# ---- lfsr_period_monitor ----
### config.mk
export PLATFORM = sky130hd
export DESIGN_NAME = lfsr_period_monitor
export DESIGN_NICKNAME = d
export VERILOG_FILES = /design/src/rtl/lfsr_pkg.sv /design/src/rtl/lfsr_stuck_det.sv /design/src/rtl/lfsr_period_monitor.sv
export SDC_FILE = /design/constraint.sdc
export NUM_CORES = 1
export LEC_CHECK = 0
export CORE_ASPECT_RATIO = 0.75
export CORE_UTILIZATION = 54
export CTS_CLUSTER_SIZE = 20
export DETAILED_ROUTE_END_ITERATION = 16
export GPL_TIMING_DRIVEN = 0
export PLACE_DENSITY = 0.82
export SLEW_MARGIN = 15
export SYNTH_ARGS = -nofsm -noshare
export SYNTH_HDL_FRONTEND = slang
export SYNTH_HIERARCHICAL = 1
export SYNTH_SLANG_ARGS = --single-unit
### constraint.sdc
create_clock -name clk -period 2.6 [get_ports clk]
set_input_delay 0.52 -clock clk [delete_from_list [all_inputs] [get_ports clk]]
set_output_delay 0.52 -clock clk [all_outputs]
set_load 0.02 [all_outputs]
### src/rtl/lfsr_pkg.sv
`default_nettype none
// ============================================================================
// Module      : lfsr_pkg
// Description : Shared constants for the 20-bit LFSR and its period monitor.
// Revision    : 1.0 - initial release
// ============================================================================
package lfsr_pkg;

    localparam int LFSR20_WIDTH  = 20;
    localparam int LFSR20_PERIOD = 1048575;

    // Monitor FSM encoding, shared with lfsr_20bit benches
    localparam logic [0:0] ST_SYNC    = 1'b0;
    localparam logic [0:0] ST_MEASURE = 1'b1;

endpackage : lfsr_pkg
`default_nettype wire

### src/rtl/lfsr_stuck_det.sv
`default_nettype none
// ============================================================================
// Module      : lfsr_stuck_det
// Description : Flags an LFSR stream that repeats a value or hits all-zero.
// Revision    : 1.0 - initial release
// ============================================================================
module lfsr_stuck_det
    import lfsr_pkg::*;
#(
    parameter int WIDTH       = LFSR20_WIDTH,
    parameter int STUCK_LIMIT = 4
) (
    input  logic             clk,
    input  logic             rst_n,
    input  logic             i_clr,
    input  logic [WIDTH-1:0] i_lfsr_q,
    output logic             o_stuck
);

    localparam int                  c_same_w    = (STUCK_LIMIT > 2) ? $clog2(STUCK_LIMIT) : 1;
    localparam logic [c_same_w-1:0] c_same_max  = c_same_w'(STUCK_LIMIT - 1);
    localparam logic [c_same_w-1:0] c_same_trip = c_same_w'(STUCK_LIMIT - 2);

    logic [WIDTH-1:0]    r_q_prev;
    logic                r_q_vld;
    logic [c_same_w-1:0] r_same_cnt;
    logic                w_match;

    assign w_match = r_q_vld && (i_lfsr_q == r_q_prev);

    // Trips on the edge where the run of equal samples reaches STUCK_LIMIT
    assign o_stuck = (w_match && (r_same_cnt == c_same_trip)) ||
                     (r_q_vld && (i_lfsr_q == '0));

    always_ff @(posedge clk or negedge rst_n) begin
        if (!rst_n) begin
            r_q_prev   <= '0;
            r_q_vld    <= 1'b0;
            r_same_cnt <= '0;
        end else begin
            r_q_prev <= i_lfsr_q;
            if (i_clr) begin
                r_q_vld    <= 1'b0;
                r_same_cnt <= '0;
            end else begin
                r_q_vld <= 1'b1;
                if (!w_match) begin
                    r_same_cnt <= '0;
                end else if (r_same_cnt != c_same_max) begin
                    r_same_cnt <= r_same_cnt + 1'b1;
                end
            end
        end
    end

endmodule : lfsr_stuck_det
`default_nettype wire

### src/rtl/lfsr_period_monitor.sv
`default_nettype none
// ============================================================================
// Module      : lfsr_period_monitor
// Description : Checks max_tick spacing and stream health of an LFSR.
// Revision    : 1.0 - initial release
// ============================================================================
module lfsr_period_monitor
    import lfsr_pkg::*;
#(
    parameter int WIDTH       = LFSR20_WIDTH,
    parameter int PERIOD      = LFSR20_PERIOD,
    parameter int STUCK_LIMIT = 4,
    parameter int CNT_W       = 16,
    localparam int CYC_W      = $clog2(PERIOD + 2)
) (
    input  logic             clk,
    input  logic             rst_n,
    input  logic [WIDTH-1:0] lfsr_q,
    input  logic             lfsr_tick,
    input  logic             clr,
    output logic             period_ok,
    output logic             period_err,
    output logic             stuck_err,
    output logic [CNT_W-1:0] good_cnt,
    output logic [CYC_W-1:0] last_period,
    output logic             locked
);

    localparam logic [CYC_W-1:0] c_period  = CYC_W'(PERIOD);
    localparam logic [CYC_W-1:0] c_timeout = CYC_W'(PERIOD + 1);

    logic [0:0]       r_state;
    logic [CYC_W-1:0] r_cyc_cnt;
    logic             r_period_ok;
    logic             r_period_err;
    logic             r_stuck_err;
    logic [CNT_W-1:0] r_good_cnt;
    logic [CYC_W-1:0] r_last_period;
    logic             w_stuck;

    lfsr_stuck_det #(
        .WIDTH       (WIDTH),
        .STUCK_LIMIT (STUCK_LIMIT)
    ) u_stuck_det (
        .clk      (clk),
        .rst_n    (rst_n),
        .i_clr    (clr),
        .i_lfsr_q (lfsr_q),
        .o_stuck  (w_stuck)
    );

    always_ff @(posedge clk or negedge rst_n) begin
        if (!rst_n) begin
            r_state       <= ST_SYNC;
            r_cyc_cnt     <= '0;
            r_period_ok   <= 1'b0;
            r_period_err  <= 1'b0;
            r_stuck_err   <= 1'b0;
            r_good_cnt    <= '0;
            r_last_period <= '0;
        end else if (clr) begin
            // Clear takes priority over any tick on the same edge
            r_state       <= ST_SYNC;
            r_cyc_cnt     <= '0;
            r_period_ok   <= 1'b0;
            r_period_err  <= 1'b0;
            r_stuck_err   <= 1'b0;
            r_good_cnt    <= '0;
            r_last_period <= '0;
        end else begin
            r_period_ok <= 1'b0;
            if (w_stuck) begin
                r_stuck_err <= 1'b1;
            end
            case (r_state)
                ST_SYNC: begin
                    if (lfsr_tick) begin
                        r_state   <= ST_MEASURE;
                        r_cyc_cnt <= CYC_W'(1);
                    end
                end
                default: begin
                    if (lfsr_tick) begin
                        r_last_period <= r_cyc_cnt;
                        r_cyc_cnt     <= CYC_W'(1);
                        if (r_cyc_cnt == c_period) begin
                            r_period_ok <= 1'b1;
                            if (r_good_cnt != '1) begin
                                r_good_cnt <= r_good_cnt + 1'b1;
                            end
                        end else begin
                            r_period_err <= 1'b1;
                        end
                    end else if (r_cyc_cnt == c_timeout) begin
                        // Missing tick: drop lock so the counter never wraps
                        r_period_err  <= 1'b1;
                        r_last_period <= c_timeout;
                        r_cyc_cnt     <= '0;
                        r_state       <= ST_SYNC;
                    end else begin
                        r_cyc_cnt <= r_cyc_cnt + 1'b1;
                    end
                end
            endcase
        end
    end

    assign period_ok   = r_period_ok;
    assign period_err  = r_period_err;
    assign stuck_err   = r_stuck_err;
    assign good_cnt    = r_good_cnt;
    assign last_period = r_last_period;
    assign locked      = (r_state == ST_MEASURE);

endmodule : lfsr_period_monitor
`default_nettype wire

### Clock nets, lfsr_period_monitor

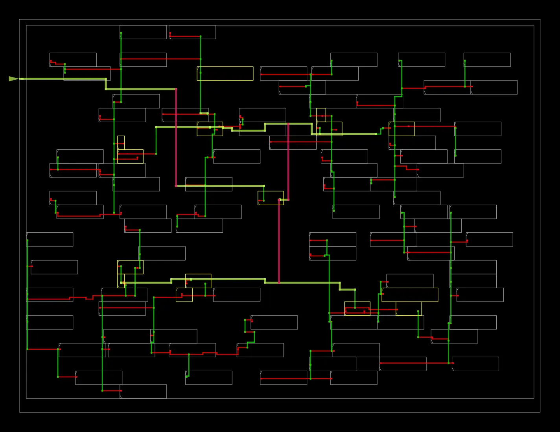
Final Skew: 0.00819 ns
CTS Buf Count: 9

### Met3 routing, lfsr_period_monitor

Scale: 4 px per µm.
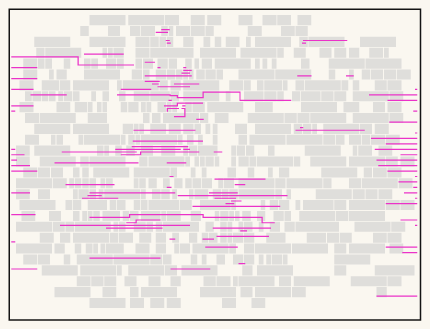
share of all routed wire: 8.0%
longest straight run: 32.2 µm
wire length on this layer: 814 µm
main direction: horizontal

==> flow_summary_export.csv <==
group,metric,value,unit
job,warnings,28,
yosys,synthArstFlopShare,1.00,
setup_path,worstSetupPathDepth,8,
sta,fin_hold_ws,0.133,ns
grt,overflow,0,
setup_path,slowest_delay,0.43,ns
grt,busiest_layer,"met1",
route,wl,10200,µm
grt,met2_usage,0.384,
setup_path,path_buffers,4,
setup_path,crit_arrival,2.69,ns
setup_path,reg2reg_setup_slack,0.17,ns
sta,slew_viol_final,0,
power_and_ir_drop,p_per_area,495,nW/µm²
route,route.met3.wl,813,µm
floorplan,rows,27,
route,drc_errors,0,
floorplan,dieArea,7920,µm²
cells_and_area,syn_to_final_growth,25.1,%
cells_and_area,drive_gt1_frac,0.0766,
hold_path,hold_class,"primary input to async pin",
job,maxCapViolCount,0,
sta,final_hold_viol_count,0,
grt,track_usage,0.268,
cells_and_area,utilization,0.697,
route,dr.pass1.iters,5,
yosys,netlist_logic_family_top,"simple AND/OR/NAND/NOR gates",
sta,fmax,0.411,GHz
cells_and_area,num-fill-cells,586,
setup_path,crit_chain,"clkdlybuf4s50_1 -> clkbuf_1 -> nor2_1 -> clkbuf_1 -> o211a_1 -> clkbuf_1 -> o211ai_1 -> o211ai_1",
clocking,path_clk_slew,0.08,ns
yosys,yosys_area,4090,µm²
floorplan,num_io_pins,65,
cells_and_area,clkCellAreaFrac,0.0402,
setup_path,path_max_fanout,10,
setup_path,worstSetupEndpointType,"flop",
yosys,mux_share,0.00766,
yosys,synth_cells,401,
yosys,aoi_share,0.151,
yosys,largest_area_cell,"dfrtp_1",
cells_and_area,antenna_cells,0,
placed_design,hpwl,7160,µm
power_and_ir_drop,power.total,2.53,mW
sta,relSlewSlack,0.649,
cells_and_area,nNonClkBuffers,91,
run_status,outcome,"complete, no violations",
cells_and_area,seq_cell_count,85,
placed_design,gp_congestion,0.960,
route,drt_iter0_drc,288,
route,drt-wirelength-per-cell,17.4,µm
floorplan,tap_cells,101,
setup_path,timing.rr.start,"r_cyc_cnt[11]$_DFFE_PN0P_",
yosys,area_leaders,"dfrtp_1, a22o_1, nand3_1, nand2_1, nor4_1",
sta,rsz0062_at_grt,"false",
placed_design,place_ws,-0.226,ns
### Clock network drawn from the DEF, lfsr_period_monitor

Scale: 4 px per µm.
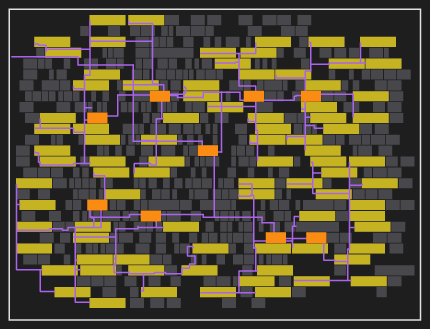
[orange] clock drivers | count: 9
[purple] clock wires | length: 932 µm
[yellow] flip-flops | count: 85
routed clock nets: 10
flops lie: widely spread
later-pin clock latency in the skew report: 0.35 ns
Clk. pwr: 0.982 mW
Clk network pwr share: 0.388

-- sequential cells by signal, summed over array words and instances, names as in the netlist --
| register | flops |
|---|---|
| stuck_err | 1 |
| period_err | 1 |
| u_stuck_det/r_q_prev | 20 |
| last_period | 21 |
| u_stuck_det/r_q_vld | 1 |
| locked | 1 |
| u_stuck_det/r_same_cnt | 2 |
| good_cnt | 16 |
| r_cyc_cnt | 21 |
| period_ok | 1 |
-- report_power, final --
group / switching, mW / total [mW] / internal (mW)
registers: 0.0125 / 1.36 / 1.34
logic: 0.118 / 0.193 / 0.0756
clock network: 0.445 / 0.982 / 0.537
-- timing repair --
action	CTS	global route
hold buffers	0	0
endpoints found under the hold margin	0	0
resized	0	5
buffers inserted	0	2
endpoints found under the setup margin	0	25
-- worst register-to-register path, delay by kind of cell (launching register included) --
kind | cells | cell delay [ns]
AOI/OAI and AO/OA | 3 | 0.79
and+or+nand+nor | 2 | 0.63
buffers and inverters | 2 | 0.54
DFF | 1 | 0.37
-- kinds of logic (layout without fill, tap and decap cells) --
kind of cell | Yosys count | in the layout
xor+xnor | 22 | 22
buf+inv | 38 | 120
mux | 3 | 3
fa+ha+maj | 5 | 5
simple gates | 159 | 159
compound gates | 89 | 89
flops | 85 | 85

# ---- packet_sink ----
### Met1 routing, packet_sink

Scale: 1 px per µm. Supply wires on this layer in grey.
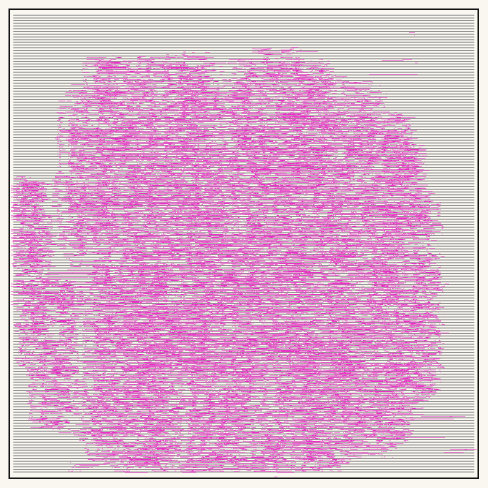
### Placement density heat map, packet_sink

The die is cut into 23 by 23 equal tiles; white is low, dark blue is high, 0 to 100% covered.
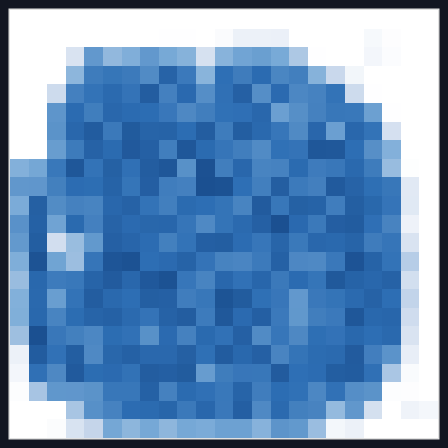
--- src/rtl/packet_sink.sv ---
// rtl/packet_sink.sv - byte-stream packet sink: circular buffer, trailing size check, commit/discard, replay
module packet_sink #(
  parameter int DEPTH     = 256,
  parameter int LEN_DEPTH = 8
) (
  input  logic        CLK,
  input  logic        RESET,
  input  logic [7:0]  inData,
  input  logic        inDataValid,
  input  logic [7:0]  inDataSize,
  input  logic        inDataSizeValid,
  output logic [7:0]  outData,
  output logic        outValid,
  input  logic        outReady,
  output logic        outLast,
  output logic [7:0]  outLength,
  output logic        sizeError,
  output logic        overflow,
  output logic [15:0] pktCount,
  output logic [15:0] dropCount
);

  localparam int AW = $clog2(DEPTH);
  localparam int LW = $clog2(LEN_DEPTH);
  localparam logic [AW:0] PTR_ONE  = {{AW{1'b0}}, 1'b1};
  localparam logic [LW:0] LPTR_ONE = {{LW{1'b0}}, 1'b1};

  typedef enum logic [1:0] {IDLE, FETCH, STREAM} state_t;

  logic [7:0]    data_mem [DEPTH];
  logic [7:0]    len_mem  [LEN_DEPTH];
  logic [AW:0]   wr_ptr, commit_ptr, rel_ptr, wr_ptr_inc;
  logic [LW:0]   len_wr, len_rd;
  logic [7:0]    byte_count, count_nx, remaining, mem_q;
  logic [AW-1:0] rd_addr;
  logic          drop, drop_nx;
  logic          buf_full, wr_en, len_full, len_empty, pop, xfer;
  logic          rewind_ovf, rewind_size, commit;
  state_t        state, state_nx;

  assign xfer       = (state == STREAM) && outReady;
  // A transfer in the same cycle frees the slot the write needs.
  assign buf_full   = (wr_ptr[AW] != rel_ptr[AW]) && (wr_ptr[AW-1:0] == rel_ptr[AW-1:0]);
  assign wr_en      = inDataValid && (!buf_full || xfer);
  assign wr_ptr_inc = wr_en ? wr_ptr + PTR_ONE : wr_ptr;
  assign count_nx   = (inDataValid && byte_count != 8'hFF) ? byte_count + 8'd1 : byte_count;
  assign drop_nx    = drop || (inDataValid && !wr_en);

  assign len_full   = (len_wr[LW] != len_rd[LW]) && (len_wr[LW-1:0] == len_rd[LW-1:0]);
  assign len_empty  = (len_wr == len_rd);
  assign pop        = (state == IDLE) && !len_empty;

  assign rewind_ovf  = inDataSizeValid && (drop_nx || len_full);
  assign rewind_size = inDataSizeValid && !rewind_ovf &&
                       (count_nx == 8'd0 || count_nx != inDataSize);
  assign commit      = inDataSizeValid && !rewind_ovf && !rewind_size;

  // Read address tracks the release pointer one cycle ahead, so mem_q always holds the head byte.
  assign rd_addr = xfer ? rel_ptr[AW-1:0] + PTR_ONE[AW-1:0] : rel_ptr[AW-1:0];

  always_ff @(posedge CLK) begin
    if (wr_en) data_mem[wr_ptr[AW-1:0]] <= inData;
    if (commit) len_mem[len_wr[LW-1:0]] <= count_nx;
    mem_q <= data_mem[rd_addr];
  end

  always_ff @(posedge CLK) begin
    if (RESET) begin
      wr_ptr     <= '0;
      commit_ptr <= '0;
      len_wr     <= '0;
      byte_count <= 8'd0;
      drop       <= 1'b0;
      sizeError  <= 1'b0;
      overflow   <= 1'b0;
      pktCount   <= 16'd0;
      dropCount  <= 16'd0;
    end else begin
      sizeError <= rewind_size;
      overflow  <= rewind_ovf;
      if (inDataSizeValid) begin
        byte_count <= 8'd0;
        drop       <= 1'b0;
      end else begin
        byte_count <= count_nx;
        drop       <= drop_nx;
      end
      if (rewind_ovf || rewind_size) begin
        wr_ptr <= commit_ptr;
        if (dropCount != 16'hFFFF) dropCount <= dropCount + 16'd1;
      end else begin
        wr_ptr <= wr_ptr_inc;
      end
      if (commit) begin
        commit_ptr <= wr_ptr_inc;
        len_wr     <= len_wr + LPTR_ONE;
        if (pktCount != 16'hFFFF) pktCount <= pktCount + 16'd1;
      end
    end
  end

  always_ff @(posedge CLK) begin
    if (RESET) begin
      state     <= IDLE;
      rel_ptr   <= '0;
      len_rd    <= '0;
      remaining <= 8'd0;
      outLength <= 8'd0;
    end else begin
      state <= state_nx;
      if (pop) begin
        outLength <= len_mem[len_rd[LW-1:0]];
        remaining <= len_mem[len_rd[LW-1:0]];
        len_rd    <= len_rd + LPTR_ONE;
      end
      if (xfer) begin
        rel_ptr   <= rel_ptr + PTR_ONE;
        remaining <= remaining - 8'd1;
      end
    end
  end

  always_comb begin
    state_nx = state;
    outValid = 1'b0;
    outData  = 8'd0;
    outLast  = 1'b0;
    case (state)
      IDLE:   if (pop) state_nx = FETCH;
      FETCH:  state_nx = STREAM;
      STREAM: begin
        outValid = 1'b1;
        outData  = mem_q;
        outLast  = (remaining == 8'd1);
        if (xfer && remaining == 8'd1) state_nx = IDLE;
      end
      default: state_nx = IDLE;
    endcase
  end

endmodule

--- config.mk ---
export PLATFORM = sky130hd
export DESIGN_NAME = packet_sink
export DESIGN_NICKNAME = d
export VERILOG_FILES = /design/src/rtl/packet_sink.sv
export SDC_FILE = /design/constraint.sdc
export NUM_CORES = 2
export LEC_CHECK = 0
export ABC_AREA = 1
export CAP_MARGIN = 10
export CORE_MARGIN = 3
export CORE_UTILIZATION = 45
export DETAILED_ROUTE_END_ITERATION = 10
export PLACE_DENSITY = 0.67
export SETUP_SLACK_MARGIN = 0.02
export SYNTH_ARGS = -nofsm -noshare
export SYNTH_HDL_FRONTEND = slang
export SYNTH_SLANG_ARGS = --single-unit
--- constraint.sdc ---
create_clock -name CLK -period 2.65 [get_ports CLK]
set_clock_uncertainty 0.15 [all_clocks]
set_input_delay 0.3975 -clock CLK [delete_from_list [all_inputs] [get_ports CLK]]
set_output_delay 0.3975 -clock CLK [all_outputs]
set_load 0.01 [all_outputs]
==> flow_summary_export.csv <==
group,metric,value,unit
setup_path,slowest_stage,"dfxtp_2",
setup_path,crit_type,"flop to flop",
yosys,largest_area_cell,"edfxtp_1",
floorplan,chipHeight,468,µm
route,drc_errors,0,
yosys,synth-main-ff-cell,"edfxtp_1",
yosys,synth_cells,9195,
yosys,adder_share,0.00157,
setup_path,startpoint_type,"flop",
cells_and_area,seq_share,0.549,
cells_and_area,nNonClkBuffers,1060,
sta,fin_crit_sh,1.10,
yosys,edf_count,2112,
yosys,simple_gate_share,0.214,
yosys,yosysTopAreaCellShare,0.662,
hold_path,hold_depth,2,
placed_design,port_buffers,72,
yosys,aoi_share,0.0236,
yosys,area_leaders,"edfxtp_1, nand2_1, nand3_1, inv_1, dfxtp_1",
setup_path,cp_common_cell,"nand2_4",
yosys,avgSynthCellArea,10.4,µm²
setup_path,rr_endpoint,"len_mem[2][2]$_DFFE_PP_",
job,warnings,34,
setup_path,required,3.06,ns
setup_path,ff2ff_path_depth,17,
yosys,synth.most_common_cell,"nand2_1",
sta,setup_slack,-0.270,ns
yosys,netlist_logic_family_top,"simple AND/OR/NAND/NOR gates",
floorplan,num_io_pins,73,
yosys,syn_area,95900,µm²
sta,setup_tns,-48.98,ns
clocking,clk_latency,0.86,ns
hold_path,hold_path_end,"data_mem[23][1]$_DFFE_PP_",
floorplan,dieArea,219000,µm²
sta,rsz0062_at_grt,"true",
run_status,failed_checks,"setup timing",
setup_path,slowest_delay,0.35,ns
job,maxCapViolCount,0,
sta,finalSetupViolCount,736,
run_status,outcome,"complete, but fails checks",
route,wl,289000,µm
route,ant_nets,0,
cells_and_area,drive_gt1_frac,0.173,
grt,grt_pass1_vias,67500,
grt,antenna_found_initial,5,
Notes on 'Met1 routing' of packet_sink above:
share of all routed wire: 39%
main direction: horizontal

Notes on 'Placement density heat map' of packet_sink above:
nearly empty tiles: 20%
fullest tile: 87%
emptiest ninth of the die: north-east
tiles over 75% full: 32%
mean over tiles: 53%
core area: 211000 µm²
FP Util: 0.455
Final Util: 0.567

## critical path, delay by kind of cell (launching register included)
family        cells  cell delay, ns
simple gates     12            1.47
fa+ha+maj         1            0.16
flops             1            0.35
buf+inv           4            0.47
## metal layers
layer  share of wire  GRT usage  vias up
met4           0.041     0.0985        2
met1            0.39      0.353    34300
li1                -          -    32300
met2            0.46      0.404     3761
met5        0.000045          0        -
met3            0.10     0.0435      605
## registers in the layout, indices dropped and copies added (netlist names), named ones only
name and flops:
byte_count 8, commit_ptr 9, remaining 8, drop 1, dropCount 16, len_mem 64, mem_q 8, len_rd 4
overflow 1, wr_ptr 9, pktCount 16, state 2, sizeError 1, data_mem 2048, rel_ptr 9, len_wr 4
outLength 8
## where the power goes
group / switching (mW) / total (mW) / internal (mW)
clock network: 13.4 / 30.9 / 17.5
logic: 13.0 / 20.8 / 7.80
registers: 0.245 / 38.9 / 38.6
## stage by stage
stage                      util  total power, mW  cells
after global routing      0.567             93.9  12900
after global placement    0.505             57.4  12400
final                     0.567             90.6  12900
after CTS                 0.550             89.4  12900
after floorplan               -             50.0   9195
after detailed placement  0.505             57.6  12400

# ---- acc_delta_decoder ----
### Placement density heat map, acc_delta_decoder

Scale: 6 px per µm. The die is cut into 6 by 6 equal tiles; white is low, dark blue is high, 0 to 100% covered.
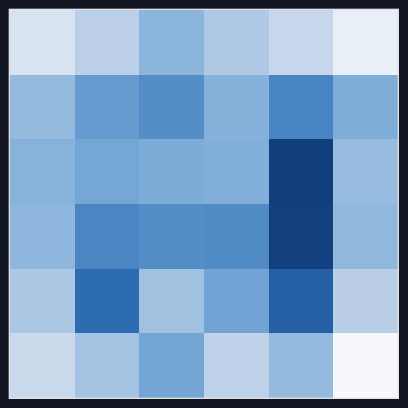
### Clock nets, acc_delta_decoder

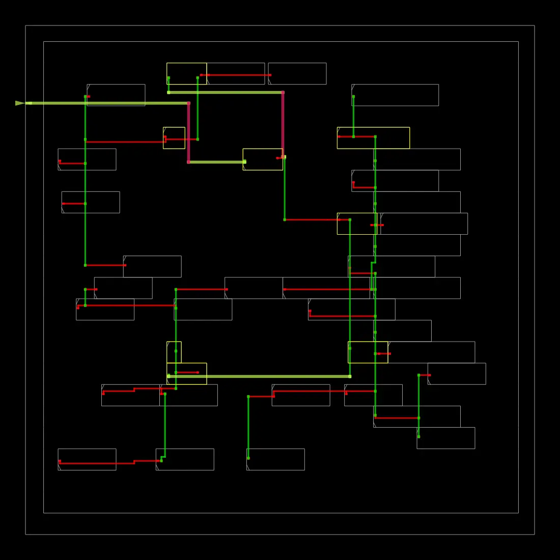
[config.mk]
export PLATFORM = sky130hd
export DESIGN_NAME = acc_delta_decoder
export DESIGN_NICKNAME = d
export VERILOG_FILES = /design/src/rtl/acc_pkg.sv /design/src/rtl/acc_fifo2.sv /design/src/rtl/acc_delta_decoder.sv
export SDC_FILE = /design/constraint.sdc
export NUM_CORES = 1
export LEC_CHECK = 0
export ABC_AREA = 0
export CELL_PAD_IN_SITES_DETAIL_PLACEMENT = 0
export CELL_PAD_IN_SITES_GLOBAL_PLACEMENT = 1
export CORE_MARGIN = 2
export CORE_UTILIZATION = 43
export DETAILED_ROUTE_END_ITERATION = 16
export PLACE_DENSITY_LB_ADDON = 0.1
export SYNTH_ARGS = -nofsm -noshare
export SYNTH_HDL_FRONTEND = slang
export SYNTH_HIERARCHICAL = 1
export SYNTH_SLANG_ARGS = --single-unit
export TNS_END_PERCENT = 20
[constraint.sdc]
create_clock -name clk -period 6.85 [get_ports clk]
set_clock_uncertainty 0.2 [all_clocks]
set_input_delay 1.37 -clock clk [delete_from_list [all_inputs] [get_ports clk]]
set_output_delay 1.37 -clock clk [all_outputs]
set_load 0.01 [all_outputs]
[src/rtl/acc_pkg.sv]
// Shared definitions for the accumulator delta decoder: default widths,
// decoder FSM states and the layout of one output FIFO entry.
package acc_pkg;

  localparam int SUM_W_DEF   = 5;
  localparam int DELTA_W_DEF = 4;
  localparam int CNT_W_DEF   = 8;

  // FIFO entry layout, MSB to LSB: {delta[DELTA_W-1:0], wrap, ovf}
  localparam int FLAG_W       = 2;
  localparam int ENT_WRAP_BIT = 1;
  localparam int ENT_OVF_BIT  = 0;

  typedef enum logic {
    PRIME = 1'b0,
    RUN   = 1'b1
  } acc_state_e;

  function automatic int entry_w(input int delta_w);
    return delta_w + FLAG_W;
  endfunction

endpackage

[src/rtl/acc_fifo2.sv]
// Two-entry synchronous FIFO with valid/ready handshakes on both sides.
// Storage is left unreset; only pointers and occupancy are cleared.
module acc_fifo2 #(
  parameter int W = 6
) (
  input  logic         clk,
  input  logic         rst,
  input  logic         in_valid,
  output logic         in_ready,
  input  logic [W-1:0] in_data,
  output logic         out_valid,
  input  logic         out_ready,
  output logic [W-1:0] out_data
);

  logic [W-1:0] mem [2];
  logic         wr_ptr;
  logic         rd_ptr;
  logic [1:0]   count;
  logic         push;
  logic         pop;

  assign in_ready  = (count != 2'd2);
  assign out_valid = (count != 2'd0);
  assign out_data  = mem[rd_ptr];
  assign push      = in_valid && in_ready;
  assign pop       = out_valid && out_ready;

  always_ff @(posedge clk) begin
    if (!rst) begin
      wr_ptr <= 1'b0;
      rd_ptr <= 1'b0;
      count  <= 2'd0;
    end else begin
      if (push) wr_ptr <= ~wr_ptr;
      if (pop)  rd_ptr <= ~rd_ptr;
      case ({push, pop})
        2'b10:   count <= count + 2'd1;
        2'b01:   count <= count - 2'd1;
        default: count <= count;
      endcase
    end
  end

  always_ff @(posedge clk) begin
    if (push) mem[wr_ptr] <= in_data;
  end

endmodule

[src/rtl/acc_delta_decoder.sv]
// Recovers per-sample increments from a free-running modulo-2^SUM_W
// accumulator stream, flagging modulus wrap and increment overflow.
module acc_delta_decoder
  import acc_pkg::*;
#(
  parameter int SUM_W   = SUM_W_DEF,
  parameter int DELTA_W = DELTA_W_DEF,
  parameter int CNT_W   = CNT_W_DEF
) (
  input  logic               clk,
  input  logic               rst,
  input  logic               sum_valid,
  output logic               sum_ready,
  input  logic [SUM_W-1:0]   sum_data,
  input  logic               sum_clr,
  output logic               delta_valid,
  input  logic               delta_ready,
  output logic [DELTA_W-1:0] delta_data,
  output logic               delta_wrap,
  output logic               delta_ovf,
  output logic               err_sticky,
  output logic [CNT_W-1:0]   sample_cnt
);

  localparam int EW = entry_w(DELTA_W);
  localparam int XW = (SUM_W > DELTA_W) ? SUM_W : DELTA_W;

  acc_state_e        state_q;
  acc_state_e        state_d;
  logic [SUM_W-1:0]  prev_sum;
  logic              accept;
  logic              fifo_in_ready;
  logic [SUM_W-1:0]  base;
  logic [SUM_W-1:0]  diff_p0;
  logic              wrap_p0;
  logic              ovf_p0;
  logic [EW-1:0]     entry_p0;
  logic              vld_p1;
  logic [EW-1:0]     head_p1;

  // Any bit of the modulo difference above DELTA_W means it will not fit.
  function automatic logic calc_ovf(input logic [SUM_W-1:0] d);
    logic [XW-1:0] x;
    x = XW'(d);
    return (x >> DELTA_W) != '0;
  endfunction

  function automatic logic [DELTA_W-1:0] trunc_delta(input logic [SUM_W-1:0] d);
    logic [XW-1:0] x;
    x = XW'(d);
    return x[DELTA_W-1:0];
  endfunction

  assign sum_ready = fifo_in_ready;
  assign accept    = sum_valid && sum_ready;

  always_comb begin
    state_d = state_q;
    if (accept) state_d = RUN;
  end

  always_ff @(posedge clk) begin
    if (!rst) state_q <= PRIME;
    else      state_q <= state_d;
  end

  // Stage p0: difference against the held sum, or against zero after a clear
  assign base     = ((state_q == PRIME) || sum_clr) ? '0 : prev_sum;
  assign diff_p0  = sum_data - base;
  assign wrap_p0  = (state_q == RUN) && !sum_clr && (sum_data < prev_sum);
  assign ovf_p0   = calc_ovf(diff_p0);
  assign entry_p0 = {trunc_delta(diff_p0), wrap_p0, ovf_p0};

  always_ff @(posedge clk) begin
    if (!rst) begin
      prev_sum   <= '0;
      sample_cnt <= '0;
      err_sticky <= 1'b0;
    end else if (accept) begin
      prev_sum   <= sum_data;
      sample_cnt <= sample_cnt + 1'b1;
      if (ovf_p0) err_sticky <= 1'b1;
    end
  end

  acc_fifo2 #(
    .W (EW)
  ) u_fifo (
    .clk       (clk),
    .rst       (rst),
    .in_valid  (sum_valid),
    .in_ready  (fifo_in_ready),
    .in_data   (entry_p0),
    .out_valid (vld_p1),
    .out_ready (delta_ready),
    .out_data  (head_p1)
  );

  // Stage p1: FIFO head, forced to zero whenever nothing is buffered
  assign delta_valid = vld_p1;
  assign delta_data  = vld_p1 ? head_p1[EW-1:FLAG_W] : '0;
  assign delta_wrap  = vld_p1 && head_p1[ENT_WRAP_BIT];
  assign delta_ovf   = vld_p1 && head_p1[ENT_OVF_BIT];

endmodule
==> flow_summary_export.csv <==
group,metric,value,unit
yosys,area_leaders,"dfxtp_1, edfxtp_1, ha_1, xnor2_1, and2_1",
yosys,yosys_area,1580,µm²
yosys,edf_count,12,
cells_and_area,antenna_cells,0,
route,wl,2760,µm
clocking,tritoncts,"done",
cells_and_area,final_cell_mix,"clkdlybuf4s50_1, nand2_1, dfxtp_1, and2_1, edfxtp_1",
setup_path,timing.rr.start,"state_q$_SDFFE_PN0P_",
clocking,cts_buffer_depth,2,
grt,antenna_found_initial,0,
setup_path,ff2ff_path_depth,8,
placed_design,place_ws,3.04,ns
run_status,outcome,"complete, no violations",
setup_path,slowest_stage,"clkdlybuf4s50_1",
cells_and_area,utilization,0.553,
Notes on 'Placement density heat map' of acc_delta_decoder above:
mean over tiles: 46%
fullest tile: 94%
tiles over 75% full: 11%
densest ninth of the die: east

Notes on 'Clock nets' of acc_delta_decoder above:
Clk. pwr: 0.162 mW
later-pin clock latency in the skew report: 0.28 ns

## sequential cells by signal, summed over array words and instances (netlist names), named ones only
register and cells:
sample_cnt 8, u_fifo/mem 12, state_q 1, u_fifo/count 2
err_sticky 1, prev_sum 5, u_fifo/rd_ptr 1, u_fifo/wr_ptr 1
## final cells by class
type	count	area, µm²	area share
Inverter	9	33.8	0.0169
Timing Repair Buffer	26	260	0.131
Clock buffer	6	93.8	0.0471
Multi-Input combinational cell	107	772	0.387
Sequential cell	32	761	0.382
Tap cell	48	60.1	0.0301
Clock inverter	2	12.5	0.00628
## layer usage
metal | GRT usage | share of wire
met1 | 0.178 | 0.44
met2 | 0.258 | 0.50
met3 | 0.0521 | 0.056
met4 | 0.0559 | 0.0054
met5 | 0 | 0
## cells by family (layout without fill, tap and decap cells)
logic type / Yosys count / after routing / synth area share
adders and majority gates: 11 / 11 / 0.0919
AOI/OAI and AO/OA: 19 / 19 / 0.0832
muxes: 6 / 6 / 0.0428
and+or+nand+nor: 57 / 57 / 0.193
buffers and inverters: 12 / 43 / 0.0293
xor gates and xnor gates: 14 / 14 / 0.0777
DFF: 32 / 32 / 0.482

# ---- disp_scan_mux ----
### Clock nets, disp_scan_mux

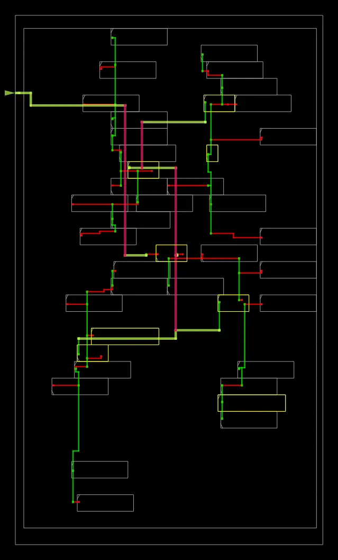
### Placement density heat map, disp_scan_mux

Scale: 6 px per µm. The die is cut into 5 by 9 equal tiles; white is low, dark blue is high, 0 to 100% covered.
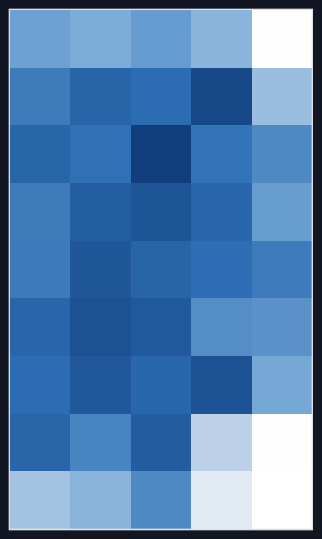
### Met1 routing, disp_scan_mux

Scale: 4 px per µm. Supply wires on this layer in grey.
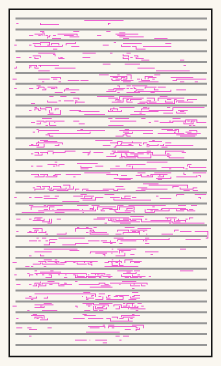
## config.mk

```make
export PLATFORM = sky130hd
export DESIGN_NAME = disp_scan_mux
export DESIGN_NICKNAME = d
export VERILOG_FILES = /design/src/rtl/disp_scan_pkg.sv /design/src/rtl/disp_next_ch.sv /design/src/rtl/disp_scan_mux.sv
export SDC_FILE = /design/constraint.sdc
export NUM_CORES = 1
export LEC_CHECK = 0
export ABC_AREA = 1
export CORE_ASPECT_RATIO = 1.75
export CORE_UTILIZATION = 52
export CTS_CLUSTER_DIAMETER = 150
export DETAILED_ROUTE_END_ITERATION = 12
export PLACE_DENSITY = 0.89
export SLEW_MARGIN = 20
export SYNTH_ARGS = -nofsm -noshare
export SYNTH_HDL_FRONTEND = slang
export SYNTH_HIERARCHICAL = 1
export SYNTH_SLANG_ARGS = --single-unit
```

## constraint.sdc

```tcl
create_clock -name clk -period 3.1 [get_ports clk]
set_input_delay 0.465 -clock clk [delete_from_list [all_inputs] [get_ports clk]]
set_output_delay 0.465 -clock clk [all_outputs]
set_load 0.05 [all_outputs]
```

## src/rtl/disp_scan_pkg.sv

```systemverilog
// Shared defaults and elaboration-time helpers for the display scan multiplexer.
package disp_scan_pkg;

    localparam int DEF_WIDTH = 8;
    localparam int DEF_NCH   = 4;
    localparam int DEF_DIV   = 50000;
    localparam int DEF_BLANK = 2;

    // Bits needed to hold 0..value-1; never less than 1 so ports stay legal.
    function automatic int clog2(input int value);
        int r;
        int v;
        r = 0;
        v = value - 1;
        while (v > 0) begin
            r = r + 1;
            v = v >> 1;
        end
        return (r < 1) ? 1 : r;
    endfunction

endpackage

```

## src/rtl/disp_next_ch.sv

```systemverilog
// Combinational search for the next enabled channel after cur_i, ascending with wrap.
module disp_next_ch
    import disp_scan_pkg::*;
#(
    parameter int NCH = DEF_NCH,
    parameter int IW  = clog2(DEF_NCH)
) (
    input  logic [NCH-1:0] mask_i,
    input  logic [IW-1:0]  cur_i,
    output logic [IW-1:0]  nxt_o,
    output logic           valid_o
);

    logic [IW-1:0]  cand_idx [NCH];
    logic [NCH-1:0] cand_en;

    // Candidate gi is the channel gi+1 steps ahead; the last candidate is cur_i itself.
    genvar gi;
    generate
        for (gi = 0; gi < NCH; gi++) begin : g_cand
            assign cand_idx[gi] = IW'((int'(cur_i) + gi + 1) % NCH);
            assign cand_en[gi]  = mask_i[cand_idx[gi]];
        end
    endgenerate

    always_comb begin
        nxt_o = cur_i;
        for (int k = NCH - 1; k >= 0; k--) begin
            if (cand_en[k]) begin
                nxt_o = cand_idx[k];
            end
        end
    end

    assign valid_o = |mask_i;

endmodule

```

## src/rtl/disp_scan_mux.sv

```systemverilog
// Multiplexed display scanner: rotating or manual channel select with post-switch blanking.
module disp_scan_mux
    import disp_scan_pkg::*;
#(
    parameter int WIDTH = DEF_WIDTH,
    parameter int NCH   = DEF_NCH,
    parameter int DIV   = DEF_DIV,
    parameter int BLANK = DEF_BLANK
) (
    input  logic                   clk,
    input  logic                   rst_n,
    input  logic [NCH*WIDTH-1:0]   din,
    input  logic [NCH-1:0]         ch_mask,
    input  logic                   auto,
    input  logic [clog2(NCH)-1:0]  man_sel,
    input  logic                   hold,
    output logic [WIDTH-1:0]       seg_out,
    output logic [NCH-1:0]         dig_en,
    output logic [clog2(NCH)-1:0]  ch_idx,
    output logic                   tick
);

    localparam int IW = clog2(NCH);
    localparam int PW = clog2(DIV);
    localparam int BW = clog2(BLANK + 1);

    logic [PW-1:0]    pre_q, pre_d;
    logic [BW-1:0]    blank_q, blank_d;
    logic [IW-1:0]    ch_q, ch_d;
    logic [WIDTH-1:0] seg_q, seg_d;
    logic [NCH-1:0]   dig_q, dig_d;
    logic             tick_q, tick_d;

    logic             wrap;
    logic             show;
    logic             man_ok;
    logic [NCH-1:0]   man_hit;
    logic [NCH-1:0]   onehot;
    logic [WIDTH-1:0] chan [NCH];
    logic [IW-1:0]    nxt_idx;
    logic             nxt_valid;

    genvar gi;
    generate
        for (gi = 0; gi < NCH; gi++) begin : g_chan
            assign chan[gi]    = din[gi*WIDTH +: WIDTH];
            assign man_hit[gi] = (man_sel == IW'(gi));
            assign onehot[gi]  = (ch_d == IW'(gi));
        end
    endgenerate

    // Out-of-range man_sel matches no channel and is therefore ignored.
    assign man_ok = |man_hit;

    disp_next_ch #(
        .NCH (NCH),
        .IW  (IW)
    ) u_next (
        .mask_i  (ch_mask),
        .cur_i   (ch_q),
        .nxt_o   (nxt_idx),
        .valid_o (nxt_valid)
    );

    always_comb begin
        wrap    = ~hold && (pre_q == PW'(DIV - 1));
        pre_d   = pre_q;
        tick_d  = 1'b0;
        ch_d    = ch_q;
        blank_d = blank_q;

        if (wrap) begin
            pre_d  = '0;
            tick_d = 1'b1;
        end else if (~hold) begin
            pre_d = pre_q + PW'(1);
        end

        // A manual change overrides any wrap in the same cycle and restarts the dwell.
        if (auto) begin
            if (wrap && nxt_valid) begin
                ch_d = nxt_idx;
            end
        end else if (man_ok && (man_sel != ch_q)) begin
            ch_d  = man_sel;
            pre_d = '0;
        end

        if (ch_d != ch_q) begin
            blank_d = BW'(BLANK);
        end else if (blank_q != '0) begin
            blank_d = blank_q - BW'(1);
        end
    end

    // Decide visibility from the post-edge state so blanking lasts exactly BLANK cycles.
    assign show  = (blank_d == '0) && ch_mask[ch_d];
    assign seg_d = show ? chan[ch_d] : '0;
    assign dig_d = show ? onehot : '0;

    always_ff @(posedge clk or negedge rst_n) begin
        if (!rst_n) begin
            pre_q   <= '0;
            blank_q <= BW'(BLANK);
            ch_q    <= '0;
            seg_q   <= '0;
            dig_q   <= '0;
            tick_q  <= 1'b0;
        end else begin
            pre_q   <= pre_d;
            blank_q <= blank_d;
            ch_q    <= ch_d;
            seg_q   <= seg_d;
            dig_q   <= dig_d;
            tick_q  <= tick_d;
        end
    end

    assign seg_out = seg_q;
    assign dig_en  = dig_q;
    assign ch_idx  = ch_q;
    assign tick    = tick_q;

endmodule

```

==> flow_summary_export.csv <==
group,metric,value,unit
run_status,outcome,"complete, no violations",
grt,overflow,0,
sta,relSlewSlack,0.645,
cells_and_area,final_cell_area,2810,µm²
yosys,simple_gate_share,0.420,
yosys,edf_count,0,
route,drt_iter0_drc,36,
yosys,synthXorXnorAreaFrac,0.0289,
sta,tightest_slew,0.531,ns
yosys,synth.distinct_cells,29,
placed_design,dpl.cell_count,414,
hold_path,worst_hold_startpoint,"blank_q[0]$_DFF_PN0_",
yosys,netlist_logic_family_top,"simple AND/OR/NAND/NOR gates",
clocking,clock-root-buffer,"clkbuf_8",
setup_path,slowest_delay,0.48,ns
cells_and_area,nNonClkBuffers,60,
cells_and_area,drive_gt1_frac,0.0829,
clocking,tritoncts,"done",
sta,finalSetupViolCount,0,
setup_path,ff2ff_path_depth,18,
route,dr.pass1.iters,4,
power_and_ir_drop,peakVddDrop,481,µV
placed_design,gp_congestion,0.889,
setup_path,startpoint_type,"primary input",
sta,fin_crit_sh,0.843,
yosys,ys_seq_frac,0.390,
cells_and_area,bufAreaShareNonClock,0.210,
cells_and_area,seq_share,0.294,
yosys,largest_area_cell,"dfrtp_1",
setup_path,crit_type,"primary input to flop",
yosys,synth_cells,313,
setup_path,cp_top_family,"simple AND/OR/NAND/NOR gates",
hold_path,hold_path_end,"blank_q[0]$_DFF_PN0_",
cells_and_area,clkbuf_count,5,
floorplan,num_io_pins,57,
cells_and_area,clkCellAreaFrac,0.0477,
clocking,clk_latency,0.28,ns
Notes on 'Clock nets' of disp_scan_mux above:
CTS Sinks: 33
Clk. pwr: 0.473 mW

Notes on 'Placement density heat map' of disp_scan_mux above:
mean over tiles: 63%
tiles over 75% full: 42%
nearly empty tiles: 6.7%
fullest tile: 94%

Notes on 'Met1 routing' of disp_scan_mux above:
main direction: horizontal
longest straight run: 15.2 µm
wire length on this layer: 1700 µm
share of all routed wire: 35%
Post-Route WL: 4800 µm
Vias: 2084
met1 usage: 0.247

==> cells in the final DEF, fill, tap and decap left out, types with 6 or more instances in the layout <==
master	instances
nand3_1	12
a21oi_1	7
nor2_2	6
dfrtp_1	32
clkdlybuf4s50_1	56
nand4_1	6
inv_1	34
nor2_1	30
nand2_1	139
==> stage by stage <==
stage	hold WS (ns)	worst slack (ns)
floorplan	0.169	0.743
global placement	0.425	0.275
detailed placement	0.449	0.198
CTS	0.459	0.482
global route	0.471	0.238
finish	0.459	0.486
==> registers in the layout (all words and copies together) (netlist names) <==
| register | flops |
|---|---|
| ch_idx | 2 |
| pre_q | 16 |
| dig_en | 4 |
| seg_out | 8 |
| blank_q | 2 |
| tick | 1 |
==> power groups by stage <==
stage,registers [mW],logic (mW),clock network [mW]
after global placement,0.475,0.274,0
after detailed placement,0.476,0.280,0
after floorplan,0.491,0.171,0
final,0.469,0.281,0.473
after CTS,0.469,0.282,0.480
after global routing,0.471,0.316,0.498
==> routing by layer <==
layer  up-vias  routed length (µm)  track usage
met3        11                 239       0.0632
met2        58                2770        0.484
met4         0                  87       0.0987
met5         -                   0            0
li1       1075                   -            -
met1       940                1700        0.247

# ---- iobuf_ctrl ----
### Met1 routing, iobuf_ctrl

Scale: 6 px per µm. Supply wires on this layer in grey.
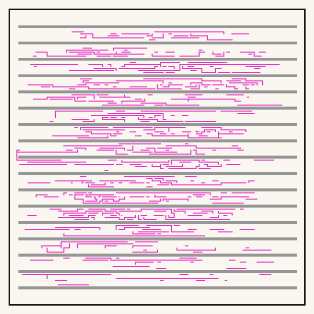
`config.mk`:
```
export PLATFORM = sky130hd
export DESIGN_NAME = iobuf_ctrl
export DESIGN_NICKNAME = d
export VERILOG_FILES = /design/src/rtl/iobuf_ctrl.sv
export SDC_FILE = /design/constraint.sdc
export NUM_CORES = 1
export LEC_CHECK = 0
export CAP_MARGIN = 20
export CORE_UTILIZATION = 48
export CTS_CLUSTER_DIAMETER = 200
export DETAILED_ROUTE_END_ITERATION = 10
export PLACE_DENSITY_LB_ADDON = 0.2
export SLEW_MARGIN = 10
export SYNTH_ARGS = -nofsm -noshare
export SYNTH_HDL_FRONTEND = slang
export SYNTH_SLANG_ARGS = --single-unit
```
`constraint.sdc`:
```
create_clock -name clock -period 1.6 [get_ports clock]
set_input_delay 0.32 -clock clock [delete_from_list [all_inputs] [get_ports clock]]
set_output_delay 0.32 -clock clock [all_outputs]
set_load 0.1 [all_outputs]
```
`src/rtl/iobuf_ctrl.sv`:
```
// iobuf_ctrl: direction/drive sequencer for one IO channel.
// Steps the level-shifter DIR, the open-drain buffer input and the FPGA
// tristate enable in break-before-make order, with SETTLE_CYCLES-long gaps.
// This keeps the FPGA from driving into a buffer set to input, and keeps the
// two buffers from fighting on the header. Also synchronizes the pin input.
module iobuf_ctrl #(
    parameter int SETTLE_CYCLES = 4
) (
    input  logic       clock,
    input  logic       reset,
    input  logic [1:0] mode_req,
    input  logic       mode_valid,
    output logic       mode_ready,
    output logic [1:0] mode_cur,
    input  logic       dout,
    output logic       din,
    output logic       bufdir,
    output logic       bufod,
    output logic       bufdat_tristate_oe,
    output logic       bufdat_tristate_dout,
    input  logic       bufdat_tristate_din
);
    localparam int            CW       = $clog2(SETTLE_CYCLES + 1);
    localparam logic [CW-1:0] CNT_LOAD = CW'(SETTLE_CYCLES - 1);

    localparam logic [1:0] M_IN = 2'b00;
    localparam logic [1:0] M_PP = 2'b01;
    localparam logic [1:0] M_OD = 2'b10;

    typedef enum logic [2:0] {
        ST_IN, ST_OD, ST_PP, ST_OD_OFF, ST_DIR_ON, ST_OE_OFF, ST_DIR_OFF
    } state_t;

    state_t        r_state, w_state_nxt;
    logic [CW-1:0] r_cnt, w_cnt_nxt;
    logic [1:0]    r_tgt, w_tgt_nxt;
    logic [1:0]    r_cur, w_cur_nxt;
    logic          r_dir, w_dir_nxt;
    logic          r_od, w_od_nxt;
    logic          r_oe, w_oe_nxt;
    logic          r_tdout, w_tdout_nxt;
    logic [1:0]    r_sync;

    logic          w_stable;
    logic          w_acc;
    logic [1:0]    w_req;
    logic          w_expired;

    assign w_stable  = (r_state == ST_IN) || (r_state == ST_OD) || (r_state == ST_PP);
    assign w_req     = (mode_req == 2'b11) ? M_IN : mode_req;
    assign w_acc     = mode_valid && mode_ready;
    assign w_expired = (r_cnt == '0);

    assign mode_ready           = w_stable && !reset;
    assign mode_cur             = r_cur;
    assign bufdir               = r_dir;
    assign bufod                = r_od;
    assign bufdat_tristate_oe   = r_oe;
    assign bufdat_tristate_dout = r_tdout;
    assign din                  = r_sync[1];

    // State, settle counter and all buffer controls; reset forces IN outputs.
    always_ff @(posedge clock) begin
        if (reset) begin
            r_state <= ST_IN;
            r_cnt   <= '0;
            r_tgt   <= M_IN;
            r_cur   <= M_IN;
            r_dir   <= 1'b0;
            r_od    <= 1'b1;
            r_oe    <= 1'b0;
            r_tdout <= 1'b0;
        end else begin
            r_state <= w_state_nxt;
            r_cnt   <= w_cnt_nxt;
            r_tgt   <= w_tgt_nxt;
            r_cur   <= w_cur_nxt;
            r_dir   <= w_dir_nxt;
            r_od    <= w_od_nxt;
            r_oe    <= w_oe_nxt;
            r_tdout <= w_tdout_nxt;
        end
    end

    // Next state and next control values; each wait state drops one control.
    always_comb begin
        w_state_nxt = r_state;
        w_cnt_nxt   = r_cnt;
        w_tgt_nxt   = r_tgt;
        w_cur_nxt   = r_cur;
        w_dir_nxt   = r_dir;
        w_od_nxt    = r_od;
        w_oe_nxt    = r_oe;
        w_tdout_nxt = r_tdout;
        case (r_state)
            ST_IN: begin
                if (w_acc && w_req == M_PP) begin
                    w_dir_nxt   = 1'b1;
                    w_cnt_nxt   = CNT_LOAD;
                    w_state_nxt = ST_DIR_ON;
                end else if (w_acc && w_req == M_OD) begin
                    w_od_nxt    = dout;
                    w_cur_nxt   = M_OD;
                    w_state_nxt = ST_OD;
                end
            end
            ST_OD: begin
                w_od_nxt = dout;
                if (w_acc && w_req == M_PP) begin
                    // release the pull-down before turning the level shifter around
                    w_od_nxt    = 1'b1;
                    w_cnt_nxt   = CNT_LOAD;
                    w_state_nxt = ST_OD_OFF;
                end else if (w_acc && w_req == M_IN) begin
                    w_od_nxt    = 1'b1;
                    w_cur_nxt   = M_IN;
                    w_state_nxt = ST_IN;
                end
            end
            ST_PP: begin
                w_tdout_nxt = dout;
                if (w_acc && w_req != M_PP) begin
                    w_oe_nxt    = 1'b0;
                    w_tdout_nxt = 1'b0;
                    w_tgt_nxt   = w_req;
                    w_cnt_nxt   = CNT_LOAD;
                    w_state_nxt = ST_OE_OFF;
                end
            end
            ST_OD_OFF: begin
                if (w_expired) begin
                    w_dir_nxt   = 1'b1;
                    w_cnt_nxt   = CNT_LOAD;
                    w_state_nxt = ST_DIR_ON;
                end else begin
                    w_cnt_nxt = r_cnt - CW'(1);
                end
            end
            ST_DIR_ON: begin
                if (w_expired) begin
                    w_oe_nxt    = 1'b1;
                    w_tdout_nxt = dout;
                    w_cur_nxt   = M_PP;
                    w_state_nxt = ST_PP;
                end else begin
                    w_cnt_nxt = r_cnt - CW'(1);
                end
            end
            ST_OE_OFF: begin
                if (w_expired) begin
                    w_dir_nxt   = 1'b0;
                    w_cnt_nxt   = CNT_LOAD;
                    w_state_nxt = ST_DIR_OFF;
                end else begin
                    w_cnt_nxt = r_cnt - CW'(1);
                end
            end
            ST_DIR_OFF: begin
                if (w_expired) begin
                    w_cur_nxt   = r_tgt;
                    w_od_nxt    = (r_tgt == M_OD) ? dout : 1'b1;
                    w_state_nxt = (r_tgt == M_OD) ? ST_OD : ST_IN;
                end else begin
                    w_cnt_nxt = r_cnt - CW'(1);
                end
            end
            default: w_state_nxt = ST_IN;
        endcase
    end

    // Two-flop synchronizer for the raw pin input.
    always_ff @(posedge clock) begin
        if (reset) r_sync <= 2'b00;
        else       r_sync <= {r_sync[0], bufdat_tristate_din};
    end
endmodule

```
==> flow_summary_export.csv <==
group,metric,value,unit
route,via_count,1100,
cells_and_area,antenna_cells,0,
grt,overflow,0,
grt,gr-usage-met1,0.297,
yosys,yosys_area,1060,µm²
route,dr.pass1.iters,5,
setup_path,startpoint_type,"primary input",
power_and_ir_drop,peakVddDrop,671,µV
route,top_layer,"met4",
setup_path,worstSetupEndpointType,"flop",
run_status,outcome,"complete, no violations",
cells_and_area,drive_gt1_frac,0.375,
route,viasPerCell,5.88,
placed_design,gp_congestion,0.864,
sta,slew_viol_final,0,
floorplan,dieArea,2400,µm²
grt,met2_usage,0.414,
setup_path,crit_arrival,1.85,ns
Notes on 'Met1 routing' of iobuf_ctrl above:
share of all routed wire: 43%
wire length on this layer: 1230 µm
nets with wire on the layer: 157

==> final cells by class <==
| type | instances | area, µm² | area share |
|---|---|---|---|
| Inverter | 8 | 30.0 | 0.0189 |
| Multi-Input combinational cell | 92 | 747 | 0.470 |
| Timing Repair Buffer | 41 | 430 | 0.271 |
| Clock buffer | 3 | 22.5 | 0.0142 |
| Sequential cell | 16 | 327 | 0.205 |
| Tap cell | 27 | 33.8 | 0.0212 |
==> logic make-up after synthesis <==
logic type | Yosys count | synth area share
xor gates and xnor gates | 1 | 0.00826
DFF | 16 | 0.302
adders and majority gates | 5 | 0.0590
buffers and inverters | 18 | 0.0708
muxes | 5 | 0.0495
AOI/OAI and AO/OA | 37 | 0.259
and+or+nand+nor | 44 | 0.251
==> cell usage in the layout (no fill, tap or decap), types with 4 or more instances in the layout <==
cell	count
buf_4	23
dfxtp_1	13
nor2b_1	9
buf_12	8
inv_1	7
nor2_1	7
nand3_1	6
a21oi_1	6
nand3b_1	5
a31oi_1	4
buf_6	4
==> flip-flops by register name, indices dropped and copies added, names as in the netlist <==
register / count
bufdat_tristate_oe: 1
bufod: 1
r_cnt: 3
bufdat_tristate_dout: 1
bufdir: 1
r_state: 3
r_tgt: 2
mode_cur: 2
r_sync: 2

# ---- jtag_tap_ir_flat ----
### Met3 routing, jtag_tap_ir_flat

Scale: 8 px per µm.
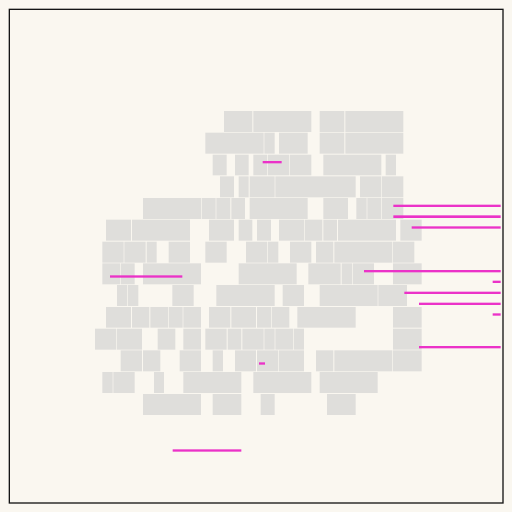
### Clock network drawn from the DEF, jtag_tap_ir_flat

Scale: 6 px per µm.
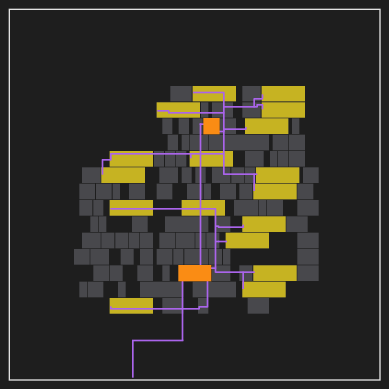
[src/rtl/jtag_tap_ir_if.sv]
// Bundle for the JTAG TAP + IR block: serial test inputs, capture status,
// instruction decode to the TDO mux, DR strobes and pad-stage TDO controls.
interface jtag_tap_ir_if;
  logic       TMS;
  logic       TDI;
  logic [1:0] IR_STATUS;
  logic [3:0] CODE;
  logic       CAPTURE_DR;
  logic       SHIFT_DR;
  logic       UPDATE_DR;
  logic       IR_TDO;
  logic       TDO_SEL_IR;
  logic       TDO_EN;
  logic [3:0] TAP_STATE;

  // Test-access side: drives TMS/TDI/status, observes everything else.
  modport master (
    output TMS, TDI, IR_STATUS,
    input  CODE, CAPTURE_DR, SHIFT_DR, UPDATE_DR, IR_TDO, TDO_SEL_IR, TDO_EN, TAP_STATE
  );

  // TAP controller side.
  modport slave (
    input  TMS, TDI, IR_STATUS,
    output CODE, CAPTURE_DR, SHIFT_DR, UPDATE_DR, IR_TDO, TDO_SEL_IR, TDO_EN, TAP_STATE
  );
endinterface

[src/rtl/jtag_tap_ir.sv]
// JTAG TAP controller (IEEE 1149.1 16-state FSM) with instruction register.
// Drives the 4-bit CODE select of the downstream TDO mux, the shared DR
// capture/shift/update strobes, and the IR serial output / TDO controls.
// Optional feature macro: JTAG_IR_STATUS_EN -- when defined, Capture-IR loads
// IR_STATUS into bits [3:2]; otherwise IR_STATUS is ignored.
module jtag_tap_ir #(
  parameter int         IR_WIDTH     = 4,
  parameter logic [3:0] RESET_OPCODE = 4'h2
) (
  input  logic          TCK,
  input  logic          RST,
  jtag_tap_ir_if.slave  bus
);

  typedef enum logic [3:0] {
    TLR    = 4'h0,
    RTI    = 4'h1,
    SEL_DR = 4'h2,
    CAP_DR = 4'h3,
    SH_DR  = 4'h4,
    EX1_DR = 4'h5,
    PA_DR  = 4'h6,
    EX2_DR = 4'h7,
    UPD_DR = 4'h8,
    SEL_IR = 4'h9,
    CAP_IR = 4'hA,
    SH_IR  = 4'hB,
    EX1_IR = 4'hC,
    PA_IR  = 4'hD,
    EX2_IR = 4'hE,
    UPD_IR = 4'hF
  } tap_state_t;

  localparam logic [IR_WIDTH-1:0] RESET_IR = IR_WIDTH'(RESET_OPCODE);

  tap_state_t          state;
  logic                capture_dr;
  logic                shift_dr;
  logic                update_dr;
  logic                tdo_sel_ir;
  logic                tdo_en;
  logic [IR_WIDTH-1:0] ir_shift;
  logic [IR_WIDTH-1:0] ir_update;
  logic [IR_WIDTH-1:0] cap_val;

  // Standard TAP transition table, one step per TCK edge.
  function automatic tap_state_t next_state(input tap_state_t cur, input logic tms);
    tap_state_t nxt;
    case (cur)
      TLR:     nxt = tms ? TLR    : RTI;
      RTI:     nxt = tms ? SEL_DR : RTI;
      SEL_DR:  nxt = tms ? SEL_IR : CAP_DR;
      CAP_DR:  nxt = tms ? EX1_DR : SH_DR;
      SH_DR:   nxt = tms ? EX1_DR : SH_DR;
      EX1_DR:  nxt = tms ? UPD_DR : PA_DR;
      PA_DR:   nxt = tms ? EX2_DR : PA_DR;
      EX2_DR:  nxt = tms ? UPD_DR : SH_DR;
      UPD_DR:  nxt = tms ? SEL_DR : RTI;
      SEL_IR:  nxt = tms ? TLR    : CAP_IR;
      CAP_IR:  nxt = tms ? EX1_IR : SH_IR;
      SH_IR:   nxt = tms ? EX1_IR : SH_IR;
      EX1_IR:  nxt = tms ? UPD_IR : PA_IR;
      PA_IR:   nxt = tms ? EX2_IR : PA_IR;
      EX2_IR:  nxt = tms ? UPD_IR : SH_IR;
      UPD_IR:  nxt = tms ? SEL_DR : RTI;
      default: nxt = TLR;
    endcase
    return nxt;
  endfunction

  // State register plus per-state strobes registered from the next state, so
  // each strobe is a flop output that is high exactly while the FSM sits there.
  always_ff @(posedge TCK) begin
    if (RST) begin
      state      <= TLR;
      capture_dr <= 1'b0;
      shift_dr   <= 1'b0;
      update_dr  <= 1'b0;
      tdo_sel_ir <= 1'b0;
      tdo_en     <= 1'b0;
    end else begin
      tap_state_t nxt;
      nxt         = next_state(state, bus.TMS);
      state      <= nxt;
      capture_dr <= (nxt == CAP_DR);
      shift_dr   <= (nxt == SH_DR);
      update_dr  <= (nxt == UPD_DR);
      tdo_sel_ir <= (nxt == SH_IR);
      tdo_en     <= (nxt == SH_IR) || (nxt == SH_DR);
    end
  end

  // Capture-IR pattern: fixed 2'b01 in the LSBs, optional status above it.
  always_comb begin
    cap_val      = '0;
    cap_val[1:0] = 2'b01;
`ifdef JTAG_IR_STATUS_EN
    cap_val[3:2] = bus.IR_STATUS;
`else
    // Status input is present on the port but deliberately masked out.
    cap_val[3:2] = bus.IR_STATUS & 2'b00;
`endif
  end

  // IR datapath, keyed to the state held before the edge; reset and TLR both
  // restore the default opcode so a half-shifted IR can never become active.
  always_ff @(posedge TCK) begin
    if (RST) begin
      ir_shift  <= '0;
      ir_update <= RESET_IR;
    end else begin
      case (state)
        TLR:     ir_update <= RESET_IR;
        CAP_IR:  ir_shift  <= cap_val;
        SH_IR:   ir_shift  <= {bus.TDI, ir_shift[IR_WIDTH-1:1]};
        UPD_IR:  ir_update <= ir_shift;
        default: ;
      endcase
    end
  end

  // Any opcode above 5 (including set upper bits on wider IRs) selects BYPASS.
  assign bus.CODE       = (ir_update > IR_WIDTH'(5)) ? 4'h0 : ir_update[3:0];
  assign bus.CAPTURE_DR = capture_dr;
  assign bus.SHIFT_DR   = shift_dr;
  assign bus.UPDATE_DR  = update_dr;
  assign bus.IR_TDO     = ir_shift[0];
  assign bus.TDO_SEL_IR = tdo_sel_ir;
  assign bus.TDO_EN     = tdo_en;
  assign bus.TAP_STATE  = state;

endmodule

[src/flat_wrapper.sv]
// flat-port wrapper written by rule: the top's interface ports become plain ports
module jtag_tap_ir_flat 
#(
  parameter int         IR_WIDTH     = 4,
  parameter logic [3:0] RESET_OPCODE = 4'h2
)
  (TCK, RST, bus_TMS, bus_TDI, bus_IR_STATUS, bus_CODE, bus_CAPTURE_DR, bus_SHIFT_DR, bus_UPDATE_DR, bus_IR_TDO, bus_TDO_SEL_IR, bus_TDO_EN, bus_TAP_STATE);
  jtag_tap_ir_if bus_i ();
  input  logic TCK;
  input  logic RST;
  input wire logic [$bits(bus_i.TMS)-1:0] bus_TMS;
  input wire logic [$bits(bus_i.TDI)-1:0] bus_TDI;
  input wire logic [$bits(bus_i.IR_STATUS)-1:0] bus_IR_STATUS;
  output wire logic [$bits(bus_i.CODE)-1:0] bus_CODE;
  output wire logic [$bits(bus_i.CAPTURE_DR)-1:0] bus_CAPTURE_DR;
  output wire logic [$bits(bus_i.SHIFT_DR)-1:0] bus_SHIFT_DR;
  output wire logic [$bits(bus_i.UPDATE_DR)-1:0] bus_UPDATE_DR;
  output wire logic [$bits(bus_i.IR_TDO)-1:0] bus_IR_TDO;
  output wire logic [$bits(bus_i.TDO_SEL_IR)-1:0] bus_TDO_SEL_IR;
  output wire logic [$bits(bus_i.TDO_EN)-1:0] bus_TDO_EN;
  output wire logic [$bits(bus_i.TAP_STATE)-1:0] bus_TAP_STATE;
  assign bus_i.TMS = bus_TMS;
  assign bus_i.TDI = bus_TDI;
  assign bus_i.IR_STATUS = bus_IR_STATUS;
  assign bus_CODE = bus_i.CODE;
  assign bus_CAPTURE_DR = bus_i.CAPTURE_DR;
  assign bus_SHIFT_DR = bus_i.SHIFT_DR;
  assign bus_UPDATE_DR = bus_i.UPDATE_DR;
  assign bus_IR_TDO = bus_i.IR_TDO;
  assign bus_TDO_SEL_IR = bus_i.TDO_SEL_IR;
  assign bus_TDO_EN = bus_i.TDO_EN;
  assign bus_TAP_STATE = bus_i.TAP_STATE;
  jtag_tap_ir #(.IR_WIDTH(IR_WIDTH), .RESET_OPCODE(RESET_OPCODE)) u_core (.TCK(TCK), .RST(RST), .bus(bus_i));
endmodule
[config.mk]
export PLATFORM = sky130hd
export DESIGN_NAME = jtag_tap_ir_flat
export DESIGN_NICKNAME = d
export VERILOG_FILES = /design/src/rtl/jtag_tap_ir_if.sv /design/src/rtl/jtag_tap_ir.sv /design/src/flat_wrapper.sv
export SDC_FILE = /design/constraint.sdc
export NUM_CORES = 1
export LEC_CHECK = 0
export CAP_MARGIN = 10
export CORE_MARGIN = 10
export CORE_UTILIZATION = 47
export DETAILED_ROUTE_END_ITERATION = 6
export PLACE_DENSITY = 0.75
export SYNTH_ARGS = -nofsm -noshare
export SYNTH_HDL_FRONTEND = slang
export SYNTH_SLANG_ARGS = --single-unit
[constraint.sdc]
create_clock -name TCK -period 1.8 [get_ports TCK]
set_clock_uncertainty 0.05 [all_clocks]
set_input_delay 0.18 -clock TCK [delete_from_list [all_inputs] [get_ports TCK]]
set_output_delay 0.18 -clock TCK [all_outputs]
set_load 0.05 [all_outputs]
==> flow_summary_export.csv <==
group,metric,value,unit
clocking,clock-root-buffer,"clkbuf_4",
setup_path,timing.rr.start,"u_core.bus.TAP_STATE[1]$_SDFF_PP0_",
cells_and_area,mostFrequentLayoutCell,"dfxtp_1",
power_and_ir_drop,leakage,0.392,nW
setup_path,worstSetupEndpointType,"output pin",
setup_path,slowest_stage,"clkdlybuf4s50_1",
yosys,ys_ff,17,
yosys,synth.most_common_cell,"dfxtp_1",
run_status,outcome,"complete, no violations",
sta,rsz0062_at_grt,"false",
placed_design,place_ws,0.293,ns
hold_path,hold_path_end,"u_core.ir_shift[3]$_SDFFE_PP0P_",
yosys,avgSynthCellArea,8.81,µm²
setup_path,crit_arrival,1.47,ns
setup_path,rr_endpoint,"u_core.bus.TDO_EN$_SDFF_PP0_",
sta,tightest_slew,0.505,ns
sta,setup_slack,0.0978,ns
power_and_ir_drop,p_per_area,713,nW/µm²
placed_design,dpl.cell_count,121,
sta,period_needed,1.70,ns
setup_path,crit_chain,"clkdlybuf4s50_1",
yosys,synth-main-ff-cell,"dfxtp_1",
cells_and_area,final_nets,116,
setup_path,startpoint_type,"flop",
power_and_ir_drop,p_switching,0.219,mW
Notes on 'Met3 routing' of jtag_tap_ir_flat above:
nets with wire on the layer: 12
wire length on this layer: 106 µm
M3 GR Usage: 0.0185
Vias: 710
Post-Route WL: 1760 µm

Notes on 'Clock network drawn from the DEF' of jtag_tap_ir_flat above:
[orange] clock drivers | count: 3
[yellow] flip-flops | count: 17
[purple] clock wires | length: 201 µm
routed clock nets: 4
Clk. pwr: 0.208 mW
later-pin clock latency in the skew report: 0.30 ns
Clk network pwr share: 0.280

## layer usage
layer  share of wire  vias to the layer above  track usage  wire, µm
met2            0.48                       17        0.157       837
met1            0.45                      323        0.126       792
met5               0                        -            0         0
li1                -                      368            -         -
met3           0.060                        2       0.0185       106
met4           0.014                        0       0.0573        25
## flip-flops by register name, indices dropped and copies added (netlist names)
signal                 cells
u_core.bus.TAP_STATE       4
u_core.bus.CAPTURE_DR      1
u_core.bus.UPDATE_DR       1
u_core.bus.SHIFT_DR        1
u_core.ir_update           4
u_core.ir_shift            4
u_core.bus.TDO_EN          1
u_core.bus.TDO_SEL_IR      1
## cell families after synthesis
logic type | share of synthesized area
xor gates and xnor gates | 0.0108
other | 0.00463
DFF | 0.420
and+or+nand+nor | 0.228
buffers and inverters | 0.0895
AOI/OAI and AO/OA | 0.247
## final cells by class
| type | count | area (µm²) |
|---|---|---|
| Sequential cell | 17 | 340 |
| Fill cell | 135 | 536 |
| Inverter | 6 | 22.5 |
| Tap cell | 16 | 20.0 |
| Multi-Input combinational cell | 59 | 398 |
| Clock buffer | 3 | 22.5 |
| Clock inverter | 1 | 5.00 |
| Timing Repair Buffer | 23 | 233 |

# ---- cfg_fetch_master_flat ----
### Placement density heat map, cfg_fetch_master_flat

Scale: 2 px per µm. The die is cut into 15 by 21 equal tiles; white is low, dark blue is high, 0 to 100% covered.
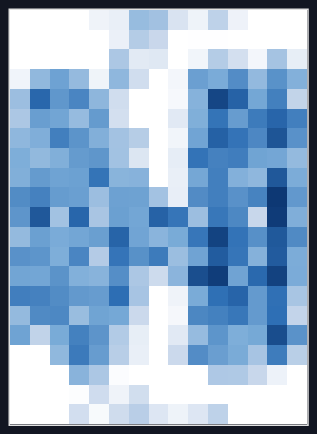
### Clock network drawn from the DEF, cfg_fetch_master_flat

Scale: 2 px per µm.
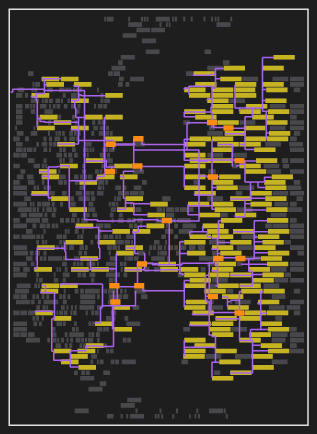
===== config.mk =====
export PLATFORM = sky130hd
export DESIGN_NAME = cfg_fetch_master_flat
export DESIGN_NICKNAME = d
export VERILOG_FILES = /design/src/rtl/cfg_fetch_pkg.sv /design/src/rtl/cfg_fetch_master_if.sv /design/src/rtl/sync_fifo.sv /design/src/rtl/cfg_fetch_master.sv /design/src/flat_wrapper.sv
export SDC_FILE = /design/constraint.sdc
export NUM_CORES = 1
export LEC_CHECK = 0
export CORE_ASPECT_RATIO = 1.4
export CORE_MARGIN = 1
export CORE_UTILIZATION = 30
export CTS_BUF_LIST = sky130_fd_sc_hd__clkbuf_4 sky130_fd_sc_hd__clkbuf_8
export DETAILED_ROUTE_END_ITERATION = 6
export GPL_TIMING_DRIVEN = 1
export SYNTH_ARGS = -nofsm -noshare
export SYNTH_HDL_FRONTEND = slang
export SYNTH_SLANG_ARGS = --single-unit

===== constraint.sdc =====
create_clock -name clk -period 2.7 [get_ports clk]
set_input_delay 0.405 -clock clk [delete_from_list [all_inputs] [get_ports clk]]
set_output_delay 0.405 -clock clk [all_outputs]
set_load 0.1 [all_outputs]

===== src/rtl/cfg_fetch_pkg.sv =====
// Shared types and constants for the configuration fetch master and its xbus.
package cfg_fetch_pkg;

  typedef enum logic [1:0] {
    ST_IDLE,
    ST_REQ,
    ST_WAIT,
    ST_ERR
  } fetch_state_t;

  localparam logic [3:0] XB_BE_ALL    = 4'hF;
  localparam int         XB_MAX_WORDS = 4096;
  localparam int         XB_COUNT_W   = $clog2(XB_MAX_WORDS) + 1;

endpackage


===== src/rtl/cfg_fetch_master_if.sv =====
// xbus request/response bundle between the fetch master and a slave.
interface cfg_fetch_master_if;

  logic        xbs_select;
  logic [31:0] xbs_addr;
  logic [31:0] xbs_data;
  logic        xbs_rnw;
  logic [3:0]  xbs_be;
  logic        sl_ack;
  logic [31:0] sl_data;

  modport master (
    output xbs_select, xbs_addr, xbs_data, xbs_rnw, xbs_be,
    input  sl_ack, sl_data
  );

  modport slave (
    input  xbs_select, xbs_addr, xbs_data, xbs_rnw, xbs_be,
    output sl_ack, sl_data
  );

endinterface


===== src/rtl/sync_fifo.sv =====
// Single-clock first-word-fall-through FIFO; DEPTH must be a power of two.
module sync_fifo #(
  parameter int WIDTH = 32,
  parameter int DEPTH = 4
) (
  input  logic                     clk,
  input  logic                     rstn,
  input  logic                     push_i,
  input  logic [WIDTH-1:0]         push_data_i,
  input  logic                     pop_i,
  output logic [WIDTH-1:0]         head_o,
  output logic                     empty_o,
  output logic [$clog2(DEPTH):0]   count_o
);

  localparam int AW = $clog2(DEPTH);
  localparam int CW = AW + 1;

  logic [WIDTH-1:0] mem_q [DEPTH];
  logic [AW-1:0]    wr_ptr_q, rd_ptr_q;
  logic [CW-1:0]    count_q;
  logic             do_push, do_pop;

  assign empty_o = (count_q == '0);
  assign count_o = count_q;
  assign head_o  = mem_q[rd_ptr_q];
  assign do_pop  = pop_i && !empty_o;
  assign do_push = push_i && ((count_q != CW'(DEPTH)) || do_pop);

  // NOTE: storage has no reset; empty_o masks stale entries, and only the pointers and count need a defined value.
  always_ff @(posedge clk) begin
    if (do_push) mem_q[wr_ptr_q] <= push_data_i;
  end

  always_ff @(posedge clk or negedge rstn) begin
    if (!rstn) begin
      wr_ptr_q <= '0;
      rd_ptr_q <= '0;
      count_q  <= '0;
    end else begin
      if (do_push) wr_ptr_q <= wr_ptr_q + AW'(1);
      if (do_pop)  rd_ptr_q <= rd_ptr_q + AW'(1);
      case ({do_push, do_pop})
        2'b10:   count_q <= count_q + CW'(1);
        2'b01:   count_q <= count_q - CW'(1);
        default: count_q <= count_q;
      endcase
    end
  end

endmodule


===== src/rtl/cfg_fetch_master.sv =====
// Fetches a block of words over xbus, one request outstanding at a time,
// and buffers the read data in a FIFO for a ready/valid consumer.
module cfg_fetch_master
  import cfg_fetch_pkg::*;
#(
  parameter int FIFO_DEPTH  = 4,
  parameter int ACK_TIMEOUT = 64
) (
  input  logic                    clk,
  input  logic                    rstn,
  input  logic                    start,
  input  logic [31:0]             base_addr,
  input  logic [XB_COUNT_W-1:0]   word_count,
  cfg_fetch_master_if.master      xb,
  output logic                    out_valid,
  output logic [31:0]             out_data,
  input  logic                    out_ready,
  output logic                    busy,
  output logic                    done,
  output logic                    error
);

  localparam int CW = $clog2(FIFO_DEPTH) + 1;
  localparam int TW = (ACK_TIMEOUT > 1) ? $clog2(ACK_TIMEOUT) : 1;

  fetch_state_t            state_q, state_d;
  logic [31:0]             addr_q, addr_d;
  logic [XB_COUNT_W-1:0]   remaining_q, remaining_d;
  logic [TW-1:0]           tmo_q, tmo_d;
  logic                    done_q, done_d;
  logic                    error_q, error_d;

  logic                    fifo_push, fifo_pop, fifo_empty, slot_free;
  logic [CW-1:0]           fifo_count;

  // Only one request is ever in flight, so a single free slot guarantees its data a home.
  assign slot_free   = (fifo_count < CW'(FIFO_DEPTH));
  assign out_valid   = !fifo_empty;
  assign fifo_pop    = out_valid && out_ready;
  assign busy        = (state_q != ST_IDLE);
  assign done        = done_q;
  assign error       = error_q;
  assign xb.xbs_data = '0;
  assign xb.xbs_rnw  = 1'b1;

  // NOTE: every signal driven here gets a default first, so no path can infer a latch.
  always_comb begin
    state_d       = state_q;
    addr_d        = addr_q;
    remaining_d   = remaining_q;
    tmo_d         = tmo_q;
    done_d        = 1'b0;
    error_d       = error_q;
    fifo_push     = 1'b0;
    xb.xbs_select = 1'b0;
    xb.xbs_addr   = '0;
    xb.xbs_be     = '0;

    case (state_q)
      ST_IDLE: begin
        if (start) begin
          addr_d      = base_addr;
          remaining_d = word_count;
          error_d     = 1'b0;
          if (word_count == '0) done_d  = 1'b1;
          else                  state_d = ST_REQ;
        end
      end
      ST_REQ: begin
        if (slot_free) begin
          xb.xbs_select = 1'b1;
          xb.xbs_addr   = addr_q;
          xb.xbs_be     = XB_BE_ALL;
          tmo_d         = '0;
          state_d       = ST_WAIT;
        end
      end
      ST_WAIT: begin
        if (xb.sl_ack) begin
          fifo_push   = 1'b1;
          addr_d      = addr_q + 32'd1;
          remaining_d = remaining_q - XB_COUNT_W'(1);
          if (remaining_q == XB_COUNT_W'(1)) begin
            done_d  = 1'b1;
            state_d = ST_IDLE;
          end else begin
            state_d = ST_REQ;
          end
        end else if (tmo_q == TW'(ACK_TIMEOUT - 1)) begin
          error_d = 1'b1;
          state_d = ST_ERR;
        end else begin
          tmo_d = tmo_q + TW'(1);
        end
      end
      ST_ERR:  state_d = ST_IDLE;
      default: state_d = ST_IDLE;
    endcase
  end

  // NOTE: state registers use non-blocking assignment so every flop samples pre-edge values.
  always_ff @(posedge clk or negedge rstn) begin
    if (!rstn) begin
      state_q     <= ST_IDLE;
      addr_q      <= '0;
      remaining_q <= '0;
      tmo_q       <= '0;
      done_q      <= 1'b0;
      error_q     <= 1'b0;
    end else begin
      state_q     <= state_d;
      addr_q      <= addr_d;
      remaining_q <= remaining_d;
      tmo_q       <= tmo_d;
      done_q      <= done_d;
      error_q     <= error_d;
    end
  end

  sync_fifo #(
    .WIDTH (32),
    .DEPTH (FIFO_DEPTH)
  ) u_fifo (
    .clk         (clk),
    .rstn        (rstn),
    .push_i      (fifo_push),
    .push_data_i (xb.sl_data),
    .pop_i       (fifo_pop),
    .head_o      (out_data),
    .empty_o     (fifo_empty),
    .count_o     (fifo_count)
  );

endmodule

===== src/flat_wrapper.sv =====
// flat-port wrapper written by rule: the top's interface ports become plain ports
module cfg_fetch_master_flat import cfg_fetch_pkg::*;
#(
  parameter int FIFO_DEPTH  = 4,
  parameter int ACK_TIMEOUT = 64
)
  (clk, rstn, start, base_addr, word_count, out_valid, out_data, out_ready, busy, done, error, xb_xbs_select, xb_xbs_addr, xb_xbs_data, xb_xbs_rnw, xb_xbs_be, xb_sl_ack, xb_sl_data);
  cfg_fetch_master_if xb_i ();
  input  logic clk;
  input  logic rstn;
  input  logic start;
  input  logic [31:0] base_addr;
  input  logic [XB_COUNT_W-1:0] word_count;
  output logic out_valid;
  output logic [31:0] out_data;
  input  logic out_ready;
  output logic busy;
  output logic done;
  output logic error;
  output wire logic [$bits(xb_i.xbs_select)-1:0] xb_xbs_select;
  output wire logic [$bits(xb_i.xbs_addr)-1:0] xb_xbs_addr;
  output wire logic [$bits(xb_i.xbs_data)-1:0] xb_xbs_data;
  output wire logic [$bits(xb_i.xbs_rnw)-1:0] xb_xbs_rnw;
  output wire logic [$bits(xb_i.xbs_be)-1:0] xb_xbs_be;
  input wire logic [$bits(xb_i.sl_ack)-1:0] xb_sl_ack;
  input wire logic [$bits(xb_i.sl_data)-1:0] xb_sl_data;
  assign xb_xbs_select = xb_i.xbs_select;
  assign xb_xbs_addr = xb_i.xbs_addr;
  assign xb_xbs_data = xb_i.xbs_data;
  assign xb_xbs_rnw = xb_i.xbs_rnw;
  assign xb_xbs_be = xb_i.xbs_be;
  assign xb_i.sl_ack = xb_sl_ack;
  assign xb_i.sl_data = xb_sl_data;
  cfg_fetch_master #(.FIFO_DEPTH(FIFO_DEPTH), .ACK_TIMEOUT(ACK_TIMEOUT)) u_core (.clk(clk), .rstn(rstn), .start(start), .base_addr(base_addr), .word_count(word_count), .xb(xb_i), .out_valid(out_valid), .out_data(out_data), .out_ready(out_ready), .busy(busy), .done(done), .error(error));
endmodule

==> flow_summary_export.csv <==
group,metric,value,unit
yosys,syn_area,9020,µm²
setup_path,timing.rr.start,"u_core.state_q[1]$_DFFE_PN0P_",
power_and_ir_drop,clock_power,1.86,mW
sta,setup_tns,0,ns
floorplan,chipHeight,207,µm
cells_and_area,clkbuf_count,17,
sta,fmax,0.401,GHz
cells_and_area,seq_share,0.446,
yosys,simple_gate_share,0.140,
yosys,adder_share,0.0133,
cells_and_area,num-multi-input-gates,446,
yosys,synth-main-ff-cell,"edfxtp_1",
setup_path,cp-startpoint,"u_core.u_fifo.rd_ptr_q[0]$_DFFE_PN0P_",
clocking,cts_buffer_depth,2,
yosys,avgSynthCellArea,13.0,µm²
setup_path,crit_arrival,2.09,ns
cells_and_area,nNonClkBuffers,181,
hold_path,hold_depth,1,
cells_and_area,bufAreaShareNonClock,0.208,
route,ant_nets,0,
setup_path,cp_common_cell,"buf_12",
sta,fin_crit_sh,0.924,
sta,finalSetupViolCount,0,
route,wl_met2,11400,µm
route,dr.pass1.iters,5,
sta,slew_viol_final,0,
grt,grt_max_degree,57,
setup_path,slowest_stage,"dfrtp_2",
route,drt-wirelength-per-cell,17.6,µm
power_and_ir_drop,p_comb_frac,0.595,
cells_and_area,clkCellAreaFrac,0.0329,
route,top_layer,"met4",
yosys,synth_cells,695,
cells_and_area,mostFrequentLayoutCell,"edfxtp_1",
power_and_ir_drop,powerComb,9.06,mW
grt,antenna_found_initial,0,
setup_path,cp-endpoint,"out_data[1]",
route,route.met3.wl,1180,µm
setup_path,slowest_delay,0.65,ns
run_status,outcome,"complete, no violations",
cells_and_area,seq_area,5400,µm²
grt,grt_pass1_wl,34800,µm
cells_and_area,logic_area,3260,µm²
setup_path,reg2reg_setup_slack,0.56,ns
power_and_ir_drop,p_per_area,1260,nW/µm²
floorplan,num_io_pins,188,
yosys,largest_area_cell,"edfxtp_1",
setup_path,crit_type,"flop to output pin",
sta,fin_hold_ws,0.482,ns
clocking,tritoncts,"done",
yosys,ys_cells,695,
placed_design,hpwl,15300,µm
power_and_ir_drop,peakVddDrop,674,µV
clocking,clock-root-buffer,"clkbuf_8",
cells_and_area,num-fill-cells,2701,
yosys,ys_warn_count,0,
power_and_ir_drop,power.total,15.2,mW
yosys,yosysTopAreaCellShare,0.426,
route,drc_errors,0,
route,wl,21800,µm
grt,overflow,0,
clocking,cts_buffers,17,
placed_design,gp_congestion,0.815,
About 'Placement density heat map' of cfg_fetch_master_flat:
fullest tile: 97%
mean over tiles: 38%
nearly empty tiles: 21%
densest ninth of the die: east
Final Util: 0.412
core area: 29400 µm²
FP Util: 0.307

About 'Clock network drawn from the DEF' of cfg_fetch_master_flat:
[orange] clock drivers | count: 17
[yellow] flip-flops | count: 190
[purple] clock wires | length: 2280 µm
routed clock nets: 18

-- critical path, delay by kind of cell (launching register included) --
family / cells / cell delay, ns
DFF: 1 / 0.65
buffers and inverters: 2 / 0.43
muxes: 1 / 0.56
-- per-stage QoR --
stage | area [µm²] | setup slack (ns)
CTS | 12100 | 0.130
finish | 12100 | 0.204
global route | 12100 | 0.0701
detailed placement | 11700 | 0.318
global placement | 11700 | 0.327
floorplan | 9150 | 0.0647
-- state kept, by name (all words and copies together), names as in the netlist --
register	cells
u_core.error	1
u_core.addr_q	32
u_core.u_fifo.wr_ptr_q	2
u_core.tmo_q	6
u_core.remaining_q	13
u_core.u_fifo.mem_q	128
u_core.state_q	2
u_core.done	1
u_core.u_fifo.rd_ptr_q	2
u_core.u_fifo.count_o	3
-- what timing repair did --
| item | in CTS | in global routing |
|---|---|---|
| hold buffers | 1 | 0 |
| endpoints found under the hold margin | 12 | 0 |
| gates resized | 0 | 1 |
| endpoints found under the setup margin | 0 | 1 |
-- routing by layer --
layer / global-route usage / up-vias
met2: 0.244 / 191
li1: - / 2884
met3: 0.0327 / 8
met5: 0 / -
met1: 0.190 / 3020
met4: 0.0391 / 0

# ---- rot_shift_pipe ----
### Met1 routing, rot_shift_pipe

Scale: 4 px per µm. Supply wires on this layer in grey.
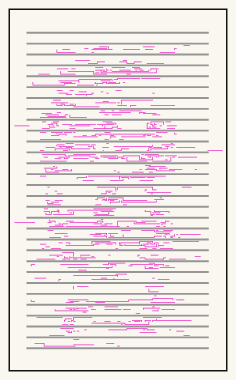
### Clock nets, rot_shift_pipe

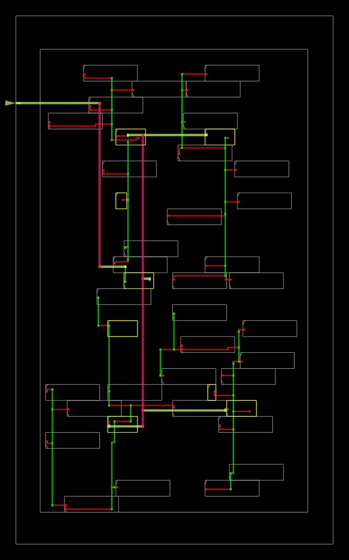
`config.mk`:
```
export PLATFORM = sky130hd
export DESIGN_NAME = rot_shift_pipe
export DESIGN_NICKNAME = d
export VERILOG_FILES = /design/src/rtl/rot_pkg.sv /design/src/rtl/rot_stage.sv /design/src/rtl/rot_shift_pipe.sv
export SDC_FILE = /design/constraint.sdc
export NUM_CORES = 1
export LEC_CHECK = 0
export ABC_AREA = 0
export CORE_AREA = 4 4 50 86
export CTS_CLUSTER_SIZE = 10
export DETAILED_ROUTE_END_ITERATION = 16
export DIE_AREA = 0 0 54 90
export PLACE_DENSITY = 0.73
export SLEW_MARGIN = 20
export SYNTH_ARGS = -nofsm -noshare
export SYNTH_HDL_FRONTEND = slang
export SYNTH_SLANG_ARGS = --single-unit
```
`constraint.sdc`:
```
create_clock -name clk -period 2.05 [get_ports clk]
set_clock_uncertainty 0.2 [all_clocks]
set_input_delay 0.41 -clock clk [delete_from_list [all_inputs] [get_ports clk]]
set_output_delay 0.41 -clock clk [all_outputs]
set_load 0.02 [all_outputs]
```
`src/rtl/rot_pkg.sv`:
```
// -----------------------------------------------------------------------------
// rot_pkg
// Shared definitions for the pipelined rotate/shift unit.
//   OP_ROR  rotate right
//   OP_ROL  rotate left
//   OP_SHR  logical shift right (vacated bits are 0)
//   OP_SHL  shift left (vacated bits are 0)
// -----------------------------------------------------------------------------
package rot_pkg;

  localparam logic [1:0] OP_ROR = 2'b00;
  localparam logic [1:0] OP_ROL = 2'b01;
  localparam logic [1:0] OP_SHR = 2'b10;
  localparam logic [1:0] OP_SHL = 2'b11;

endpackage : rot_pkg

```
`src/rtl/rot_stage.sv`:
```
// -----------------------------------------------------------------------------
// rot_stage
// One registered stage of the barrel rotator/shifter. When amt[log2(DIST)] is
// set, the stage moves the data by DIST positions in the direction and mode
// given by op. Control (valid, op, amt) and the optional carry travel through
// the stage alongside the data.
//
// Configuration macro: ROT_CARRY_EN adds the carry input and register.
//
// Ports
//   clk, rst    clock, asynchronous active-high reset
//   en          stage advance (deasserted while the pipe is stalled)
//   valid       incoming word valid
//   op          operation code (rot_pkg OP_*)
//   amt         full shift amount; this stage uses bit log2(DIST)
//   data        incoming data word
//   carry       incoming carry bit (ROT_CARRY_EN only)
//   valid_q .. carry_q   registered versions of the above, data moved
// -----------------------------------------------------------------------------
module rot_stage #(
  parameter int WIDTH = 8,
  parameter int DIST  = 1,
  parameter int SHW   = $clog2(WIDTH)
) (
  input  logic             clk,
  input  logic             rst,
  input  logic             en,
  input  logic             valid,
  input  logic [1:0]       op,
  input  logic [SHW-1:0]   amt,
  input  logic [WIDTH-1:0] data,
`ifdef ROT_CARRY_EN
  input  logic             carry,
  output logic             carry_q,
`endif
  output logic             valid_q,
  output logic [1:0]       op_q,
  output logic [SHW-1:0]   amt_q,
  output logic [WIDTH-1:0] data_q
);

  import rot_pkg::*;

  // Amount bit that selects this stage's move.
  localparam int BIT = $clog2(DIST);

  logic [WIDTH-1:0] moved;

  always_comb begin
    moved = data;
    if (amt[BIT]) begin
      case (op)
        OP_ROR:  moved = (data >> DIST) | (data << (WIDTH - DIST));
        OP_ROL:  moved = (data << DIST) | (data >> (WIDTH - DIST));
        OP_SHR:  moved = data >> DIST;
        default: moved = data << DIST;
      endcase
    end
  end

  // NOTE: sequential state uses non-blocking assignments so every stage samples
  // its predecessor's pre-edge value; blocking here would collapse the pipe.
  always_ff @(posedge clk or posedge rst) begin
    if (rst) begin
      // NOTE: data registers are reset too, so dout reads 0 straight out of
      // reset instead of whatever the flops powered up with.
      valid_q <= 1'b0;
      op_q    <= '0;
      amt_q   <= '0;
      data_q  <= '0;
    end else if (en) begin
      // Empty stages still clock data; only the valid bit marks a real word.
      valid_q <= valid;
      op_q    <= op;
      amt_q   <= amt;
      data_q  <= moved;
    end
  end

`ifdef ROT_CARRY_EN
  always_ff @(posedge clk or posedge rst) begin
    if (rst) begin
      carry_q <= 1'b0;
    end else if (en) begin
      carry_q <= carry;
    end
  end
`endif

endmodule : rot_stage

```
`src/rtl/rot_shift_pipe.sv`:
```
// -----------------------------------------------------------------------------
// rot_shift_pipe
// Pipelined WIDTH-bit rotate/shift unit with valid/ready flow control.
// log2(WIDTH) barrel stages; stage i moves by 2^i when in_amt[i] is set.
// Latency is $clog2(WIDTH) cycles; one word per cycle when not stalled.
// While the output is held (out_valid & ~out_ready) the whole pipe freezes
// and in_ready drops; in_ready depends only on out_valid/out_ready.
//
// Configuration macro: ROT_CARRY_EN adds dout_carry, the last bit moved out
// (0 for a zero amount), computed at the input and carried down the pipe.
//
// Ports
//   clk, rst    clock, asynchronous active-high reset
//   in_valid    input word valid
//   in_ready    unit can accept a word this cycle
//   in_op       00 ROR, 01 ROL, 10 SHR, 11 SHL
//   in_amt      move amount 0..WIDTH-1
//   din         input data
//   out_valid   result valid
//   out_ready   consumer accepts result
//   dout        result data
//   dout_carry  last bit shifted/rotated out (ROT_CARRY_EN only)
// -----------------------------------------------------------------------------
module rot_shift_pipe #(
  parameter int WIDTH = 8
) (
  input  logic                     clk,
  input  logic                     rst,
  input  logic                     in_valid,
  output logic                     in_ready,
  input  logic [1:0]               in_op,
  input  logic [$clog2(WIDTH)-1:0] in_amt,
  input  logic [WIDTH-1:0]         din,
  output logic                     out_valid,
  input  logic                     out_ready,
  output logic [WIDTH-1:0]         dout
`ifdef ROT_CARRY_EN
  ,
  output logic                     dout_carry
`endif
);

  import rot_pkg::*;

  localparam int SHW = $clog2(WIDTH);

  // Index 0 is the pipe input; index i+1 is the output of stage i.
  logic             valid_c [SHW+1];
  logic [1:0]       op_c    [SHW+1];
  logic [SHW-1:0]   amt_c   [SHW+1];
  logic [WIDTH-1:0] data_c  [SHW+1];

  logic stall;
  logic advance;

  assign stall    = valid_c[SHW] & ~out_ready;
  assign advance  = ~stall;
  assign in_ready = ~stall;

  // A word offered during a stall is not taken; the frozen pipe ignores it.
  assign valid_c[0] = in_valid;
  assign op_c[0]    = in_op;
  assign amt_c[0]   = in_amt;
  assign data_c[0]  = din;

`ifdef ROT_CARRY_EN
  logic           carry_c [SHW+1];
  logic [SHW-1:0] idx_r;
  logic [SHW-1:0] idx_l;

  // Right moves lose din[amt-1] last; left moves lose din[WIDTH-amt] last.
  // WIDTH-amt is taken modulo WIDTH, which is exact for any non-zero amount.
  always_comb begin
    idx_r      = in_amt - SHW'(1);
    idx_l      = SHW'(0) - in_amt;
    carry_c[0] = 1'b0;
    if (in_amt != '0) begin
      case (in_op)
        OP_ROR, OP_SHR: carry_c[0] = din[idx_r];
        default:        carry_c[0] = din[idx_l];
      endcase
    end
  end
`endif

  for (genvar i = 0; i < SHW; i++) begin : g_stage
    rot_stage #(
      .WIDTH (WIDTH),
      .DIST  (1 << i),
      .SHW   (SHW)
    ) u_stage (
      .clk     (clk),
      .rst     (rst),
      .en      (advance),
      .valid   (valid_c[i]),
      .op      (op_c[i]),
      .amt     (amt_c[i]),
      .data    (data_c[i]),
`ifdef ROT_CARRY_EN
      .carry   (carry_c[i]),
      .carry_q (carry_c[i+1]),
`endif
      .valid_q (valid_c[i+1]),
      .op_q    (op_c[i+1]),
      .amt_q   (amt_c[i+1]),
      .data_q  (data_c[i+1])
    );
  end

  assign out_valid = valid_c[SHW];
  assign dout      = data_c[SHW];
`ifdef ROT_CARRY_EN
  assign dout_carry = carry_c[SHW];
`endif

  // The last stage's op/amt have no consumer beyond the pipe.
  logic unused_ctrl;
  assign unused_ctrl = ^{op_c[SHW], amt_c[SHW]};

endmodule : rot_shift_pipe

```
==> flow_summary_export.csv <==
group,metric,value,unit
run_status,outcome,"complete, no violations",
route,dr.pass1.iters,4,
power_and_ir_drop,powerSeq,1.17,mW
yosys,avgSynthCellArea,9.47,µm²
floorplan,num_io_pins,27,
grt,met2_usage,0.290,
job,warnings,26,
grt,antenna_found_initial,0,
setup_path,path_max_fanout,2,
floorplan,fp_util,0.488,
setup_path,path_buffers,3,
yosys,synth-main-ff-cell,"dfrtp_1",
sta,setup_tns,0,ns
power_and_ir_drop,leakage,0.942,nW
setup_path,reg2reg_setup_slack,0.45,ns
route,drc_errors,0,
sta,fin_crit_sh,0.948,
setup_path,required,1.44,ns
clocking,path_clk_slew,0.07,ns
cells_and_area,final_nets,221,
placed_design,dpl.cell_count,243,
placed_design,gp_congestion,0.759,
sta,rsz0062_at_grt,"false",
floorplan,chipHeight,90,µm
sta,finalSetupViolCount,0,
sta,relSlewSlack,0.650,
hold_path,hold_class,"flop to flop",
placed_design,place_area,1960,µm²
sta,fin_hold_ws,0.266,ns
cells_and_area,drive_gt1_frac,0.0732,
power_and_ir_drop,p_switching,0.979,mW
sta,fmax,0.515,GHz
route,route.met3.wl,140,µm
setup_path,crit_chain,"clkdlybuf4s50_1 -> nor2b_2 -> inv_1 -> dlygate4sd2_1",
route,drt-wirelength-per-cell,14.2,µm
setup_path,timing.rr.start,"g_stage[0].u_stage.op_q[0]$_DFFE_PP0N_",
sta,period_needed,1.94,ns
cells_and_area,final_cell_mix,"dfrtp_1, nand2_1, clkdlybuf4s50_1, nor2_1, o21ai_0",
route,ant_nets,0,
floorplan,core_area,3590,µm²
power_and_ir_drop,internal_power,1.67,mW
setup_path,startpoint_type,"primary input",
yosys,synthArstFlopShare,1.00,
clocking,post_cts.repair.setup_buffers,0,
route,wl_met1,1310,µm
grt,grt_max_degree,43,
clocking,htree_levels,2,
hold_path,hold_depth,1,
grt,track_usage,0.164,
cells_and_area,syn_to_final_growth,17.0,%
route,drt_iter0_drc,25,
setup_path,cp-endpoint,"in_ready",
yosys,ys_cells,185,
power_and_ir_drop,power_switching_share,0.370,
route,top_layer,"met4",
yosys,yosysTopAreaCellShare,0.486,
route,wl_met2,2020,µm
setup_path,worstSetupPathDepth,4,
sta,final_hold_viol_count,0,
yosys,syn_nets,202,
setup_path,worstSetupEndpointType,"output pin",
cells_and_area,fin_cells,251,
placed_design,hpwl,2620,µm
clocking,tritoncts,"done",
clocking,clock-root-buffer,"clkbuf_8",
yosys,edf_count,0,
## Picture notes: 'Met1 routing' of rot_shift_pipe
longest straight run: 19.3 µm
wire length on this layer: 1310 µm
share of all routed wire: 37%
nets with wire on the layer: 188
main direction: horizontal

## Picture notes: 'Clock nets' of rot_shift_pipe
sequential cell count: 34
CTS Buf Count: 5

-- cell families after synthesis --
logic type / Yosys count / share of synthesized area
AOI/OAI and AO/OA: 59 / 0.229
and+or+nand+nor: 53 / 0.121
buffers and inverters: 29 / 0.107
DFF: 34 / 0.486
muxes: 10 / 0.0571
-- synthesized netlist by cell type, types with 2 or more instances --
master    instances
a211oi_1          9
a21o_1            9
nor2_1           24
nand2_1          25
dfrtp_1          34
o21ai_0          14
mux2i_1          10
a221oi_1          6
buf_4            11
a21oi_1           9
a311oi_1          2
buf_6             4
buf_2             3
o211ai_1          4
nor2b_1           2
inv_1             9
-- registers in the layout (all words and copies together), names as in the netlist --
register	count
g_stage.u_stage.op_q	4
g_stage.u_stage.amt_q	3
g_stage.u_stage.data_q	24
g_stage.u_stage.valid_q	3
-- layout make-up --
cell class | count | share of cell area
Sequential cell | 34 | 0.415
Inverter | 10 | 0.0183
Multi-Input combinational cell | 122 | 0.349
Tap cell | 46 | 0.0281
Clock inverter | 1 | 0.00244
Timing Repair Buffer | 31 | 0.145
Clock buffer | 7 | 0.0421

# ---- pcie_cpld_realign ----
### Met3 routing, pcie_cpld_realign

Scale: 2 px per µm.
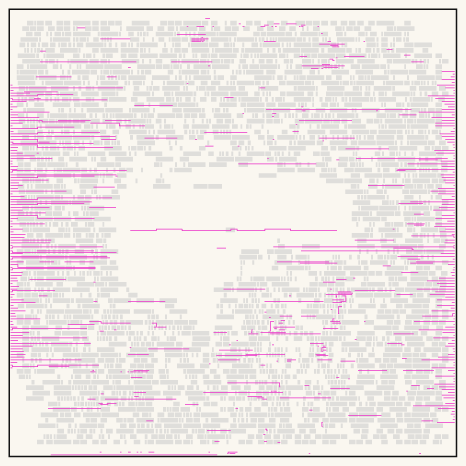
### Placement density heat map, pcie_cpld_realign

Scale: 1.5 px per µm. The die is cut into 22 by 22 equal tiles; white is low, dark blue is high, 0 to 100% covered.
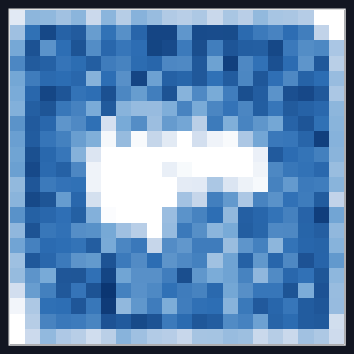
### src/rtl/pcie_cpld_realign.sv
// pcie_cpld_realign
//   Extracts the payload of Completion-with-Data TLPs arriving on the PCIe HIP
//   RX Avalon-ST source. It strips the 3DW header and realigns the payload so
//   that payload DW0 sits at bit 0 of the first output beat. Output beats are
//   length-exact: DWs past the end of the payload are driven to zero and
//   out_empty reports the unused bytes on the eop beat. Non-CplD and malformed
//   TLPs are counted in drop_cnt. Completions with a non-successful status are
//   counted in err_cnt. Neither kind ever reaches the output.
//
// Ports
//   clock, reset_n      core clock, asynchronous active-low reset
//   rx_data/valid/sop/eop/ready
//                       RX TLP stream; TLP DW0 is at [31:0] of the SOP beat
//   out_data/valid/ready/sop/eop/empty
//                       realigned payload stream, one completion per sop..eop
//   out_tag             tag of the completion currently on the output
//   out_last_cpl        on eop: this CplD finishes its request
//   drop_cnt, err_cnt   saturating discard counters
module pcie_cpld_realign #(
   parameter int DATA_W     = 256,
   parameter int MAX_LEN_DW = 256,
   parameter int CNT_W      = 16
) (
   input  logic                          clock,
   input  logic                          reset_n,
   input  logic [DATA_W-1:0]             rx_data,
   input  logic                          rx_valid,
   input  logic                          rx_sop,
   input  logic                          rx_eop,
   output logic                          rx_ready,
   output logic [DATA_W-1:0]             out_data,
   output logic                          out_valid,
   input  logic                          out_ready,
   output logic                          out_sop,
   output logic                          out_eop,
   output logic [$clog2(DATA_W/8)-1:0]   out_empty,
   output logic [7:0]                    out_tag,
   output logic                          out_last_cpl,
   output logic [CNT_W-1:0]              drop_cnt,
   output logic [CNT_W-1:0]              err_cnt
);

   localparam int N  = DATA_W / 32;        // DWs per beat
   localparam int CW = DATA_W - 96;        // carry width: upper N-3 DWs
   localparam int EW = $clog2(DATA_W / 8);

   typedef enum logic [1:0] {IDLE, STREAM, FLUSH, DROP} state_t;

   // Keeps DWs [0, cnt) of a beat and zeroes the rest.
   function automatic logic [DATA_W-1:0] dw_mask(input logic [10:0] cnt);
      logic [DATA_W-1:0] m;
      m = '0;
      for (int i = 0; i < N; i++) begin
         if (11'(i) < cnt) begin
            m[i*32 +: 32] = 32'hFFFF_FFFF;
         end else begin
            m[i*32 +: 32] = 32'h0000_0000;
         end
      end
      return m;
   endfunction

   // Counter increment that sticks at all-ones.
   function automatic logic [CNT_W-1:0] sat_add(input logic [CNT_W-1:0] c,
                                                input logic [1:0] inc);
      logic [CNT_W:0] s;
      s = {1'b0, c} + {{(CNT_W-1){1'b0}}, inc};
      return s[CNT_W] ? {CNT_W{1'b1}} : s[CNT_W-1:0];
   endfunction

   state_t            state_r, state_s;
   logic [CW-1:0]     carry_r, carry_s;
   logic [10:0]       rem_r, rem_s;           // payload DWs not yet emitted
   logic [7:0]        tag_r, tag_s;
   logic              last_r, last_s;
   logic              first_r, first_s;       // next emitted beat is the sop beat

   logic [DATA_W-1:0] out_data_r;
   logic              out_valid_r, out_sop_r, out_eop_r, out_last_r;
   logic [EW-1:0]     out_empty_r;
   logic [7:0]        out_tag_r;
   logic [CNT_W-1:0]  drop_cnt_r, err_cnt_r;

   logic              adv_s, acc_s, load_s;
   logic [DATA_W-1:0] ld_data_s;
   logic              ld_sop_s, ld_eop_s, ld_last_s;
   logic [EW-1:0]     ld_empty_s;
   logic [1:0]        drop_inc_s;
   logic              err_inc_s;

   // Header fields of the SOP beat.
   logic [10:0]       len_s;
   logic [12:0]       bc_s;
   logic [7:0]        fmt_type_s;
   logic [2:0]        status_s;
   logic              last_calc_s;

   assign fmt_type_s  = rx_data[31:24];
   assign len_s       = (rx_data[9:0] == 10'd0) ? 11'd1024 : {1'b0, rx_data[9:0]};
   assign status_s    = rx_data[47:45];
   // A byte count of zero encodes 4096 bytes.
   assign bc_s        = (rx_data[43:32] == 12'd0) ? 13'd4096 : {1'b0, rx_data[43:32]};
   assign last_calc_s = (bc_s == ({len_s, 2'b00} - {11'd0, rx_data[65:64]}));

   // Output register may take a new beat when empty or draining this cycle.
   assign adv_s    = ~out_valid_r | out_ready;
   assign rx_ready = reset_n & (state_r != FLUSH) & adv_s;
   assign acc_s    = rx_valid & rx_ready;

   // Next-state, datapath and counter-increment decode.
   always_comb begin
      state_s    = state_r;
      carry_s    = carry_r;
      rem_s      = rem_r;
      tag_s      = tag_r;
      last_s     = last_r;
      first_s    = first_r;
      load_s     = 1'b0;
      ld_data_s  = '0;
      ld_sop_s   = 1'b0;
      ld_eop_s   = 1'b0;
      ld_last_s  = 1'b0;
      ld_empty_s = '0;
      drop_inc_s = 2'd0;
      err_inc_s  = 1'b0;

      if (state_r == FLUSH) begin
         if (adv_s) begin
            load_s     = 1'b1;
            ld_data_s  = {{96{1'b0}}, carry_r} & dw_mask(rem_r);
            ld_sop_s   = first_r;
            ld_eop_s   = 1'b1;
            ld_last_s  = last_r;
            ld_empty_s = EW'((N - int'(rem_r)) * 4);
            first_s    = 1'b0;
            rem_s      = 11'd0;
            state_s    = IDLE;
         end else begin
            state_s = FLUSH;
         end
      end else if (acc_s) begin
         if (rx_sop) begin
            // A new SOP inside a completion aborts it as malformed.
            if (state_r == STREAM) begin
               drop_inc_s = 2'd1;
            end else begin
               drop_inc_s = 2'd0;
            end
            if (((fmt_type_s == 8'h4A) || (fmt_type_s == 8'h0A)) && (status_s != 3'd0)) begin
               err_inc_s = 1'b1;
               state_s   = rx_eop ? IDLE : DROP;
            end else if ((fmt_type_s != 8'h4A) || (len_s > 11'(MAX_LEN_DW))) begin
               drop_inc_s = drop_inc_s + 2'd1;
               state_s    = rx_eop ? IDLE : DROP;
            end else begin
               carry_s = rx_data[DATA_W-1:96];
               rem_s   = len_s;
               tag_s   = rx_data[79:72];
               last_s  = last_calc_s;
               first_s = 1'b1;
               // Short payloads fit entirely in the SOP beat; any trailing
               // beats of the TLP are then swallowed in IDLE.
               if (len_s <= 11'(N - 3)) begin
                  state_s = FLUSH;
               end else begin
                  state_s = STREAM;
               end
            end
         end else begin
            case (state_r)
               STREAM: begin
                  load_s    = 1'b1;
                  ld_data_s = {rx_data[95:0], carry_r} & dw_mask(rem_r);
                  ld_sop_s  = first_r;
                  first_s   = 1'b0;
                  if (rem_r <= 11'(N)) begin
                     ld_eop_s   = 1'b1;
                     ld_last_s  = last_r;
                     ld_empty_s = EW'((N - int'(rem_r)) * 4);
                     rem_s      = 11'd0;
                     // Beats after the payload (ECRC, pad) are consumed silently.
                     state_s    = rx_eop ? IDLE : DROP;
                  end else begin
                     rem_s   = rem_r - 11'(N);
                     carry_s = rx_data[DATA_W-1:96];
                     if (rem_s <= 11'(N - 3)) begin
                        state_s = FLUSH;
                     end else if (rx_eop) begin
                        // TLP ended before its declared length.
                        drop_inc_s = 2'd1;
                        state_s    = IDLE;
                     end else begin
                        state_s = STREAM;
                     end
                  end
               end
               DROP: begin
                  if (rx_eop) begin
                     state_s = IDLE;
                  end else begin
                     state_s = DROP;
                  end
               end
               default: begin
                  state_s = state_r;
               end
            endcase
         end
      end else begin
         state_s = state_r;
      end
   end

   // Control state, carry and per-completion context.
   always_ff @(posedge clock or negedge reset_n) begin
      if (!reset_n) begin
         state_r <= IDLE;
         carry_r <= '0;
         rem_r   <= 11'd0;
         tag_r   <= 8'd0;
         last_r  <= 1'b0;
         first_r <= 1'b0;
      end else begin
         state_r <= state_s;
         carry_r <= carry_s;
         rem_r   <= rem_s;
         tag_r   <= tag_s;
         last_r  <= last_s;
         first_r <= first_s;
      end
   end

   // Output beat register; holds while the sink stalls.
   always_ff @(posedge clock or negedge reset_n) begin
      if (!reset_n) begin
         out_data_r  <= '0;
         out_valid_r <= 1'b0;
         out_sop_r   <= 1'b0;
         out_eop_r   <= 1'b0;
         out_empty_r <= '0;
         out_tag_r   <= 8'd0;
         out_last_r  <= 1'b0;
      end else if (load_s) begin
         out_data_r  <= ld_data_s;
         out_valid_r <= 1'b1;
         out_sop_r   <= ld_sop_s;
         out_eop_r   <= ld_eop_s;
         out_empty_r <= ld_empty_s;
         out_tag_r   <= tag_r;
         out_last_r  <= ld_last_s;
      end else if (out_ready) begin
         out_valid_r <= 1'b0;
      end
   end

   // Saturating discard counters.
   always_ff @(posedge clock or negedge reset_n) begin
      if (!reset_n) begin
         drop_cnt_r <= '0;
         err_cnt_r  <= '0;
      end else begin
         drop_cnt_r <= sat_add(drop_cnt_r, drop_inc_s);
         err_cnt_r  <= sat_add(err_cnt_r, {1'b0, err_inc_s});
      end
   end

   assign out_data     = out_data_r;
   assign out_valid    = out_valid_r;
   assign out_sop      = out_sop_r;
   assign out_eop      = out_eop_r;
   assign out_empty    = out_empty_r;
   assign out_tag      = out_tag_r;
   assign out_last_cpl = out_last_r;
   assign drop_cnt     = drop_cnt_r;
   assign err_cnt      = err_cnt_r;

endmodule

### config.mk
export PLATFORM = sky130hd
export DESIGN_NAME = pcie_cpld_realign
export DESIGN_NICKNAME = d
export VERILOG_FILES = /design/src/rtl/pcie_cpld_realign.sv
export SDC_FILE = /design/constraint.sdc
export NUM_CORES = 1
export LEC_CHECK = 0
export ABC_AREA = 1
export CORE_MARGIN = 3
export CORE_UTILIZATION = 45
export CTS_BUF_LIST = sky130_fd_sc_hd__clkbuf_8
export DETAILED_ROUTE_END_ITERATION = 7
export PLACE_DENSITY = 0.75
export SYNTH_ARGS = -nofsm -noshare
export SYNTH_HDL_FRONTEND = slang
export SYNTH_SLANG_ARGS = --single-unit
### constraint.sdc
create_clock -name clock -period 7.3 [get_ports clock]
set_input_delay 1.46 -clock clock [delete_from_list [all_inputs] [get_ports clock]]
set_output_delay 1.46 -clock clock [all_outputs]
set_load 0.1 [all_outputs]
==> flow_summary_export.csv <==
group,metric,value,unit
run_status,outcome,"complete, no violations",
floorplan,chipHeight,223,µm
yosys,ys_cells,2309,
hold_path,hold_class,"flop to flop",
hold_path,hold_path_end,"out_tag[3]$_DFFE_PN0P_",
sta,finalSetupViolCount,0,
hold_path,hold_depth,2,
setup_path,crit_type,"primary input to output pin",
clocking,cts_buffer_depth,3,
setup_path,rr_endpoint,"drop_cnt[15]$_DFF_PN0_",
cells_and_area,bufAreaShareNonClock,0.202,
job,maxCapViolCount,0,
power_and_ir_drop,pwr-share-seq,0.302,
setup_path,crit_chain,"clkdlybuf4s50_1 -> nor2_1 -> inv_1 -> nand2_1 -> nor2_2 -> clkdlybuf4s50_1",
route,dr.pass1.iters,5,
cells_and_area,seq_cell_count,486,
setup_path,ff2ff_path_depth,20,
route,viasPerCell,5.10,
power_and_ir_drop,p_per_area,498,nW/µm²
setup_path,cp-endpoint,"rx_ready",
sta,final_hold_viol_count,0,
clocking,post_cts.repair.setup_buffers,0,
setup_path,cp_top_family,"buffers and inverters",
cells_and_area,nNonClkBuffers,576,
yosys,ys_ff,486,
floorplan,core_area,45900,µm²
route,drt-wirelength-per-cell,17.7,µm
power_and_ir_drop,leakage,14.4,nW
yosys,synthXorXnorAreaFrac,0.00828,
placed_design,place_ws,1.79,ns
cells_and_area,comb_share,0.251,
clocking,cts_resized,0,
route,ant_nets,0,
setup_path,timing.rr.start,"rem_r[3]$_DFFE_PN0P_",
yosys,mux_share,0,
sta,fin_hold_ws,0.468,ns
sta,fmax,0.200,GHz
yosys,synth_cells,2309,
sta,relSlewSlack,0.232,
setup_path,slowest_delay,1.18,ns
sta,setup_tns,0,ns
clocking,path_clk_slew,0.05,ns
cells_and_area,mostFrequentLayoutCell,"nand2_1",
## Picture notes: 'Met3 routing' of pcie_cpld_realign
wire length on this layer: 4630 µm
nets with wire on the layer: 370
longest straight run: 90.2 µm
M3 GR Usage: 0.0698
Post-Route WL: 62100 µm
Vias: 17900

## Picture notes: 'Placement density heat map' of pcie_cpld_realign
nearly empty tiles: 8.1%
tiles over 75% full: 28%
emptiest ninth of the die: centre
mean over tiles: 56%
fullest tile: 98%

per-layer routing:
metal  vias to the layer above  track usage  wire, µm
li1                       8417            -         -
met1                      8751        0.306     25300
met2                       635        0.405     30000
met3                       139       0.0698      4630
met4                         2       0.0989      2180
met5                         -            0        13
sequential cells by signal, indices dropped and copies added, names as in the netlist, 2 cells and up:
signal,flops
rem_r,11
out_empty,3
out_tag,8
carry_r,160
err_cnt,16
state_r,2
drop_cnt,16
out_data,256
tag_r,8
through the flow:
step	cells	area, µm²
6_report	3517	28600
5_1_grt	3515	28600
4_1_cts	3511	28600
3_5_place_dp	3369	27000
3_3_place_gp	3369	27000
2_1_floorplan	2310	21200
Yosys cell counts, drive strengths merged:
master / n
clkbuf: 37
nand3: 212
nand4: 17
conb: 1
nor3: 9
fa: 1
or2: 8
nor2: 73
nand3b: 3
o31a: 1
ha: 12
a31oi: 1
or3: 1
inv: 294
xnor2: 11
dfrtp: 486
a21boi: 2
buf: 80
a21oi: 14
a21o: 1
a22oi: 5
nand2: 725
nor4: 1
a32o: 43
and3: 1
o211ai: 2
xor2: 9
o21ai: 258
nand2b: 1

# ---- mem_arbiter_flat ----
$ cat src/rtl/mem_arbiter_if.sv
// Bundle of the fetch port, data port, memory port and error flag shared by mem_arbiter.
// master is the arbiter's view; slave is the view of the clients and memory around it.
interface mem_arbiter_if;
  logic        i_req;
  logic [31:0] i_addr;
  logic        i_ack;
  logic [31:0] i_rdata;

  logic        d_req;
  logic        d_we;
  logic [31:0] d_addr;
  logic [31:0] d_wdata;
  logic        d_ack;
  logic [31:0] d_rdata;

  logic        mem_req;
  logic        mem_we;
  logic [31:0] mem_addr;
  logic [31:0] mem_wdata;
  logic [31:0] mem_rdata;
  logic        mem_ready;

  logic        err;

  modport master (
    input  i_req, i_addr, d_req, d_we, d_addr, d_wdata, mem_rdata, mem_ready,
    output i_ack, i_rdata, d_ack, d_rdata, mem_req, mem_we, mem_addr, mem_wdata, err
  );

  modport slave (
    output i_req, i_addr, d_req, d_we, d_addr, d_wdata, mem_rdata, mem_ready,
    input  i_ack, i_rdata, d_ack, d_rdata, mem_req, mem_we, mem_addr, mem_wdata, err
  );
endinterface

$ cat src/rtl/mem_arbiter.sv
// Round-robin arbiter sharing one memory port between an instruction-fetch and a data port,
// with a bounded wait for mem_ready and an err pulse on timed-out accesses.
module mem_arbiter #(
  parameter int unsigned TIMEOUT = 15
) (
  input logic           clk,
  input logic           rst,
  mem_arbiter_if.master bus
);

  localparam logic [1:0] StIdle = 2'd0;
  localparam logic [1:0] StBusy = 2'd1;
  localparam logic [1:0] StResp = 2'd2;

  localparam logic PortI = 1'b0;
  localparam logic PortD = 1'b1;

  localparam logic [7:0] TimeoutCnt = 8'(TIMEOUT);

  logic [1:0]  state_q, state_d;
  logic        owner_q, owner_d;
  logic        last_q, last_d;
  logic [7:0]  cnt_q, cnt_d;
  logic        we_q, we_d;
  logic        err_q, err_d;
  logic [31:0] addr_q, addr_d;
  logic [31:0] wdata_q, wdata_d;
  logic [31:0] i_rdata_q, i_rdata_d;
  logic [31:0] d_rdata_q, d_rdata_d;
  logic        pick;
  logic        finish;
  logic [31:0] cap;

  always_comb begin
    state_d   = state_q;
    owner_d   = owner_q;
    last_d    = last_q;
    cnt_d     = cnt_q;
    we_d      = we_q;
    err_d     = err_q;
    addr_d    = addr_q;
    wdata_d   = wdata_q;
    i_rdata_d = i_rdata_q;
    d_rdata_d = d_rdata_q;
    // Data wins when it is the only requester, or on a tie when fetch went last.
    pick      = bus.d_req & (~bus.i_req | (last_q == PortI));
    // A ready in the final allowed cycle still counts as success.
    finish    = bus.mem_ready | ((cnt_q + 8'd1) == TimeoutCnt);
    cap       = bus.mem_ready ? bus.mem_rdata : 32'h0;

    case (state_q)
      StIdle: begin
        if (bus.i_req || bus.d_req) begin
          state_d = StBusy;
          owner_d = pick;
          last_d  = pick;
          cnt_d   = 8'd0;
          err_d   = 1'b0;
          we_d    = pick & bus.d_we;
          addr_d  = pick ? bus.d_addr : bus.i_addr;
          wdata_d = pick ? bus.d_wdata : 32'h0;
        end
      end
      StBusy: begin
        if (finish) begin
          state_d = StResp;
          err_d   = ~bus.mem_ready;
          if (!we_q) begin
            if (owner_q == PortD) d_rdata_d = cap;
            else                  i_rdata_d = cap;
          end
        end else begin
          cnt_d = cnt_q + 8'd1;
        end
      end
      StResp:  state_d = StIdle;
      default: state_d = StIdle;
    endcase
  end

  always_ff @(posedge clk) begin
    if (rst) begin
      state_q   <= StIdle;
      owner_q   <= PortI;
      last_q    <= PortD;
      cnt_q     <= 8'd0;
      we_q      <= 1'b0;
      err_q     <= 1'b0;
      addr_q    <= 32'h0;
      wdata_q   <= 32'h0;
      i_rdata_q <= 32'h0;
      d_rdata_q <= 32'h0;
    end else begin
      state_q   <= state_d;
      owner_q   <= owner_d;
      last_q    <= last_d;
      cnt_q     <= cnt_d;
      we_q      <= we_d;
      err_q     <= err_d;
      addr_q    <= addr_d;
      wdata_q   <= wdata_d;
      i_rdata_q <= i_rdata_d;
      d_rdata_q <= d_rdata_d;
    end
  end

  assign bus.mem_req   = (state_q == StBusy);
  assign bus.mem_we    = we_q & (state_q == StBusy);
  assign bus.mem_addr  = addr_q;
  assign bus.mem_wdata = wdata_q;
  assign bus.i_ack     = (state_q == StResp) & (owner_q == PortI);
  assign bus.d_ack     = (state_q == StResp) & (owner_q == PortD);
  assign bus.err       = (state_q == StResp) & err_q;
  assign bus.i_rdata   = i_rdata_q;
  assign bus.d_rdata   = d_rdata_q;

endmodule

$ cat src/flat_wrapper.sv
// flat-port wrapper written by rule: the top's interface ports become plain ports
module mem_arbiter_flat 
#(
  parameter int unsigned TIMEOUT = 15
)
  (clk, rst, bus_i_req, bus_i_addr, bus_d_req, bus_d_we, bus_d_addr, bus_d_wdata, bus_mem_rdata, bus_mem_ready, bus_i_ack, bus_i_rdata, bus_d_ack, bus_d_rdata, bus_mem_req, bus_mem_we, bus_mem_addr, bus_mem_wdata, bus_err);
  mem_arbiter_if bus_i ();
  input logic clk;
  input logic rst;
  input wire logic [$bits(bus_i.i_req)-1:0] bus_i_req;
  input wire logic [$bits(bus_i.i_addr)-1:0] bus_i_addr;
  input wire logic [$bits(bus_i.d_req)-1:0] bus_d_req;
  input wire logic [$bits(bus_i.d_we)-1:0] bus_d_we;
  input wire logic [$bits(bus_i.d_addr)-1:0] bus_d_addr;
  input wire logic [$bits(bus_i.d_wdata)-1:0] bus_d_wdata;
  input wire logic [$bits(bus_i.mem_rdata)-1:0] bus_mem_rdata;
  input wire logic [$bits(bus_i.mem_ready)-1:0] bus_mem_ready;
  output wire logic [$bits(bus_i.i_ack)-1:0] bus_i_ack;
  output wire logic [$bits(bus_i.i_rdata)-1:0] bus_i_rdata;
  output wire logic [$bits(bus_i.d_ack)-1:0] bus_d_ack;
  output wire logic [$bits(bus_i.d_rdata)-1:0] bus_d_rdata;
  output wire logic [$bits(bus_i.mem_req)-1:0] bus_mem_req;
  output wire logic [$bits(bus_i.mem_we)-1:0] bus_mem_we;
  output wire logic [$bits(bus_i.mem_addr)-1:0] bus_mem_addr;
  output wire logic [$bits(bus_i.mem_wdata)-1:0] bus_mem_wdata;
  output wire logic [$bits(bus_i.err)-1:0] bus_err;
  assign bus_i.i_req = bus_i_req;
  assign bus_i.i_addr = bus_i_addr;
  assign bus_i.d_req = bus_d_req;
  assign bus_i.d_we = bus_d_we;
  assign bus_i.d_addr = bus_d_addr;
  assign bus_i.d_wdata = bus_d_wdata;
  assign bus_i.mem_rdata = bus_mem_rdata;
  assign bus_i.mem_ready = bus_mem_ready;
  assign bus_i_ack = bus_i.i_ack;
  assign bus_i_rdata = bus_i.i_rdata;
  assign bus_d_ack = bus_i.d_ack;
  assign bus_d_rdata = bus_i.d_rdata;
  assign bus_mem_req = bus_i.mem_req;
  assign bus_mem_we = bus_i.mem_we;
  assign bus_mem_addr = bus_i.mem_addr;
  assign bus_mem_wdata = bus_i.mem_wdata;
  assign bus_err = bus_i.err;
  mem_arbiter #(.TIMEOUT(TIMEOUT)) u_core (.clk(clk), .rst(rst), .bus(bus_i));
endmodule
$ cat config.mk
export PLATFORM = sky130hd
export DESIGN_NAME = mem_arbiter_flat
export DESIGN_NICKNAME = d
export VERILOG_FILES = /design/src/rtl/mem_arbiter_if.sv /design/src/rtl/mem_arbiter.sv /design/src/flat_wrapper.sv
export SDC_FILE = /design/constraint.sdc
export NUM_CORES = 1
export LEC_CHECK = 0
export ABC_AREA = 0
export ABC_CLOCK_PERIOD_IN_PS = 3600
export CELL_PAD_IN_SITES_DETAIL_PLACEMENT = 1
export CELL_PAD_IN_SITES_GLOBAL_PLACEMENT = 2
export CORE_MARGIN = 3
export CORE_UTILIZATION = 26
export DETAILED_ROUTE_END_ITERATION = 6
export GPL_ROUTABILITY_DRIVEN = 1
export GPL_TIMING_DRIVEN = 0
export HOLD_SLACK_MARGIN = 0.15
export PLACE_DENSITY_LB_ADDON = 0.1
export SYNTH_ARGS = -nofsm -noshare
export SYNTH_HDL_FRONTEND = slang
export SYNTH_SLANG_ARGS = --single-unit
$ cat constraint.sdc
create_clock -name clk -period 3.6 [get_ports clk]
set_input_delay 0.36 -clock clk [delete_from_list [all_inputs] [get_ports clk]]
set_output_delay 0.36 -clock clk [all_outputs]
set_load 0.01 [all_outputs]
### Met1 routing, mem_arbiter_flat

Scale: 1.5 px per µm. Supply wires on this layer in grey.
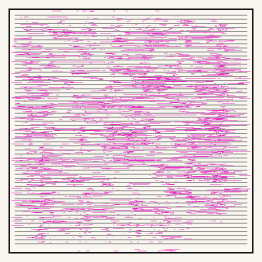
wire length on this layer: 10200 µm
nets with wire on the layer: 961
main direction: horizontal

==> flow_summary_export.csv <==
group,metric,value,unit
yosys,ys_cells,656,
grt,grt_max_degree,17,
grt,overflow,0,
power_and_ir_drop,leakage,3.32,nW
sta,relSlewSlack,0.493,
yosys,syn_nets,792,
yosys,ys_warn_count,0,
setup_path,timing.rr.start,"u_core.state_q[1]$_SDFFE_PP0P_",
grt,grtUsageMet3,0.0623,
route,dr.pass1.iters,4,
route,top_layer,"met4",
cells_and_area,clkCellAreaFrac,0.0619,
cells_and_area,num-fill-cells,2654,
setup_path,required,3.95,ns
setup_path,rr_endpoint,"u_core.bus.d_rdata[6]$_SDFFE_PP0P_",
power_and_ir_drop,internal_power,3.23,mW
yosys,synthArstFlopShare,0,
cells_and_area,final_cell_mix,"clkdlybuf4s50_1, dfxtp_1, a22oi_1, nor2_1, a21oi_1",
hold_path,worst_hold_startpoint,"rst",
setup_path,crit_arrival,2.85,ns
route,drt-wirelength-per-cell,19.3,µm
run_status,outcome,"complete, no violations",
sta,period_needed,2.50,ns
hold_path,hold_class,"primary input to flop",
clocking,cts_buffer_depth,2,
### Met3 routing, mem_arbiter_flat

Scale: 3 px per µm.
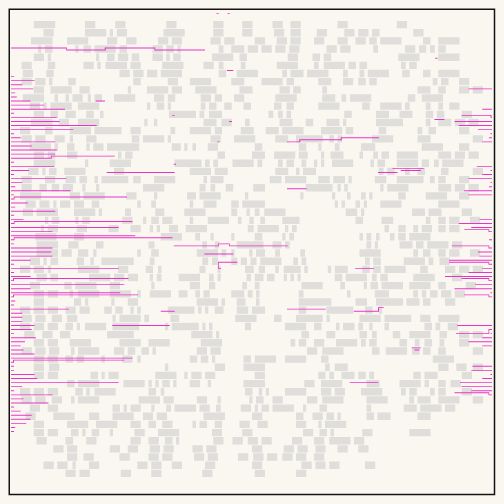
share of all routed wire: 6.8%
nets with wire on the layer: 151
main direction: horizontal

-- kinds of logic after synthesis --
| logic type | synth area share |
|---|---|
| multiplexers | 0.0529 |
| AND-OR/OR-AND | 0.342 |
| flip-flops | 0.454 |
| XOR/XNOR | 0.00819 |
| buffers and inverters | 0.0593 |
| adder cells (fa/ha/maj) | 0.00399 |
| AND/OR/NAND/NOR | 0.0803 |
-- power groups by stage --
stage	registers, mW	logic [mW]	clock network (mW)
finish	1.75	0.815	1.84
global route	1.76	0.889	1.96
CTS	1.75	0.829	1.89
detailed placement	1.78	0.825	0
global placement	1.78	0.805	0
floorplan	1.81	0.311	0
-- per-stage QoR --
step	total power [mW]	cells	util	setup WS, ns	instance area, µm²
final	4.41	1270	0.420	1.10	9920
after global routing	4.61	1270	0.420	0.851	9920
after CTS	4.47	1270	0.420	1.10	9920
after floorplan	2.12	656	-	1.54	6270
after global placement	2.58	1239	0.394	0.985	9310
after detailed placement	2.61	1239	0.394	0.866	9310
-- worst max-delay path: stages (launching register included) --
cell,delay (ns)
dfxtp_1,0.34
nand2b_1,0.23
inv_1,0.26
nand3b_1,0.35
nor2_1,0.37
clkbuf_1,0.52
a22oi_1,0.18
a21oi_1,0.18


==> layout pictures side by side <==
Clock nets.
shot_01.png
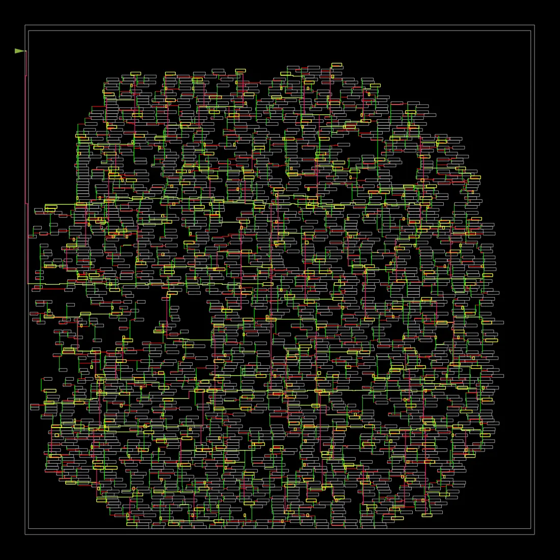
shot_02.png
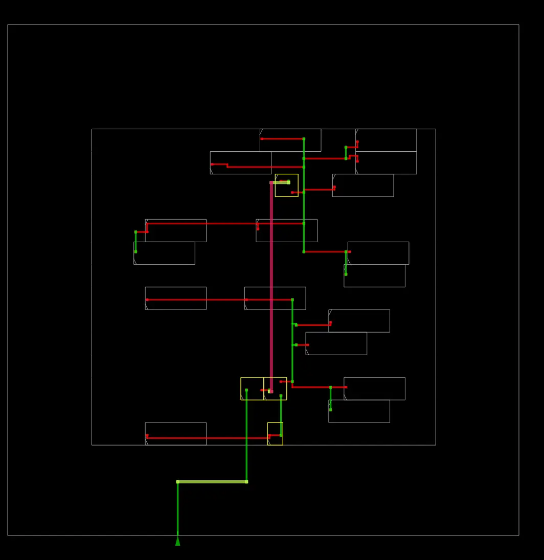
shot_03.png
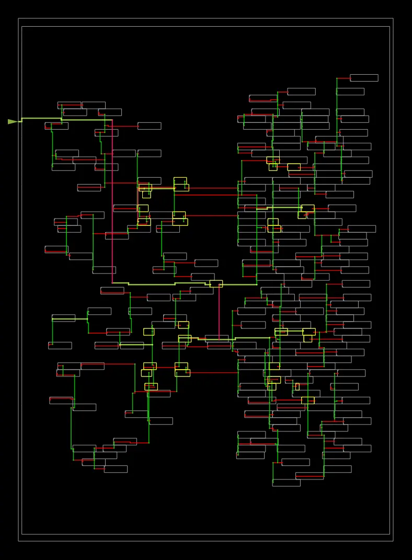
shot_04.png
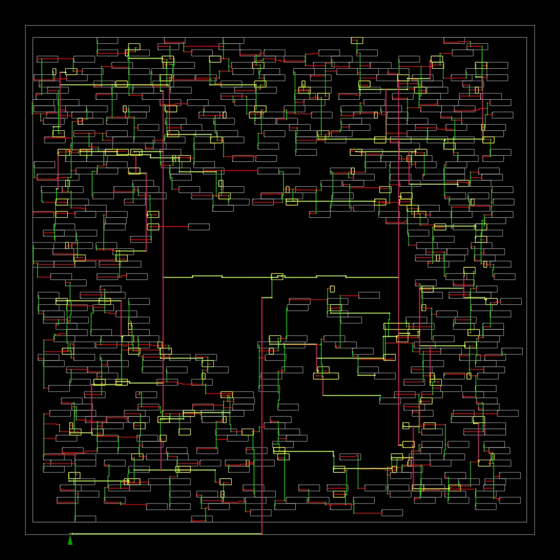
shot_05.png
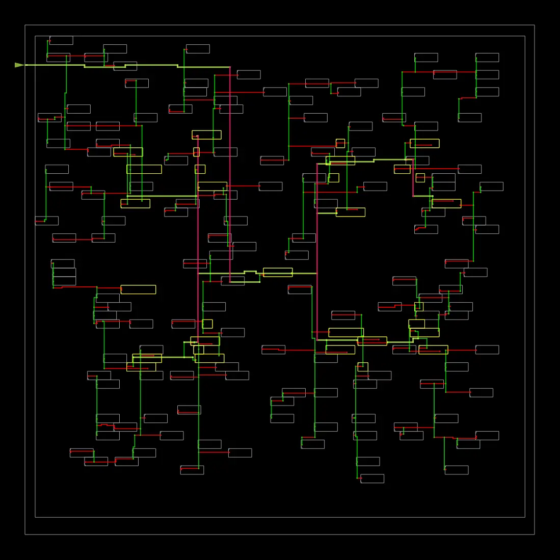
shot_06.png
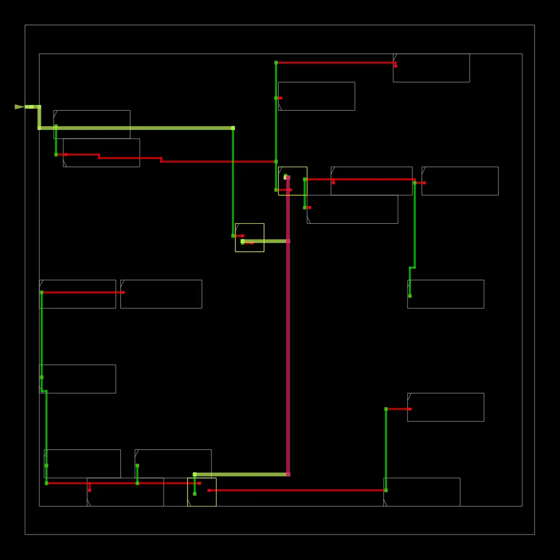
Of these, most clock buffers: shot_01.png
Of these, most sequential cells: shot_01.png
shot_06.png comes from iobuf_ctrl.
shot_01.png comes from packet_sink.
shot_03.png comes from cfg_fetch_master_flat.
shot_05.png comes from mem_arbiter_flat.
shot_04.png comes from pcie_cpld_realign.
shot_02.png comes from jtag_tap_ir_flat.


==> screenshots <==
Met1 routing.
Plate I
Scale: 1.5 px per µm. Supply wires on this layer in grey.
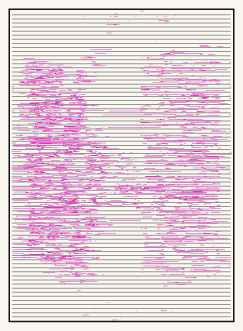
Plate II
Scale: 1 px per µm. Supply wires on this layer in grey.
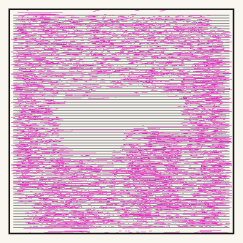
Plate III
Scale: 3 px per µm. Supply wires on this layer in grey.
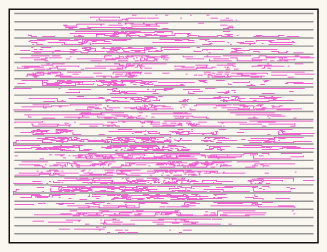
Plate IV
Scale: 4 px per µm. Supply wires on this layer in grey.
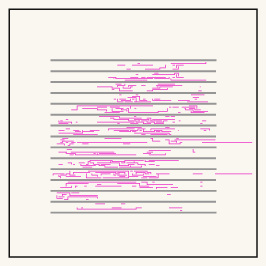
Plate V
Scale: 4 px per µm. Supply wires on this layer in grey.
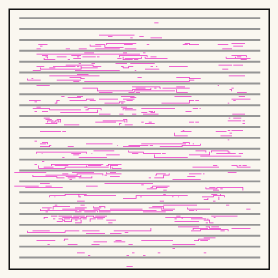
The one with the largest die is Plate II.
acc_delta_decoder is Plate V.
pcie_cpld_realign is Plate II.
lfsr_period_monitor is Plate III.
jtag_tap_ir_flat is Plate IV.
cfg_fetch_master_flat is Plate I.

Power is estimated from default activity; no workload was simulated.
